######## block 1 ########
Fig. 1: block 1, cell area per tile
(4 px per um) 7 x 7 tiles, from white (low) to dark blue (high), 0 to 100% covered.
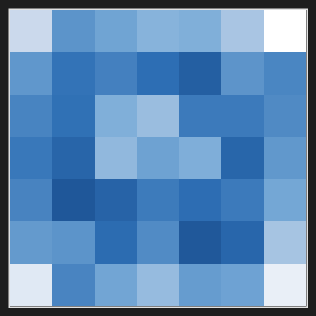

<file path="src/rtl/regfile_reader.sv">
// regfile_reader: walks a register-file address range and streams {addr,data} over valid/ready
module regfile_reader #(
  parameter int NREGS = 32,
  parameter int AW    = 5,
  parameter int DW    = 32
) (
  input  logic          clk,
  input  logic          reset,
  input  logic          i_start,
  input  logic [AW-1:0] i_start_addr,
  input  logic [AW:0]   i_count,
  output logic [AW-1:0] o_ra,
  input  logic [DW-1:0] i_rd,
  output logic          o_out_valid,
  input  logic          i_out_ready,
  output logic [AW-1:0] o_out_addr,
  output logic [DW-1:0] o_out_data,
  output logic          o_busy,
  output logic          o_done
);
  typedef enum logic [1:0] {IDLE, READ, SEND, FIN} state_t;
  localparam logic [AW:0]   ONE  = 1;
  localparam logic [AW-1:0] LAST = AW'(NREGS - 1);
  state_t        r_state, w_next;
  logic [AW-1:0] r_idx, r_addr;
  logic [AW:0]   r_rem;
  logic [DW-1:0] r_data;
  logic          r_valid;
  logic          w_acc;
  assign w_acc       = r_valid & i_out_ready;
  assign o_ra        = r_idx;
  assign o_out_valid = r_valid;
  assign o_out_addr  = r_addr;
  assign o_out_data  = r_data;
  assign o_busy      = r_state != IDLE;
  assign o_done      = r_state == FIN;
  // state register
  always_ff @(posedge clk)
    r_state <= reset ? IDLE : w_next;
  // next-state: a zero-length request goes straight to FIN so done still pulses
  always_comb begin
    w_next = r_state;
    unique case (r_state)
      IDLE: w_next = i_start ? (i_count == '0 ? FIN : READ) : IDLE;
      READ: w_next = SEND;
      SEND: w_next = w_acc ? (r_rem == ONE ? FIN : READ) : SEND;
      FIN:  w_next = IDLE;
    endcase
  end
  // datapath: latch walk, capture word in READ, advance on acceptance
  always_ff @(posedge clk) begin
    if (reset) begin
      r_idx   <= '0;
      r_rem   <= '0;
      r_addr  <= '0;
      r_data  <= '0;
      r_valid <= 1'b0;
    end else begin
      if (r_state == IDLE && i_start && i_count != '0) begin
        r_idx <= i_start_addr;
        r_rem <= i_count;
      end
      if (r_state == READ) begin
        r_data  <= i_rd;
        r_addr  <= r_idx;
        r_valid <= 1'b1;
      end
      if (r_state == SEND && w_acc) begin
        r_rem   <= r_rem - ONE;
        r_valid <= 1'b0;
        if (r_rem != ONE) r_idx <= r_idx == LAST ? '0 : r_idx + 1'b1;
      end
    end
  end
endmodule
</file>
<file path="config.mk">
export PLATFORM = sky130hd
export DESIGN_NAME = regfile_reader
export DESIGN_NICKNAME = d
export VERILOG_FILES = /design/src/rtl/regfile_reader.sv
export SDC_FILE = /design/constraint.sdc
export NUM_CORES = 1
export LEC_CHECK = 0
export CORE_MARGIN = 1.5
export CORE_UTILIZATION = 42
export DETAILED_ROUTE_END_ITERATION = 6
export PLACE_DENSITY = 0.84
export SYNTH_ARGS = -nofsm -noshare
export SYNTH_HDL_FRONTEND = slang
export SYNTH_SLANG_ARGS = --single-unit
</file>
<file path="constraint.sdc">
create_clock -name clk -period 1.8 [get_ports clk]
set_input_delay 0.36 -clock clk [delete_from_list [all_inputs] [get_ports clk]]
set_output_delay 0.36 -clock clk [all_outputs]
set_load 0.005 [all_outputs]
</file>
######## block 2 ########
[src/rtl/umi_regfile_pkg.sv]
// rtl/umi_regfile_pkg.sv - UMI register endpoint opcodes, command field positions, error codes and FSM states
package umi_regfile_pkg;

    localparam logic [4:0] OP_READ       = 5'h01;
    localparam logic [4:0] OP_WRITE      = 5'h03;
    localparam logic [4:0] OP_POSTED     = 5'h05;
    localparam logic [4:0] OP_RESP_READ  = 5'h02;
    localparam logic [4:0] OP_RESP_WRITE = 5'h04;

    localparam int OPCODE_LSB = 0;
    localparam int OPCODE_W   = 5;
    localparam int SIZE_LSB   = 5;
    localparam int SIZE_W     = 3;
    localparam int LEN_LSB    = 8;
    localparam int LEN_W      = 8;
    localparam int ERR_LSB    = 25;
    localparam int ERR_W      = 2;

    localparam logic [1:0] ERR_OK     = 2'b00;
    localparam logic [1:0] ERR_DECODE = 2'b10;
    localparam logic [1:0] ERR_UNSUP  = 2'b11;

    localparam logic [2:0] SIZE_32 = 3'd2;

    typedef enum logic {
        ST_IDLE,
        ST_RESP
    } state_t;

endpackage

[src/rtl/umi_regfile_decode.sv]
// rtl/umi_regfile_decode.sv - combinational legality check and word index for a register access
module umi_regfile_decode
    import umi_regfile_pkg::*;
#(
    parameter int             AW    = 64,
    parameter int             CW    = 32,
    parameter int             NREGS = 8,
    parameter logic [AW-1:0]  BASE  = '0,
    parameter int             RIW   = $clog2(NREGS)
) (
    input  logic [CW-1:0]  cmd,
    input  logic [AW-1:0]  dstaddr,
    output logic           legal,
    output logic           is_status,
    output logic [RIW-1:0] index
);

    logic [AW-1:0] offset;
    logic [AW-3:0] word;

    assign offset = dstaddr - BASE;
    assign word   = offset[AW-1:2];
    assign index  = word[RIW-1:0];

    // Word NREGS aliases the read-only status register; index bits wrap to 0 there, so callers must honour is_status.
    assign is_status = (word == (AW-2)'(NREGS));

    assign legal = (cmd[SIZE_LSB +: SIZE_W] == SIZE_32) &&
                   (cmd[LEN_LSB +: LEN_W] == '0) &&
                   (dstaddr[1:0] == 2'b00) &&
                   (dstaddr >= BASE) &&
                   (word <= (AW-2)'(NREGS));

    logic unused_bits;
    assign unused_bits = ^{offset[1:0], cmd[CW-1:LEN_LSB+LEN_W], cmd[OPCODE_LSB +: OPCODE_W]};

endmodule

[src/rtl/umi_regfile.sv]
// rtl/umi_regfile.sv - UMI request-terminating register bank with status word; UMI_REGFILE_POSTED_EN enables posted writes
module umi_regfile
    import umi_regfile_pkg::*;
#(
    parameter int             DW    = 256,
    parameter int             AW    = 64,
    parameter int             CW    = 32,
    parameter int             NREGS = 8,
    parameter logic [AW-1:0]  BASE  = '0
) (
    input  logic              clk,
    input  logic              rst,
    input  logic              umi_req_valid,
    input  logic [CW-1:0]     umi_req_cmd,
    input  logic [AW-1:0]     umi_req_dstaddr,
    input  logic [AW-1:0]     umi_req_srcaddr,
    input  logic [DW-1:0]     umi_req_data,
    output logic              umi_req_ready,
    output logic              umi_resp_valid,
    output logic [CW-1:0]     umi_resp_cmd,
    output logic [AW-1:0]     umi_resp_dstaddr,
    output logic [AW-1:0]     umi_resp_srcaddr,
    output logic [DW-1:0]     umi_resp_data,
    input  logic              umi_resp_ready,
    output logic [NREGS*32-1:0] reg_q,
    input  logic [31:0]       status_i
);

    localparam int RIW = $clog2(NREGS);

    state_t         state, state_next;
    logic [31:0]    regs [NREGS];
    logic           accept;
    logic           legal, is_status;
    logic [RIW-1:0] index;
    logic [4:0]     req_opcode;

    logic           wr_en, send_resp;
    logic [4:0]     rsp_op;
    logic [1:0]     rsp_err;
    logic [31:0]    rsp_rdata;
    logic [CW-1:0]  rsp_cmd;

    umi_regfile_decode #(
        .AW    (AW),
        .CW    (CW),
        .NREGS (NREGS),
        .BASE  (BASE),
        .RIW   (RIW)
    ) u_decode (
        .cmd       (umi_req_cmd),
        .dstaddr   (umi_req_dstaddr),
        .legal     (legal),
        .is_status (is_status),
        .index     (index)
    );

    assign req_opcode     = umi_req_cmd[OPCODE_LSB +: OPCODE_W];
    assign umi_req_ready  = (state == ST_IDLE) & ~rst;
    assign umi_resp_valid = (state == ST_RESP);
    assign accept         = umi_req_valid & umi_req_ready;

    always_comb begin
        wr_en     = 1'b0;
        send_resp = 1'b1;
        rsp_op    = OP_RESP_WRITE;
        rsp_err   = ERR_UNSUP;
        rsp_rdata = '0;
        case (req_opcode)
            OP_READ: begin
                rsp_op = OP_RESP_READ;
                if (legal) begin
                    rsp_err   = ERR_OK;
                    rsp_rdata = is_status ? status_i : regs[index];
                end else begin
                    rsp_err = ERR_DECODE;
                end
            end
            OP_WRITE: begin
                if (legal && !is_status) begin
                    wr_en   = 1'b1;
                    rsp_err = ERR_OK;
                end else begin
                    rsp_err = ERR_DECODE;
                end
            end
`ifdef UMI_REGFILE_POSTED_EN
            OP_POSTED: begin
                send_resp = 1'b0;
                wr_en     = legal && !is_status;
            end
`endif
            default: ;
        endcase
        rsp_cmd = umi_req_cmd;
        rsp_cmd[OPCODE_LSB +: OPCODE_W] = rsp_op;
        rsp_cmd[ERR_LSB +: ERR_W]       = rsp_err;
    end

    always_comb begin
        state_next = state;
        case (state)
            ST_IDLE: if (accept && send_resp) state_next = ST_RESP;
            ST_RESP: if (umi_resp_ready)      state_next = ST_IDLE;
            default:                          state_next = ST_IDLE;
        endcase
    end

    always_ff @(posedge clk) begin
        if (rst) state <= ST_IDLE;
        else     state <= state_next;
    end

    // Response fields load only on accept, which keeps them stable while the consumer stalls.
    always_ff @(posedge clk) begin
        if (rst) begin
            umi_resp_cmd     <= '0;
            umi_resp_dstaddr <= '0;
            umi_resp_srcaddr <= '0;
            umi_resp_data    <= '0;
        end else if (accept && send_resp) begin
            umi_resp_cmd     <= rsp_cmd;
            umi_resp_dstaddr <= umi_req_srcaddr;
            umi_resp_srcaddr <= umi_req_dstaddr;
            umi_resp_data    <= DW'(rsp_rdata);
        end
    end

    always_ff @(posedge clk) begin
        if (rst) begin
            for (int i = 0; i < NREGS; i++) regs[i] <= '0;
        end else if (accept && wr_en) begin
            regs[index] <= umi_req_data[31:0];
        end
    end

    for (genvar g = 0; g < NREGS; g++) begin : g_reg_q
        assign reg_q[32*g +: 32] = regs[g];
    end

    if (DW > 32) begin : g_unused
        logic unused_data;
        assign unused_data = ^umi_req_data[DW-1:32];
    end

endmodule

[config.mk]
export PLATFORM = sky130hd
export DESIGN_NAME = umi_regfile
export DESIGN_NICKNAME = d
export VERILOG_FILES = /design/src/rtl/umi_regfile_pkg.sv /design/src/rtl/umi_regfile_decode.sv /design/src/rtl/umi_regfile.sv
export SDC_FILE = /design/constraint.sdc
export NUM_CORES = 1
export LEC_CHECK = 0
export CAP_MARGIN = 5
export CORE_AREA = 2 2 443 445
export DETAILED_ROUTE_END_ITERATION = 8
export DIE_AREA = 0 0 445 447
export GPL_TIMING_DRIVEN = 0
export MAX_ROUTING_LAYER = met4
export SYNTH_ARGS = -nofsm -noshare
export SYNTH_HDL_FRONTEND = slang
export SYNTH_SLANG_ARGS = --single-unit
[constraint.sdc]
create_clock -name clk -period 5.6 [get_ports clk]
set_clock_uncertainty 0.2 [all_clocks]
set_input_delay 0.84 -clock clk [delete_from_list [all_inputs] [get_ports clk]]
set_output_delay 0.84 -clock clk [all_outputs]
set_load 0.01 [all_outputs]
######## block 3 ########
<file path="src/rtl/arq_seq_ctrl.sv">
// ARQ sequencing controller: tracks one outstanding frame, waits for the
// receiver verdict, and drives line-FIFO replays or a failure on NAK/timeout.
module arq_seq_ctrl #(
    parameter logic [7:0]  FRAME_LEN = 8'd68,
    parameter logic [23:0] TIMEOUT   = 24'd5000000,
    parameter logic [1:0]  MAX_RETRY = 2'd3
) (
    input  logic       i_clk,
    input  logic       i_rst,
    input  logic       i_arq_en,
    input  logic       i_frame_valid,
    input  logic       i_frame_fas,
    input  logic       i_lf_byte,
    input  logic       i_ack_valid,
    input  logic       i_ack_good,
    input  logic       i_retrans_en,
    output logic       o_map_hold,
    output logic       o_read_line_fifo,
    output logic       o_flush,
    output logic       o_send_complete,
    output logic       o_fail,
    output logic       o_retrans_wait,
    output logic [2:0] o_state,
    output logic [1:0] o_retry_cnt
);

    typedef enum logic [2:0] {
        ST_IDLE         = 3'd0,
        ST_SEND         = 3'd1,
        ST_WAIT_ACK     = 3'd2,
        ST_RETRANS_WAIT = 3'd3,
        ST_REPLAY       = 3'd4,
        ST_FAIL         = 3'd5
    } state_t;

    state_t      state_q, state_d;
    logic [7:0]  byte_cnt_q, byte_cnt_d;
    logic [23:0] timer_q, timer_d;
    logic [1:0]  retry_q, retry_d;
    logic        flush_q, flush_d;
    logic        send_complete_q, send_complete_d;
    logic        fail_q, fail_d;
    logic        map_hold_q, map_hold_d;
    logic        read_lf_q, read_lf_d;
    logic        retrans_wait_q, retrans_wait_d;
    logic [7:0]  byte_cnt_inc_s;
    logic [23:0] timer_inc_s;

    assign byte_cnt_inc_s = byte_cnt_q + 8'd1;
    assign timer_inc_s    = (timer_q == 24'hFF_FFFF) ? timer_q : (timer_q + 24'd1);

    // Next-state, counter and pulse computation.
    always_comb begin
        state_d         = state_q;
        byte_cnt_d      = byte_cnt_q;
        timer_d         = timer_q;
        retry_d         = retry_q;
        flush_d         = 1'b0;
        send_complete_d = 1'b0;
        fail_d          = 1'b0;
        if (!i_arq_en) begin
            state_d    = ST_IDLE;
            byte_cnt_d = 8'd0;
            timer_d    = 24'd0;
            retry_d    = 2'd0;
            if (state_q != ST_IDLE) begin
                flush_d = 1'b1;
            end else begin
                flush_d = 1'b0;
            end
        end else begin
            case (state_q)
                ST_IDLE: begin
                    if (i_frame_valid && i_frame_fas) begin
                        state_d    = ST_SEND;
                        byte_cnt_d = 8'd1;
                    end else begin
                        state_d = ST_IDLE;
                    end
                end
                ST_SEND: begin
                    if (i_frame_valid) begin
                        byte_cnt_d = byte_cnt_inc_s;
                        if (byte_cnt_inc_s == FRAME_LEN) begin
                            state_d = ST_WAIT_ACK;
                            timer_d = 24'd0;
                        end else begin
                            state_d = ST_SEND;
                        end
                    end else begin
                        state_d = ST_SEND;
                    end
                end
                ST_WAIT_ACK: begin
                    // A good ACK outranks a timeout landing on the same cycle.
                    if (i_ack_valid && i_ack_good) begin
                        state_d         = ST_IDLE;
                        send_complete_d = 1'b1;
                        flush_d         = 1'b1;
                        retry_d         = 2'd0;
                        byte_cnt_d      = 8'd0;
                        timer_d         = 24'd0;
                    end else if (i_ack_valid || (timer_q == (TIMEOUT - 24'd1))) begin
                        if (retry_q < MAX_RETRY) begin
                            state_d = ST_RETRANS_WAIT;
                            retry_d = retry_q + 2'd1;
                        end else begin
                            state_d = ST_FAIL;
                            fail_d  = 1'b1;
                            flush_d = 1'b1;
                        end
                    end else begin
                        timer_d = timer_inc_s;
                    end
                end
                ST_RETRANS_WAIT: begin
                    if (i_retrans_en) begin
                        state_d    = ST_REPLAY;
                        byte_cnt_d = 8'd0;
                    end else begin
                        state_d = ST_RETRANS_WAIT;
                    end
                end
                ST_REPLAY: begin
                    if (i_lf_byte) begin
                        byte_cnt_d = byte_cnt_inc_s;
                        if (byte_cnt_inc_s == FRAME_LEN) begin
                            state_d = ST_WAIT_ACK;
                            timer_d = 24'd0;
                        end else begin
                            state_d = ST_REPLAY;
                        end
                    end else begin
                        state_d = ST_REPLAY;
                    end
                end
                ST_FAIL: begin
                    state_d    = ST_IDLE;
                    retry_d    = 2'd0;
                    byte_cnt_d = 8'd0;
                    timer_d    = 24'd0;
                end
                default: begin
                    state_d    = ST_IDLE;
                    retry_d    = 2'd0;
                    byte_cnt_d = 8'd0;
                    timer_d    = 24'd0;
                end
            endcase
        end
    end

    // Level outputs are decoded from the next state so they register alongside it.
    always_comb begin
        map_hold_d     = (state_d == ST_WAIT_ACK) || (state_d == ST_RETRANS_WAIT) ||
                         (state_d == ST_REPLAY)   || (state_d == ST_FAIL);
        read_lf_d      = (state_d == ST_REPLAY);
        retrans_wait_d = (state_d == ST_RETRANS_WAIT);
    end

    // State, counters and all outputs.
    always_ff @(posedge i_clk) begin
        if (i_rst) begin
            state_q         <= ST_IDLE;
            byte_cnt_q      <= 8'd0;
            timer_q         <= 24'd0;
            retry_q         <= 2'd0;
            flush_q         <= 1'b0;
            send_complete_q <= 1'b0;
            fail_q          <= 1'b0;
            map_hold_q      <= 1'b0;
            read_lf_q       <= 1'b0;
            retrans_wait_q  <= 1'b0;
        end else begin
            state_q         <= state_d;
            byte_cnt_q      <= byte_cnt_d;
            timer_q         <= timer_d;
            retry_q         <= retry_d;
            flush_q         <= flush_d;
            send_complete_q <= send_complete_d;
            fail_q          <= fail_d;
            map_hold_q      <= map_hold_d;
            read_lf_q       <= read_lf_d;
            retrans_wait_q  <= retrans_wait_d;
        end
    end

    assign o_state          = state_q;
    assign o_retry_cnt      = retry_q;
    assign o_flush          = flush_q;
    assign o_send_complete  = send_complete_q;
    assign o_fail           = fail_q;
    assign o_map_hold       = map_hold_q;
    assign o_read_line_fifo = read_lf_q;
    assign o_retrans_wait   = retrans_wait_q;

endmodule

</file>
<file path="config.mk">
export PLATFORM = sky130hd
export DESIGN_NAME = arq_seq_ctrl
export DESIGN_NICKNAME = d
export VERILOG_FILES = /design/src/rtl/arq_seq_ctrl.sv
export SDC_FILE = /design/constraint.sdc
export NUM_CORES = 1
export LEC_CHECK = 0
export ABC_AREA = 0
export CORE_UTILIZATION = 65
export DETAILED_ROUTE_END_ITERATION = 16
export DONT_BUFFER_PORTS = 1
export PLACE_DENSITY = 0.77
export SLEW_MARGIN = 20
export SYNTH_ARGS = -nofsm -noshare
export SYNTH_HDL_FRONTEND = slang
export SYNTH_SLANG_ARGS = --single-unit
export TNS_END_PERCENT = 1
</file>
<file path="constraint.sdc">
create_clock -name i_clk -period 4 [get_ports i_clk]
set_clock_uncertainty 0.05 [all_clocks]
set_input_delay 0.8 -clock i_clk [delete_from_list [all_inputs] [get_ports i_clk]]
set_output_delay 0.8 -clock i_clk [all_outputs]
set_load 0.02 [all_outputs]
</file>
Fig. 2: block 3, sequential cells colored by netlist name
(8 px per um) Other sequential cells in the stronger gray, the rest of the logic in the fainter gray.
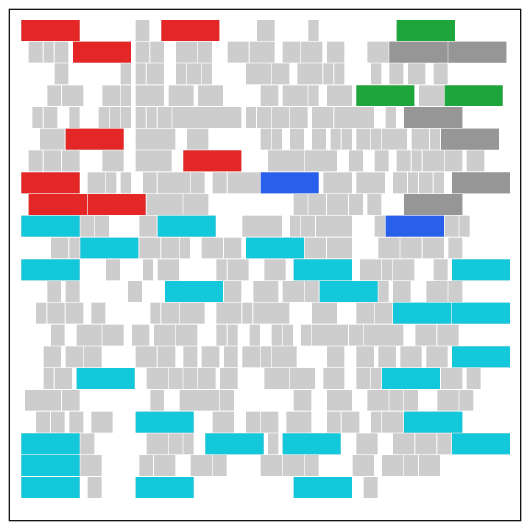
- byte_cnt_q: red (sequential cells 8)
- o_retry_cnt: blue (sequential cells 2)
- timer_q: cyan (sequential cells 24)
- o_state: green (sequential cells 3)
- not colored: 6
Seq/total area: 33.4%
Seq. pwr: 0.431 mW
final core utilization: 70.3%
Sequential Area: 861 um^2

==> changes_impl.md, block 3 <==
### Implementation results

* Status: finished clean
* Ports at 20
* Clock sinks at 43
* Inverters, non-clock at 6
* Tmin final at 2.61 ns
* Initial Util at 67.7%
* Cts bufs inserted at 5
* Crit-path max FO at 42
* Cell Count, Final, Fillers Out at 352
* R2r endpoint: timer_q[13]
* Routed length on met1 at 2.76 mm
* Synth top cell by count: dfxtp_1
* Largest net degree at the start of global routing at 43
* Rows at 22
* Hold Path Class: reg -> reg
* Hold_buf cts at 0
* Bufs w/o clock at 4
* Post-route cell area at 2570 um^2
* Worst reg2reg path startpoint: byte_cnt_q[0]
* Die Span Y at 63.8 um
* Logic area at 1520 um^2
* Vias in the first global route at 1926
* Comb area share at 59.0%
* CTS H-Tree Depth at 2
* Crit end category: flop
* Clock-cell share at 3.16%
## block 3: cells by family (layout without fill, tap and decap cells)
| kind of cell | count (synthesis) | after routing | synth area share, % |
|---|---|---|---|
| compound gates | 97 | 97 | 25.1 |
| xor+xnor | 4 | 4 | 1.41 |
| fa+ha+maj | 4 | 4 | 2.02 |
| buf+inv | 23 | 18 | 4.14 |
| flops | 43 | 43 | 34.7 |
| mux | 2 | 2 | 0.858 |
| simple gates | 136 | 136 | 31.7 |
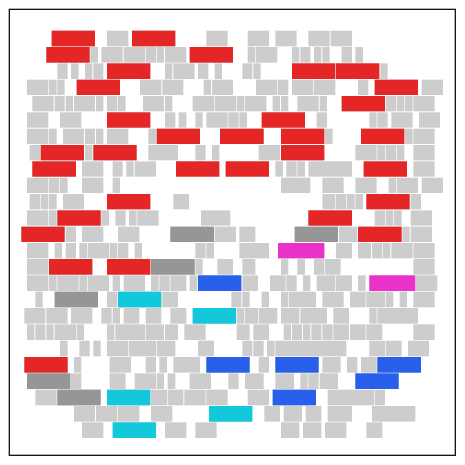
Fig. 3. Sequential cells colored by netlist name (block 1).
(6 px per um) Other sequential cells in the stronger gray, the rest of the logic in the fainter gray.
- o_ra: cyan (sequential cells 5)
- r_state: magenta (sequential cells 2)
- o_out_data: red (sequential cells 32)
- r_rem: blue (sequential cells 6)
- not colored: 6
Seq. pwr: 1.25 mW
Sequential Area: 1020 um^2
final core utilization: 68.3%
Seq/total area: 31.3%

## Picture notes: Fig. 1
- densest ninth of the die: left middle
- tiles over 75% full: 20%
- nearly empty tiles: 2.0%
- mean over tiles: 58%
core area: 4790 um^2
Initial Util: 44.4%

==> changes_impl.md, block 1 <==
### Implementation results

* Status: finished clean
* WP buf/inv at 2
* Pwr Total at 2.39 mW
* Largest net degree at the start of global routing at 38
* Die area at 5490 um^2
* Met3 usage at 6.91%
* YS warnings at 0
* Dpl hpwl at 3.94 mm
* Top cells, area: dfxtp_1 (48%), nand2_1 (14%), a21oi_1 (9.4%), a211oi_1 (3.2%), ha_1 (2.4%)
* DR pass1 iterations at 4
* Yosys reg bits at 51
* Critical path depth at 6
* Nets at 404
* Placed Instances at 411
* Syn nets at 308
* Bufs w/o clock at 106
* Min-Delay Endpoint: r_state[0]
* Post-synth ARST share at 0%
* Hold Path Cell Cnt at 2
* # Taps at 67
* Main flop type: dfxtp_1
* Fmax at 0.559 GHz
* Crit path DAT at 1.99 ns
* Top cell category: non-clock buffers
* Initial antenna violation count at 0
* Drt initial violations at 106
-- block 1: logic make-up (layout without fill, tap and decap cells) --
logic type,Yosys count,in the layout,synth area share (%)
compound gates,65,65,18.5
xor+xnor,3,3,1.24
fa+ha+maj,4,4,2.36
buf+inv,21,118,5.42
flops,51,51,48.1
mux,5,5,2.36
simple gates,108,108,22.0
-- block 1: what timing repair did --
action | in CTS | in global routing
endpoints found under the setup margin | 10 | 11
gates cloned | 1 | 0
pin swaps | 3 | 4
resized | 5 | 2
buffers inserted | 1 | 0
Fig. 4: block 2, sequential cells colored by netlist name
(1 px per um) Other sequential cells in the stronger gray, the rest of the logic in the fainter gray.
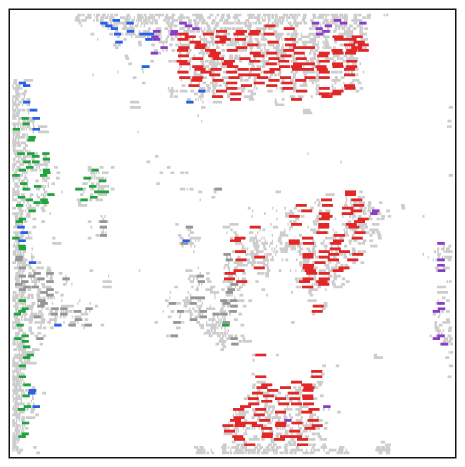
- regs: red (sequential cells 256)
- umi_resp_dstaddr: green (sequential cells 64)
- umi_resp_data: purple (sequential cells 32; where spread over the die)
- umi_resp_cmd: blue (sequential cells 29)
Sequential Area: 11500 um^2
Seq. pwr: 3.77 mW
Seq/total area: 34.1%

Fig. 5: block 2, the metal 4 layer
(1 px per um) Supply wires on this layer in gray. Cells faint in the background.
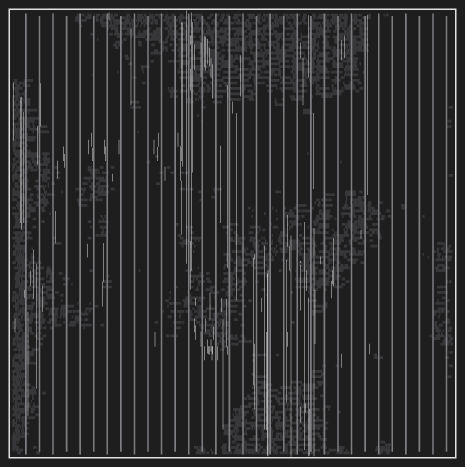
- longest straight run: 258 um
- share of all routed wire: 4.2%
- wire length on this layer: 6100 um
- nets with wire on the layer: 86
- main direction: vertical
vias post-DR: 19507
Post-Route WL: 147 mm

==> changes_impl.md, block 2 <==
### Implementation results

* Area grow syn2layout at 62.8%
* Synth Seq Share at 55.5%
* Post-Route Setup TNS at 0 ns
* Crit-path max FO at 10
* YS warnings at 0
* Top cells, area: edfxtp_1 (37%), dfxtp_1 (18%), buf_4 (8.3%), nand2_1 (6.8%), and4_1 (5.4%)
* R2r endpoint: umi_resp_cmd[20]
* Crit path DAT at 5.01 ns
* Critical Path End: umi_resp_data[7]
* Tmin final at 4.62 ns
* Cell chain of the critical path: clkdlybuf4s50_1, nor4_1, nand4_1, nor2_1, nand3_1, clkbuf_1, o21ai_0
* Combinational Power Share at 17.0%
* First-pass GRT wire length at 185 mm
* Status: finished clean
* Worst-margin pin slew at 1.39 ns
* I/O Buffers at 670
* Largest register by flop count: regs
* Post-synth top cells: nand2_1 (376), edfxtp_1 (256), buf_4 (229)
* Antenna viol nets, final at 0
block 2: kinds of logic after synthesis:
kind of cell           Yosys count  synth area share (%)
AOI/OAI and AO/OA              298                  8.35
buffers and inverters          384                  11.8
DFF                            446                  55.5
muxes                          128                  6.57
other                            1                0.0181
and+or+nand+nor                730                  17.7
block 2: worst register-to-register path, stage by stage (launching register included):
cell      delay (ns)
dfxtp_1         0.41
nor3b_2         0.81
clkbuf_1        0.82
clkbuf_1        0.76
clkbuf_1        0.59
nand2_1         0.34
o21ai_0         0.15

######## block 4 ########
Fig. 6: block 4, sequential cells colored by netlist name
(8 px per um) Other sequential cells in the stronger gray, the rest of the logic in the fainter gray.
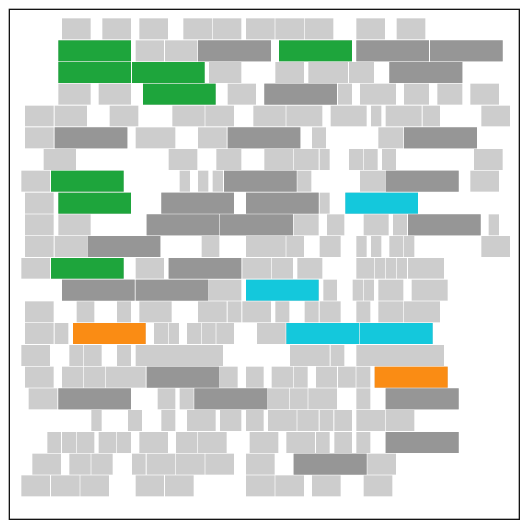

--- src/rtl/simple_calc_arbiter.sv ---
// Round-robin front end that time-shares one combinational simple_calc between
// requesters A and B: latch operands, hold them for a settle window, capture, ack.
module simple_calc_arbiter #(
    parameter int unsigned SETTLE_CYCLES = 2
) (
    input  logic       CLK100MHZ,
    input  logic       CPU_RESETN,
    input  logic       REQ_A,
    input  logic       REQ_B,
    input  logic [3:0] X_A,
    input  logic [3:0] Y_A,
    input  logic [3:0] X_B,
    input  logic [3:0] Y_B,
    input  logic [1:0] OP_A,
    input  logic [1:0] OP_B,
    output logic [3:0] CALC_X,
    output logic [3:0] CALC_Y,
    output logic [1:0] CALC_OP,
    input  logic [7:0] CALC_RESULT,
    input  logic       CALC_CARRY,
    input  logic       CALC_OVERFLOW,
    output logic       ACK_A,
    output logic       ACK_B,
    output logic [7:0] RSP_RESULT,
    output logic       RSP_CARRY,
    output logic       RSP_OVERFLOW,
    output logic       BUSY,
    output logic       GRANT_ID,
    output logic [7:0] OP_COUNT
);

    // The settle counter is loaded with SETTLE_CYCLES-1 so capture lands
    // exactly SETTLE_CYCLES edges after acceptance.
    localparam logic [3:0] CNT_LOAD = 4'(SETTLE_CYCLES - 1);

    typedef enum logic [1:0] {
        IDLE   = 2'd0,
        SETTLE = 2'd1,
        DONE   = 2'd2
    } state_t;

    state_t     state_reg, state_next;
    logic [3:0] cnt_reg, cnt_next;
    logic       prio_reg, prio_next;
    logic [3:0] calc_x_reg, calc_x_next;
    logic [3:0] calc_y_reg, calc_y_next;
    logic [1:0] calc_op_reg, calc_op_next;
    logic       ack_a_reg, ack_a_next;
    logic       ack_b_reg, ack_b_next;
    logic [7:0] rsp_result_reg, rsp_result_next;
    logic       rsp_carry_reg, rsp_carry_next;
    logic       rsp_overflow_reg, rsp_overflow_next;
    logic       busy_reg, busy_next;
    logic       grant_reg, grant_next;
    logic [7:0] op_count_reg, op_count_next;
    logic       win;

    always_ff @(posedge CLK100MHZ or negedge CPU_RESETN) begin
        if (!CPU_RESETN) begin
            state_reg        <= IDLE;
            cnt_reg          <= '0;
            prio_reg         <= 1'b0;
            calc_x_reg       <= '0;
            calc_y_reg       <= '0;
            calc_op_reg      <= '0;
            ack_a_reg        <= 1'b0;
            ack_b_reg        <= 1'b0;
            rsp_result_reg   <= '0;
            rsp_carry_reg    <= 1'b0;
            rsp_overflow_reg <= 1'b0;
            busy_reg         <= 1'b0;
            grant_reg        <= 1'b0;
            op_count_reg     <= '0;
        end else begin
            state_reg        <= state_next;
            cnt_reg          <= cnt_next;
            prio_reg         <= prio_next;
            calc_x_reg       <= calc_x_next;
            calc_y_reg       <= calc_y_next;
            calc_op_reg      <= calc_op_next;
            ack_a_reg        <= ack_a_next;
            ack_b_reg        <= ack_b_next;
            rsp_result_reg   <= rsp_result_next;
            rsp_carry_reg    <= rsp_carry_next;
            rsp_overflow_reg <= rsp_overflow_next;
            busy_reg         <= busy_next;
            grant_reg        <= grant_next;
            op_count_reg     <= op_count_next;
        end
    end

    always_comb begin
        state_next        = state_reg;
        cnt_next          = cnt_reg;
        prio_next         = prio_reg;
        calc_x_next       = calc_x_reg;
        calc_y_next       = calc_y_reg;
        calc_op_next      = calc_op_reg;
        ack_a_next        = 1'b0;
        ack_b_next        = 1'b0;
        rsp_result_next   = rsp_result_reg;
        rsp_carry_next    = rsp_carry_reg;
        rsp_overflow_next = rsp_overflow_reg;
        busy_next         = busy_reg;
        grant_next        = grant_reg;
        op_count_next     = op_count_reg;
        win               = 1'b0;

        case (state_reg)
            IDLE: begin
                if (REQ_A || REQ_B) begin
                    // Tie goes to prio; a lone requester always wins.
                    win          = (REQ_A && REQ_B) ? prio_reg : REQ_B;
                    calc_x_next  = win ? X_B  : X_A;
                    calc_y_next  = win ? Y_B  : Y_A;
                    calc_op_next = win ? OP_B : OP_A;
                    grant_next   = win;
                    prio_next    = ~win;
                    busy_next    = 1'b1;
                    cnt_next     = CNT_LOAD;
                    state_next   = SETTLE;
                end
            end
            SETTLE: begin
                if (cnt_reg != 4'd0) begin
                    cnt_next = cnt_reg - 4'd1;
                end else begin
                    rsp_result_next   = CALC_RESULT;
                    rsp_carry_next    = CALC_CARRY;
                    rsp_overflow_next = CALC_OVERFLOW;
                    ack_a_next        = ~grant_reg;
                    ack_b_next        = grant_reg;
                    op_count_next     = op_count_reg + 8'd1;
                    state_next        = DONE;
                end
            end
            DONE: begin
                busy_next  = 1'b0;
                state_next = IDLE;
            end
            default: begin
                busy_next  = 1'b0;
                state_next = IDLE;
            end
        endcase
    end

    assign CALC_X       = calc_x_reg;
    assign CALC_Y       = calc_y_reg;
    assign CALC_OP      = calc_op_reg;
    assign ACK_A        = ack_a_reg;
    assign ACK_B        = ack_b_reg;
    assign RSP_RESULT   = rsp_result_reg;
    assign RSP_CARRY    = rsp_carry_reg;
    assign RSP_OVERFLOW = rsp_overflow_reg;
    assign BUSY         = busy_reg;
    assign GRANT_ID     = grant_reg;
    assign OP_COUNT     = op_count_reg;

endmodule
--- config.mk ---
export PLATFORM = sky130hd
export DESIGN_NAME = simple_calc_arbiter
export DESIGN_NICKNAME = d
export VERILOG_FILES = /design/src/rtl/simple_calc_arbiter.sv
export SDC_FILE = /design/constraint.sdc
export NUM_CORES = 1
export LEC_CHECK = 0
export CAP_MARGIN = 25
export CORE_UTILIZATION = 47
export DETAILED_ROUTE_END_ITERATION = 16
export PLACE_DENSITY = 0.86
export SYNTH_ARGS = -nofsm -noshare
export SYNTH_HDL_FRONTEND = slang
export SYNTH_SLANG_ARGS = --single-unit
export TNS_END_PERCENT = 10
--- constraint.sdc ---
create_clock -name CLK100MHZ -period 4 [get_ports CLK100MHZ]
set_input_delay 0.4 -clock CLK100MHZ [delete_from_list [all_inputs] [get_ports CLK100MHZ]]
set_output_delay 0.4 -clock CLK100MHZ [all_outputs]
set_load 0.005 [all_outputs]
######## block 5 ########
[config.mk]
export PLATFORM = sky130hd
export DESIGN_NAME = mem_port_arbiter_way0
export DESIGN_NICKNAME = d
export VERILOG_FILES = /design/src/rtl/mem_arb_pkg.sv /design/src/rtl/mem_arb_select_way0.sv /design/src/rtl/mem_port_arbiter_way0.sv
export SDC_FILE = /design/constraint.sdc
export NUM_CORES = 1
export LEC_CHECK = 0
export CORE_AREA = 2 2 161 163
export CTS_CLUSTER_SIZE = 30
export DETAILED_ROUTE_END_ITERATION = 6
export DIE_AREA = 0 0 163 165
export GPL_TIMING_DRIVEN = 1
export PLACE_DENSITY = 0.7
export SLEW_MARGIN = 0
export SYNTH_ARGS = -nofsm -noshare
export SYNTH_HDL_FRONTEND = slang
export SYNTH_SLANG_ARGS = --single-unit
export TNS_END_PERCENT = 100
[constraint.sdc]
create_clock -name clk -period 2.25 [get_ports clk]
set_clock_uncertainty 0.15 [all_clocks]
set_input_delay 0.45 -clock clk [delete_from_list [all_inputs] [get_ports clk]]
set_output_delay 0.45 -clock clk [all_outputs]
set_load 0.02 [all_outputs]
[src/rtl/mem_arb_pkg.sv]
// Shared types and constants for the way0 memory port arbiter.
// State/owner encodings plus the instruction word selector used on fetch responses.
package mem_arb_pkg;

    typedef enum logic [1:0] {
        IDLE,
        REQ,
        WAIT,
        RESP
    } state_e;

    typedef enum logic {
        OWN_IF,
        OWN_D
    } owner_e;

    localparam logic [2:0] WSTATE_DONE = 3'b111;

    // Wide enough for the largest legal starvation limit (15).
    localparam int CNT_W = 4;

    // Pick the 32-bit instruction out of a 64-bit beat using address bit 2.
    function automatic logic [31:0] select_inst(input logic        hi_word,
                                                input logic [63:0] beat);
        return hi_word ? beat[63:32] : beat[31:0];
    endfunction

endpackage

[src/rtl/mem_arb_select_way0.sv]
// Winner selection between fetch and data requesters, with starvation counter.
// Build with ARB_ROUND_ROBIN_EN defined to replace the counter by a strict alternation pointer.
module mem_arb_select_way0
    import mem_arb_pkg::*;
#(
    parameter int STARVE_MAX = 4
) (
    input  logic   clk,
    input  logic   reset,
    input  logic   arb_en_i,
    input  logic   if_req_i,
    input  logic   if_flush_i,
    input  logic   d_req_i,
    output logic   grant_o,
    output owner_e owner_o
);

    logic if_elig;

    // A jump flush in the arbitration cycle removes fetch from contention.
    assign if_elig = if_req_i & ~if_flush_i;
    assign grant_o = arb_en_i & (if_elig | d_req_i);

`ifdef ARB_ROUND_ROBIN_EN

    logic prefer_d_q;
    logic prefer_d_d;

    assign owner_o = (if_elig && (!d_req_i || !prefer_d_q)) ? OWN_IF : OWN_D;

    always_comb begin
        prefer_d_d = prefer_d_q;
        if (grant_o) begin
            prefer_d_d = (owner_o == OWN_IF);
        end
    end

    always_ff @(posedge clk) begin
        if (reset) begin
            prefer_d_q <= 1'b1;
        end else begin
            prefer_d_q <= prefer_d_d;
        end
    end

`else

    localparam logic [CNT_W-1:0] STARVE_LIM = CNT_W'(STARVE_MAX);

    logic [CNT_W-1:0] cnt_q;
    logic [CNT_W-1:0] cnt_d;

    assign owner_o = (if_elig && (!d_req_i || cnt_q == STARVE_LIM)) ? OWN_IF : OWN_D;

    // NOTE: every always_comb output gets a default first so no path leaves it unassigned (no latch).
    always_comb begin
        cnt_d = cnt_q;
        if (!if_req_i) begin
            cnt_d = '0;
        end else if (grant_o) begin
            if (owner_o == OWN_IF) begin
                cnt_d = '0;
            end else if (cnt_q != STARVE_LIM) begin
                cnt_d = cnt_q + 1'b1;
            end
        end
    end

    always_ff @(posedge clk) begin
        if (reset) begin
            cnt_q <= '0;
        end else begin
            cnt_q <= cnt_d;
        end
    end

`endif

endmodule

[src/rtl/mem_port_arbiter_way0.sv]
// Single 64-bit memory port shared by way0 instruction fetch and data load/store.
// One transaction in flight; arbitration policy selectable via ARB_ROUND_ROBIN_EN.
module mem_port_arbiter_way0
    import mem_arb_pkg::*;
#(
    parameter int ADDR_W     = 32,
    parameter int DATA_W     = 64,
    parameter int STARVE_MAX = 4
) (
    input  logic                clk,
    input  logic                reset,

    input  logic                if_req_i,
    input  logic [ADDR_W-1:0]   if_addr_i,
    input  logic                if_flush_i,
    output logic                if_ok_o,
    output logic [31:0]         if_inst_o,

    input  logic                d_rd_i,
    input  logic                d_wr_i,
    input  logic [ADDR_W-1:0]   d_addr_i,
    input  logic [DATA_W-1:0]   d_wdata_i,
    input  logic [DATA_W/8-1:0] d_wmask_i,
    output logic                d_ok_o,
    output logic [DATA_W-1:0]   d_rdata_o,
    output logic [2:0]          d_wstate_o,

    output logic                mem_req_o,
    output logic                mem_we_o,
    output logic [ADDR_W-1:0]   mem_addr_o,
    output logic [DATA_W-1:0]   mem_wdata_o,
    output logic [DATA_W/8-1:0] mem_wmask_o,
    input  logic                mem_gnt_i,
    input  logic                mem_rvalid_i,
    input  logic [DATA_W-1:0]   mem_rdata_i
);

    state_e              state_q;
    owner_e              owner_q;
    logic                drop_q;

    logic                mem_req_q;
    logic                mem_we_q;
    logic [ADDR_W-1:0]   mem_addr_q;
    logic [DATA_W-1:0]   mem_wdata_q;
    logic [DATA_W/8-1:0] mem_wmask_q;

    logic                if_ok_q;
    logic [31:0]         if_inst_q;
    logic                d_ok_q;
    logic [DATA_W-1:0]   d_rdata_q;
    logic [2:0]          d_wstate_q;

    logic                grant;
    owner_e              sel_owner;
    logic                if_flushed;

    mem_arb_select_way0 #(
        .STARVE_MAX (STARVE_MAX)
    ) u_sel (
        .clk        (clk),
        .reset      (reset),
        .arb_en_i   (state_q == IDLE),
        .if_req_i   (if_req_i),
        .if_flush_i (if_flush_i),
        .d_req_i    (d_rd_i | d_wr_i),
        .grant_o    (grant),
        .owner_o    (sel_owner)
    );

    // A flush seen at any point of an in-flight fetch kills its response.
    assign if_flushed = (owner_q == OWN_IF) && (drop_q || if_flush_i);

    always_ff @(posedge clk) begin
        if (reset) begin
            state_q     <= IDLE;
            owner_q     <= OWN_IF;
            drop_q      <= 1'b0;
            mem_req_q   <= 1'b0;
            mem_we_q    <= 1'b0;
            mem_addr_q  <= '0;
            mem_wdata_q <= '0;
            mem_wmask_q <= '0;
            if_ok_q     <= 1'b0;
            if_inst_q   <= '0;
            d_ok_q      <= 1'b0;
            d_rdata_q   <= '0;
            d_wstate_q  <= '0;
        end else begin
            if_ok_q    <= 1'b0;
            d_ok_q     <= 1'b0;
            d_wstate_q <= '0;

            case (state_q)
                IDLE: begin
                    if (grant) begin
                        owner_q   <= sel_owner;
                        drop_q    <= 1'b0;
                        mem_req_q <= 1'b1;
                        state_q   <= REQ;
                        if (sel_owner == OWN_IF) begin
                            mem_we_q    <= 1'b0;
                            mem_addr_q  <= if_addr_i;
                            mem_wdata_q <= '0;
                            mem_wmask_q <= '0;
                        end else begin
                            // Write wins over a simultaneous read; the read is granted later.
                            mem_we_q    <= d_wr_i;
                            mem_addr_q  <= d_addr_i;
                            mem_wdata_q <= d_wr_i ? d_wdata_i : '0;
                            mem_wmask_q <= d_wr_i ? d_wmask_i : '0;
                        end
                    end
                end

                REQ: begin
                    if (if_flushed) begin
                        drop_q <= 1'b1;
                    end
                    if (mem_gnt_i) begin
                        mem_req_q <= 1'b0;
                        state_q   <= WAIT;
                    end
                end

                WAIT: begin
                    if (if_flushed) begin
                        drop_q <= 1'b1;
                    end
                    if (mem_rvalid_i) begin
                        state_q <= RESP;
                        if (owner_q == OWN_IF) begin
                            if (!if_flushed) begin
                                if_ok_q   <= 1'b1;
                                if_inst_q <= select_inst(mem_addr_q[2], mem_rdata_i[63:0]);
                            end
                        end else if (mem_we_q) begin
                            d_wstate_q <= WSTATE_DONE;
                        end else begin
                            d_ok_q    <= 1'b1;
                            d_rdata_q <= mem_rdata_i;
                        end
                    end
                end

                RESP: begin
                    state_q <= IDLE;
                end

                default: begin
                    state_q <= IDLE;
                end
            endcase
        end
    end

    assign if_ok_o     = if_ok_q;
    assign if_inst_o   = if_inst_q;
    assign d_ok_o      = d_ok_q;
    assign d_rdata_o   = d_rdata_q;
    assign d_wstate_o  = d_wstate_q;
    assign mem_req_o   = mem_req_q;
    assign mem_we_o    = mem_we_q;
    assign mem_addr_o  = mem_addr_q;
    assign mem_wdata_o = mem_wdata_q;
    assign mem_wmask_o = mem_wmask_q;

endmodule
######## block 6 ########
$ cat src/rtl/ex_operand_stage.sv
// ID/EX pipeline register for the integer ALU: captures a decoded instruction,
// resolves MEM/WB forwarding, selects operands and builds the ALU function code.
module ex_operand_stage #(
    parameter int XLEN   = 32,
    parameter int REG_AW = 5
) (
    input  logic              clk_i,
    input  logic              rst_i,
    input  logic              flush_i,
    input  logic              valid_i,
    output logic              ready_o,
    input  logic [REG_AW-1:0] rs1_addr_i,
    input  logic [REG_AW-1:0] rs2_addr_i,
    input  logic [XLEN-1:0]   rs1_data_i,
    input  logic [XLEN-1:0]   rs2_data_i,
    input  logic [XLEN-1:0]   imm_i,
    input  logic [XLEN-1:0]   pc_i,
    input  logic [REG_AW-1:0] rd_addr_i,
    input  logic [2:0]        funct3_i,
    input  logic [6:0]        funct7_i,
    input  logic [1:0]        op_kind_i,
    input  logic [1:0]        a_sel_i,
    input  logic              mem_we_i,
    input  logic [REG_AW-1:0] mem_rd_i,
    input  logic [XLEN-1:0]   mem_data_i,
    input  logic              wb_we_i,
    input  logic [REG_AW-1:0] wb_rd_i,
    input  logic [XLEN-1:0]   wb_data_i,
    output logic              valid_o,
    input  logic              ready_i,
    output logic [XLEN-1:0]   a_o,
    output logic [XLEN-1:0]   b_o,
    output logic [9:0]        func_o,
    output logic [REG_AW-1:0] rd_addr_o
);

    localparam logic [1:0] OP_R = 2'b00;
    localparam logic [1:0] OP_I = 2'b01;

    function automatic logic [XLEN-1:0] fwd(
        input logic [REG_AW-1:0] addr,
        input logic [XLEN-1:0]   data,
        input logic              m_we,
        input logic [REG_AW-1:0] m_rd,
        input logic [XLEN-1:0]   m_data,
        input logic              w_we,
        input logic [REG_AW-1:0] w_rd,
        input logic [XLEN-1:0]   w_data
    );
        if (addr == '0)
            return '0;
        else if (m_we && (m_rd == addr))
            return m_data;
        else if (w_we && (w_rd == addr))
            return w_data;
        else
            return data;
    endfunction

    logic              valid_reg;
    logic [XLEN-1:0]   a_reg;
    logic [XLEN-1:0]   b_reg;
    logic [9:0]        func_reg;
    logic [REG_AW-1:0] rd_reg;
    logic              a_from_rs1_reg;
    logic              b_from_rs2_reg;
    logic [REG_AW-1:0] src_addr_reg [2];
    logic [XLEN-1:0]   src_val_reg  [2];

    logic [REG_AW-1:0] in_addr  [2];
    logic [XLEN-1:0]   in_data  [2];
    logic [XLEN-1:0]   fwd_in   [2];
    logic [XLEN-1:0]   fwd_held [2];

    logic              capture;
    logic              hold;
    logic [XLEN-1:0]   a_next;
    logic [XLEN-1:0]   b_next;
    logic [9:0]        func_next;

    assign in_addr[0] = rs1_addr_i;
    assign in_addr[1] = rs2_addr_i;
    assign in_data[0] = rs1_data_i;
    assign in_data[1] = rs2_data_i;

    // Held operands keep the last forwarded value so a one-cycle producer pulse sticks.
    generate
        for (genvar gi = 0; gi < 2; gi++) begin : g_fwd
            assign fwd_in[gi]   = fwd(in_addr[gi], in_data[gi], mem_we_i, mem_rd_i,
                                      mem_data_i, wb_we_i, wb_rd_i, wb_data_i);
            assign fwd_held[gi] = fwd(src_addr_reg[gi], src_val_reg[gi], mem_we_i, mem_rd_i,
                                      mem_data_i, wb_we_i, wb_rd_i, wb_data_i);
        end
    endgenerate

    assign ready_o = ~valid_reg | ready_i;
    assign capture = valid_i & ready_o & ~flush_i;
    assign hold    = valid_reg & ~ready_i;

    always_comb begin
        a_next    = '0;
        func_next = '0;
        case (a_sel_i)
            2'b00:   a_next = fwd_in[0];
            2'b01:   a_next = pc_i;
            default: a_next = '0;
        endcase
        b_next = (op_kind_i == OP_R) ? fwd_in[1] : imm_i;
        case (op_kind_i)
            OP_R:    func_next = {funct7_i, funct3_i};
            // Only shift-right immediates carry funct7; ADDI/SLLI etc. are cleaned.
            OP_I:    func_next = (funct3_i == 3'b101) ? {funct7_i, funct3_i} : {7'b0, funct3_i};
            default: func_next = '0;
        endcase
    end

    always_ff @(posedge clk_i) begin
        if (rst_i) begin
            valid_reg      <= 1'b0;
            a_reg          <= '0;
            b_reg          <= '0;
            func_reg       <= '0;
            rd_reg         <= '0;
            a_from_rs1_reg <= 1'b0;
            b_from_rs2_reg <= 1'b0;
            for (int i = 0; i < 2; i++) begin
                src_addr_reg[i] <= '0;
                src_val_reg[i]  <= '0;
            end
        end else if (flush_i) begin
            valid_reg <= 1'b0;
        end else if (capture) begin
            valid_reg      <= 1'b1;
            a_reg          <= a_next;
            b_reg          <= b_next;
            func_reg       <= func_next;
            rd_reg         <= rd_addr_i;
            a_from_rs1_reg <= (a_sel_i == 2'b00);
            b_from_rs2_reg <= (op_kind_i == OP_R);
            for (int i = 0; i < 2; i++) begin
                src_addr_reg[i] <= in_addr[i];
                src_val_reg[i]  <= fwd_in[i];
            end
        end else if (hold) begin
            for (int i = 0; i < 2; i++)
                src_val_reg[i] <= fwd_held[i];
            if (a_from_rs1_reg)
                a_reg <= fwd_held[0];
            if (b_from_rs2_reg)
                b_reg <= fwd_held[1];
        end else if (valid_reg && ready_i) begin
            valid_reg <= 1'b0;
        end
    end

    assign valid_o   = valid_reg;
    assign a_o       = a_reg;
    assign b_o       = b_reg;
    assign func_o    = func_reg;
    assign rd_addr_o = rd_reg;

endmodule
$ cat config.mk
export PLATFORM = sky130hd
export DESIGN_NAME = ex_operand_stage
export DESIGN_NICKNAME = d
export VERILOG_FILES = /design/src/rtl/ex_operand_stage.sv
export SDC_FILE = /design/constraint.sdc
export NUM_CORES = 1
export LEC_CHECK = 0
export CAP_MARGIN = 20
export CORE_MARGIN = 3
export CORE_UTILIZATION = 55
export DETAILED_ROUTE_END_ITERATION = 6
export PLACE_DENSITY_LB_ADDON = 0.25
export SLEW_MARGIN = 40
export SYNTH_ARGS = -nofsm -noshare
export SYNTH_HDL_FRONTEND = slang
export SYNTH_SLANG_ARGS = --single-unit
$ cat constraint.sdc
create_clock -name clk_i -period 14.95 [get_ports clk_i]
set_clock_uncertainty 0.15 [all_clocks]
set_input_delay 2.99 -clock clk_i [delete_from_list [all_inputs] [get_ports clk_i]]
set_output_delay 2.99 -clock clk_i [all_outputs]
set_load 0.02 [all_outputs]
######## block 7 ########
==> config.mk <==
export PLATFORM = sky130hd
export DESIGN_NAME = uart_tx_mmio
export DESIGN_NICKNAME = d
export VERILOG_FILES = /design/src/rtl/uart_tx_mmio.sv
export SDC_FILE = /design/constraint.sdc
export NUM_CORES = 1
export LEC_CHECK = 0
export ABC_AREA = 1
export CORE_MARGIN = 5
export CORE_UTILIZATION = 42
export DETAILED_ROUTE_END_ITERATION = 12
export GPL_ROUTABILITY_DRIVEN = 0
export PLACE_DENSITY = 0.58
export SLEW_MARGIN = 20
export SYNTH_ARGS = -nofsm -noshare
export SYNTH_HDL_FRONTEND = slang
export SYNTH_SLANG_ARGS = --single-unit
==> constraint.sdc <==
create_clock -name clk -period 7.2 [get_ports clk]
set_input_delay 2.16 -clock clk [delete_from_list [all_inputs] [get_ports clk]]
set_output_delay 2.16 -clock clk [all_outputs]
set_load 0.005 [all_outputs]
==> src/rtl/uart_tx_mmio.sv <==
// Memory-mapped 8N1 UART transmitter: byte FIFO, status/divisor registers and a serializer FSM.
// Sits on the RAM-style responder port with one-cycle registered read data.
module uart_tx_mmio #(
    parameter int unsigned ADDR_WIDTH  = 4,
    parameter int unsigned FIFO_LOG2   = 3,
    parameter int unsigned DEFAULT_DIV = 16
) (
    input  logic                  clk,
    input  logic                  reset,
    input  logic [ADDR_WIDTH-1:2] addr,
    input  logic [31:0]           din,
    input  logic [3:0]            bwe,
    input  logic                  ren,
    output logic [31:0]           dout,
    output logic                  txd,
    output logic                  tx_idle
);

    localparam int unsigned AW    = ADDR_WIDTH - 2;
    localparam int unsigned Depth = 1 << FIFO_LOG2;
    localparam int unsigned CW    = FIFO_LOG2 + 1;

    typedef enum logic [1:0] {StIdle, StStart, StData, StStop} state_e;

    state_e               state_q;
    logic                 txd_q;
    logic [7:0]           shift_q;
    logic [15:0]          bitdiv_q;
    logic [15:0]          cnt_q;
    logic [2:0]           bitcnt_q;
    logic [15:0]          div_q;
    logic                 ovf_q;
    logic [31:0]          dout_q;
    logic [FIFO_LOG2-1:0] wptr_q, rptr_q;
    logic [CW-1:0]        count_q, count_d;
    logic [7:0]           mem_q [Depth];

    logic        empty, full, bit_end, pop, push_req, push, ovf_clr, sel_div;
    logic [15:0] eff_div;
    logic [31:0] status, rdata;
    logic        unused_ok;

    assign unused_ok = ^{din[31:16], bwe[3:2]};

    always_comb begin
        empty    = (count_q == '0);
        full     = (count_q == CW'(Depth));
        eff_div  = (div_q == 16'd0) ? 16'd1 : div_q;
        bit_end  = (cnt_q == bitdiv_q - 16'd1);
        // The FSM pops either from IDLE or at the last cycle of a stop bit.
        pop      = !empty && ((state_q == StIdle) || ((state_q == StStop) && bit_end));
        push_req = (addr == AW'(0)) && bwe[0];
        push     = push_req && (!full || pop);
        ovf_clr  = (addr == AW'(1)) && bwe[0] && din[3];
        sel_div  = (addr == AW'(2));

        count_d = count_q;
        if (push && !pop) begin
            count_d = count_q + CW'(1);
        end else if (!push && pop) begin
            count_d = count_q - CW'(1);
        end

        status          = '0;
        status[0]       = (state_q != StIdle);
        status[1]       = full;
        status[2]       = empty;
        status[3]       = ovf_q;
        status[8 +: CW] = count_q;

        rdata = '0;
        if (addr == AW'(1)) begin
            rdata = status;
        end else if (addr == AW'(2)) begin
            rdata = {16'd0, div_q};
        end
    end

    always_ff @(posedge clk) begin
        if (push) begin
            mem_q[wptr_q] <= din[7:0];
        end
    end

    always_ff @(posedge clk) begin
        if (reset) begin
            wptr_q  <= '0;
            rptr_q  <= '0;
            count_q <= '0;
            ovf_q   <= 1'b0;
            div_q   <= 16'(DEFAULT_DIV);
            dout_q  <= '0;
        end else begin
            if (push) begin
                wptr_q <= wptr_q + FIFO_LOG2'(1);
            end
            if (pop) begin
                rptr_q <= rptr_q + FIFO_LOG2'(1);
            end
            count_q <= count_d;
            if (push_req && full && !pop) begin
                ovf_q <= 1'b1;
            end else if (ovf_clr) begin
                ovf_q <= 1'b0;
            end
            if (sel_div && bwe[0]) begin
                div_q[7:0] <= din[7:0];
            end
            if (sel_div && bwe[1]) begin
                div_q[15:8] <= din[15:8];
            end
            // Read data reflects register state before any same-cycle write.
            if (ren) begin
                dout_q <= rdata;
            end
        end
    end

    always_ff @(posedge clk) begin
        if (reset) begin
            state_q  <= StIdle;
            txd_q    <= 1'b1;
            shift_q  <= '0;
            bitdiv_q <= 16'd1;
            cnt_q    <= '0;
            bitcnt_q <= '0;
        end else begin
            case (state_q)
                StIdle, StStop: begin
                    if (state_q == StStop && !bit_end) begin
                        cnt_q <= cnt_q + 16'd1;
                    end else if (pop) begin
                        shift_q  <= mem_q[rptr_q];
                        bitdiv_q <= eff_div;
                        cnt_q    <= '0;
                        bitcnt_q <= '0;
                        txd_q    <= 1'b0;
                        state_q  <= StStart;
                    end else begin
                        cnt_q   <= '0;
                        txd_q   <= 1'b1;
                        state_q <= StIdle;
                    end
                end
                StStart: begin
                    if (bit_end) begin
                        cnt_q   <= '0;
                        txd_q   <= shift_q[0];
                        state_q <= StData;
                    end else begin
                        cnt_q <= cnt_q + 16'd1;
                    end
                end
                StData: begin
                    if (!bit_end) begin
                        cnt_q <= cnt_q + 16'd1;
                    end else if (bitcnt_q == 3'd7) begin
                        cnt_q   <= '0;
                        txd_q   <= 1'b1;
                        state_q <= StStop;
                    end else begin
                        cnt_q    <= '0;
                        shift_q  <= shift_q >> 1;
                        txd_q    <= shift_q[1];
                        bitcnt_q <= bitcnt_q + 3'd1;
                    end
                end
                default: state_q <= StIdle;
            endcase
        end
    end

    assign dout    = dout_q;
    assign txd     = txd_q;
    assign tx_idle = empty && (state_q == StIdle);

endmodule

Fig. 7: block 4, power grid
(6 px per um) Pins as bars on the die edge. Tap cells in gray.
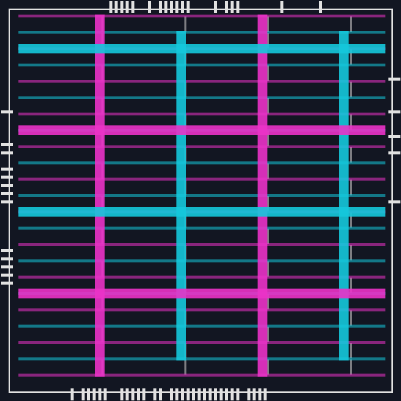
- VDD: cyan
- VSS: magenta
- met5 straps: 4
- met1 rails: 23
- rows: 22
core area: 3660 um^2
Max rail drop VDD: 0.000350 V
Die X: 63.6 um
Die Span Y: 63.6 um

About Fig. 6:
- CALC_OP: orange (sequential cells 2)
- cnt_reg: cyan (sequential cells 4)
- RSP_RESULT: green (sequential cells 8; where top left)
Seq/total area: 37.9%
Seq. pwr: 0.688 mW
Sequential Area: 976 um^2

==> changes_impl.md, block 4 <==
### Implementation results

* Status: finished clean
* Logic area at 726 um^2
* Post-synth top cells: dfrtp_1 (39), a21oi_1 (14), mux2_2 (12), o21ai_0 (12), a31oi_1 (11)
* Top cells, area: dfrtp_1 (55%), mux2_2 (7.6%), nand3b_1 (4.2%), a21oi_1 (3.9%), a31oi_1 (3.9%)
* Final setup viols at 0
* Post-Route WL at 3.94 mm
* Worst reg2reg path startpoint: cnt_reg[0]
* Pwr top: combinational logic
* Routability congestion estimate at 0.789
* Drt initial violations at 72
* Antenna viol nets, final at 0
* Synth top cell by count: dfrtp_1
* Synth Area in Simple Gates at 15.0%
* Crit-path max cell delay at 0.72 ns
* DRC errors left at 0
* YS warnings at 0
* Number of clock buffers in the layout at 6
* Clock sinks at 39
* Crit Path Class: in -> reg
* Rows at 22
* Clk pwr share at 20.4%
-- block 4: metal layers --
metal	GRT usage (%)	part of all wire (%)	vias up
met5	0	0	-
met4	9.66	2.4	0
met3	5.80	3.3	9
met2	33.2	50	33
met1	27.4	44	692
li1	-	-	697
-- block 4: per-stage QoR --
step	power (mW)	setup WS (ns)	hold slack [ns]
detailed placement	1.51	1.55	0.459
global route	2.01	1.77	0.274
CTS	1.90	1.86	0.238
floorplan	1.11	2.30	0.104
global placement	1.48	1.60	0.458
finish	1.89	1.84	0.202
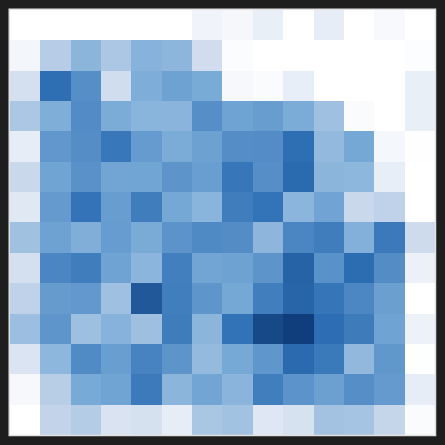
Fig. 8. Cell area per tile (block 7).
(3 px per um) 14 x 14 tiles, from white (low) to dark blue (high), 0 to 100% covered.
- mean over tiles: 40%
- densest ninth of the die: middle
- emptiest ninth of the die: top right
- tiles over 75% full: 4.6%
- fullest tile: 94%
core area: 17100 um^2
Initial Util: 42.5%
final core utilization: 48.9%

==> changes_impl.md, block 7 <==
### Implementation results

* Status: finished clean
* Final setup viols at 0
* Cell Count, Final, Fillers Out at 1140
* R2R Setup Slk at 3.44 ns
* Yosys stat chip area at 7270 um^2
* Ports at 75
* Top logic family: simple AND/OR/NAND/NOR gates
* Dpl cell area at 7780 um^2
* CP delay by family, top: simple AND/OR/NAND/NOR gates
* Length in cells of the worst reg-to-reg path at 27
* Cell chain of the critical path: clkdlybuf4s50_1, inv_1, nor3_1, nand2_1, inv_1, ha_1, inv_1, ha_1, nand2_1, nor2_1, a211oi_1, nor2_1, nor2_1, nand2_1, o21ai_0, a21oi_1
* Share of layout cells above drive strength 1 at 5.79%
* Pwr top: combinational logic
* Max rail drop VDD at 0.000216 V
* I/O Buffers at 40
* Clk slew on worst S/H paths at 0.07 ns
* Hold Path Cell Cnt at 2
* Post-synth ARST share at 0%
* Global route overflow at 0
* Hold WS at 0.462 ns
* Late-Pin Clk Latency at 0.43 ns
* Drt initial violations at 312
==> block 7: routing by layer <==
metal | up-vias | GRT usage, % | part of all wire [%]
met2 | 95 | 27.7 | 48
met4 | 0 | 5.25 | 1.1
met3 | 10 | 3.98 | 4.2
met1 | 2467 | 21.9 | 47
li1 | 2913 | - | -
met5 | - | 0 | 0
==> block 7: layout make-up <==
class | count | area [um^2]
sequential | 156 | 3760
clock buffer | 17 | 425
inverter | 91 | 342
timing repair buffer | 44 | 430
tap | 225 | 282
multi-input combinational | 593 | 2970
fill | 1638 | 8750
clock inverter | 14 | 155
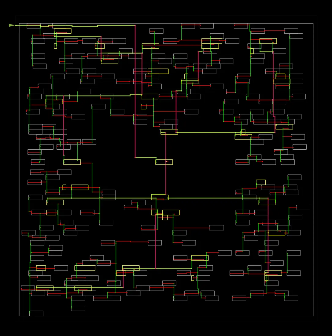
Fig. 9. Clock wiring as the flow saved it (block 5).
Flops: 213
clock sinks: 213
Clk power: 4.16 mW
number of clock buffers in the layout: 33
Late-Pin Clk Latency: 0.53 ns

==> changes_impl.md, block 5 <==
### Implementation results

* Status: finished clean
* Dpl hpwl at 20.5 mm
* Top-area cell share at 48.5%
* Yosys cell types at 46
* Synth Area in Simple Gates at 11.6%
* Cell chain of the critical path: clkdlybuf4s50_1
* Crit end category: output pin
* CTS Buffer Depth at 3
* Crit Path Class: reg -> out
* Net Sw Frac at 32.0%
* GRT Overall Usage at 20.6%
* Most numerous logic cells after layout: clkdlybuf4s50_1 (412), dfxtp_1 (212), inv_1 (184), nand2_1 (163), a21oi_1 (97)
* Global route overflow at 0
* I/O Buffers at 414
* Area grow syn2layout at 60.6%
block 5: layout make-up:
| cell class | count | area [um^2] |
|---|---|---|
| flip-flops and latches | 213 | 4270 |
| clock buffers | 33 | 716 |
| clock inverters | 11 | 139 |
| diodes | 2 | 5.00 |
| fillers | 2260 | 10900 |
| multi-input cells | 549 | 3430 |
| well taps | 330 | 413 |
| repair buffers | 438 | 4460 |
| inverters | 185 | 694 |
Fig. 10: block 6, clock wiring as the flow saved it
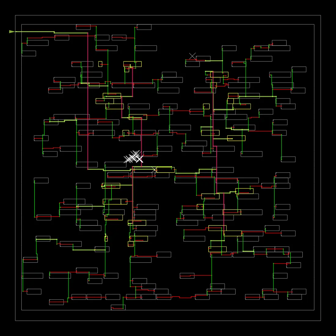
number of clock buffers in the layout: 23
cts bufs inserted: 17
Flops: 156
clock sinks: 156
Late-Pin Clk Latency: 0.44 ns

==> changes_impl.md, block 6 <==
### Implementation results

* Status: finished with violations
* Failing checks: DRC
* Seq. pwr at 0.491 mW
* Final count of pins violating max slew at 0
* Post-synth ARST share at 0%
* Dpl hpwl at 33.1 mm
* Clock-cell share at 3.73%
* Pwr top: registers
* First-pass GRT wire length at 79.6 mm
* R2r endpoint: b_o[28]
* DRC errors left at 39
* Most numerous logic cells after layout: clkdlybuf4s50_1 (317), nor3_1 (114), o21ai_0 (102), nand2_1 (82), dfxtp_1 (82)
* Syn nets at 1825
* Post-CTS Setup Inserts at 0
* Crit-path max cell delay at 0.60 ns
* Met2 usage at 59.6%
* Max rail drop VDD at 0.0000803 V
* Yosys top cell by area: edfxtp_1
* Worst-margin pin slew at 0.904 ns
* Logic area at 7890 um^2
==> block 6: how the worst max path moves through the flow <==
| stage | start | to | slack (ns) | cells after the start |
|---|---|---|---|---|
| 2_1_floorplan | ready_i | src_val_reg[0][0] | 8.02 | 3 |
| 3_3_place_gp | ready_i | ready_o | 7.31 | 4 |
| 3_5_place_dp | ready_i | ready_o | 7.25 | 4 |
| 4_1_cts | ready_i | ready_o | 7.24 | 4 |
| 5_1_grt | ready_i | ready_o | 7.03 | 4 |
| 6_report | ready_i | ready_o | 7.13 | 4 |

==> layout pictures side by side <==
Routed metal, one color a layer.
panel A
(3 px per um)
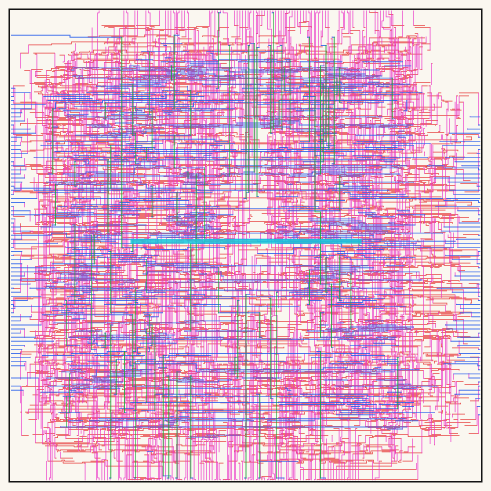
panel B
(3 px per um)
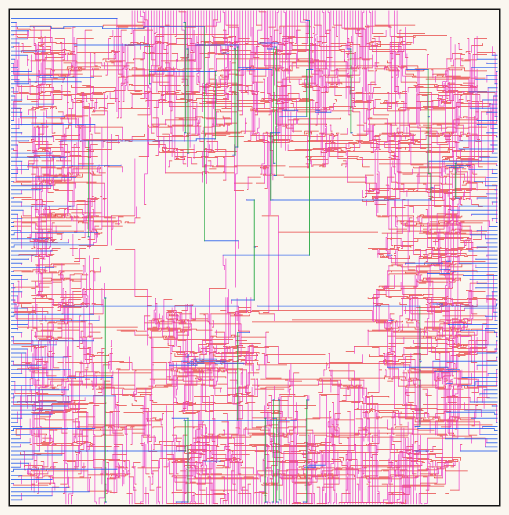
panel C
(8 px per um)
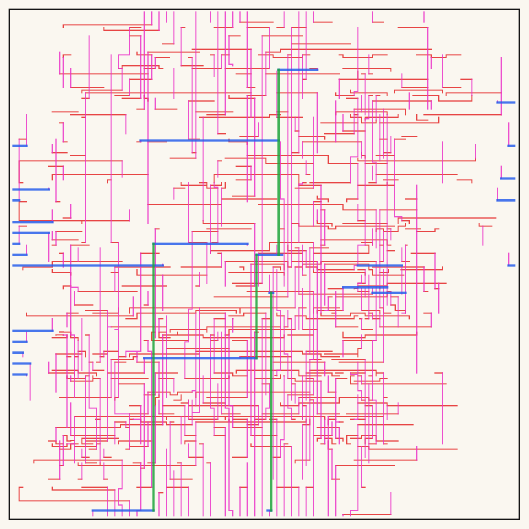
panel D
(3 px per um)
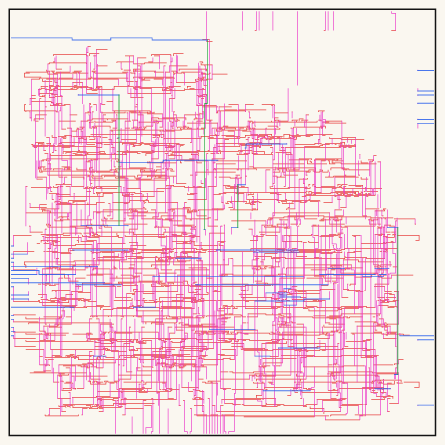
block 4: panel C
block 6: panel A
block 7: panel D
block 5: panel B



==> screenshots <==
Clock wiring as the flow saved it.
(a)
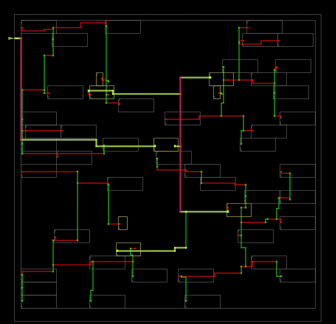
(b)
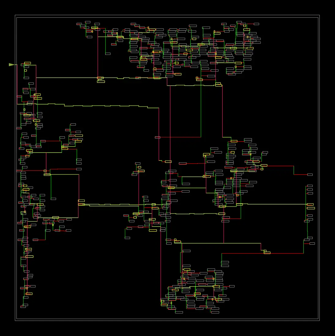
(c)
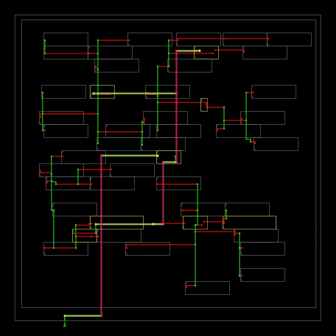
(d)
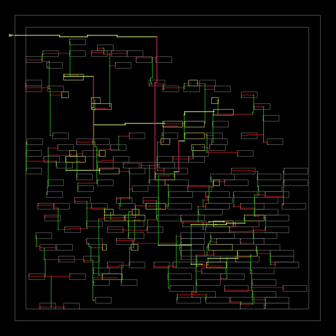
(e)
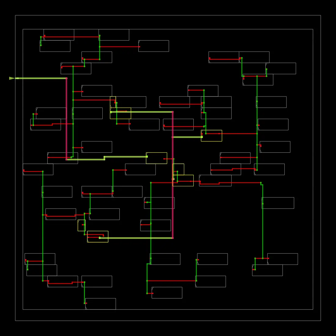
The one with the most clock buffers is (b).
The one with the most sequential cells is (b).
(b): block 2
(d): block 7
(c): block 4
(e): block 1
(a): block 3


==> notes/layouts.md <==
Pictures saved along the way, in no particular order.

Sequential cells colored by netlist name.
(3 px per um) Other sequential cells in the stronger gray, the rest of the logic in the fainter gray.
shot_01.png
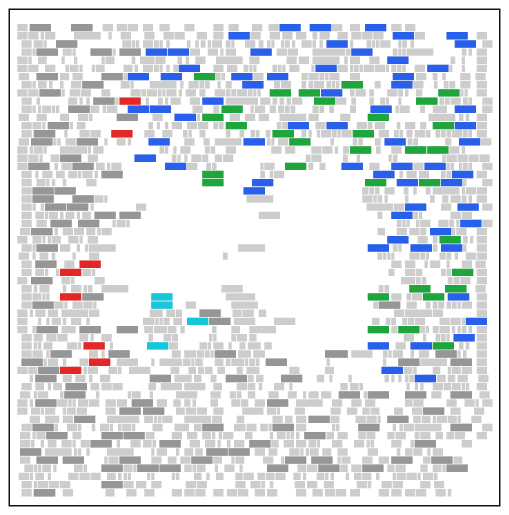
shot_02.png
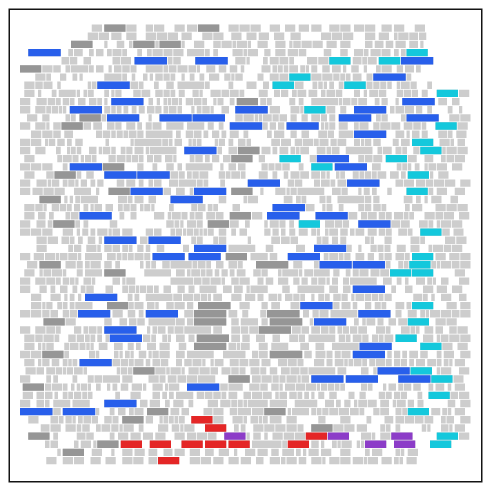
shot_03.png
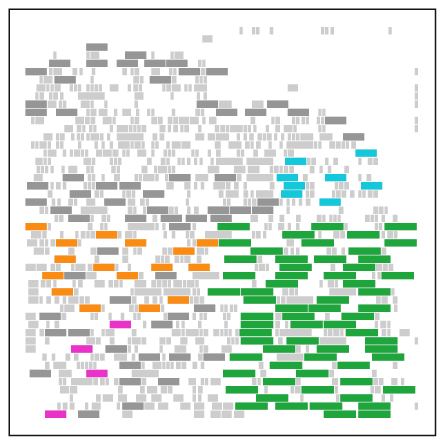
Block 5 is shot_01.png.
Block 7 is shot_03.png.
Block 6 is shot_02.png.

Key to shot_03.png:
- count_q: magenta (sequential cells 4; where bottom left)
- mem_q: green (sequential cells 64)
- div_q: orange (sequential cells 16)
- shift_q: cyan (sequential cells 8)
- not colored: 64

No activity file was given, so power comes from the tool's default toggle rates.
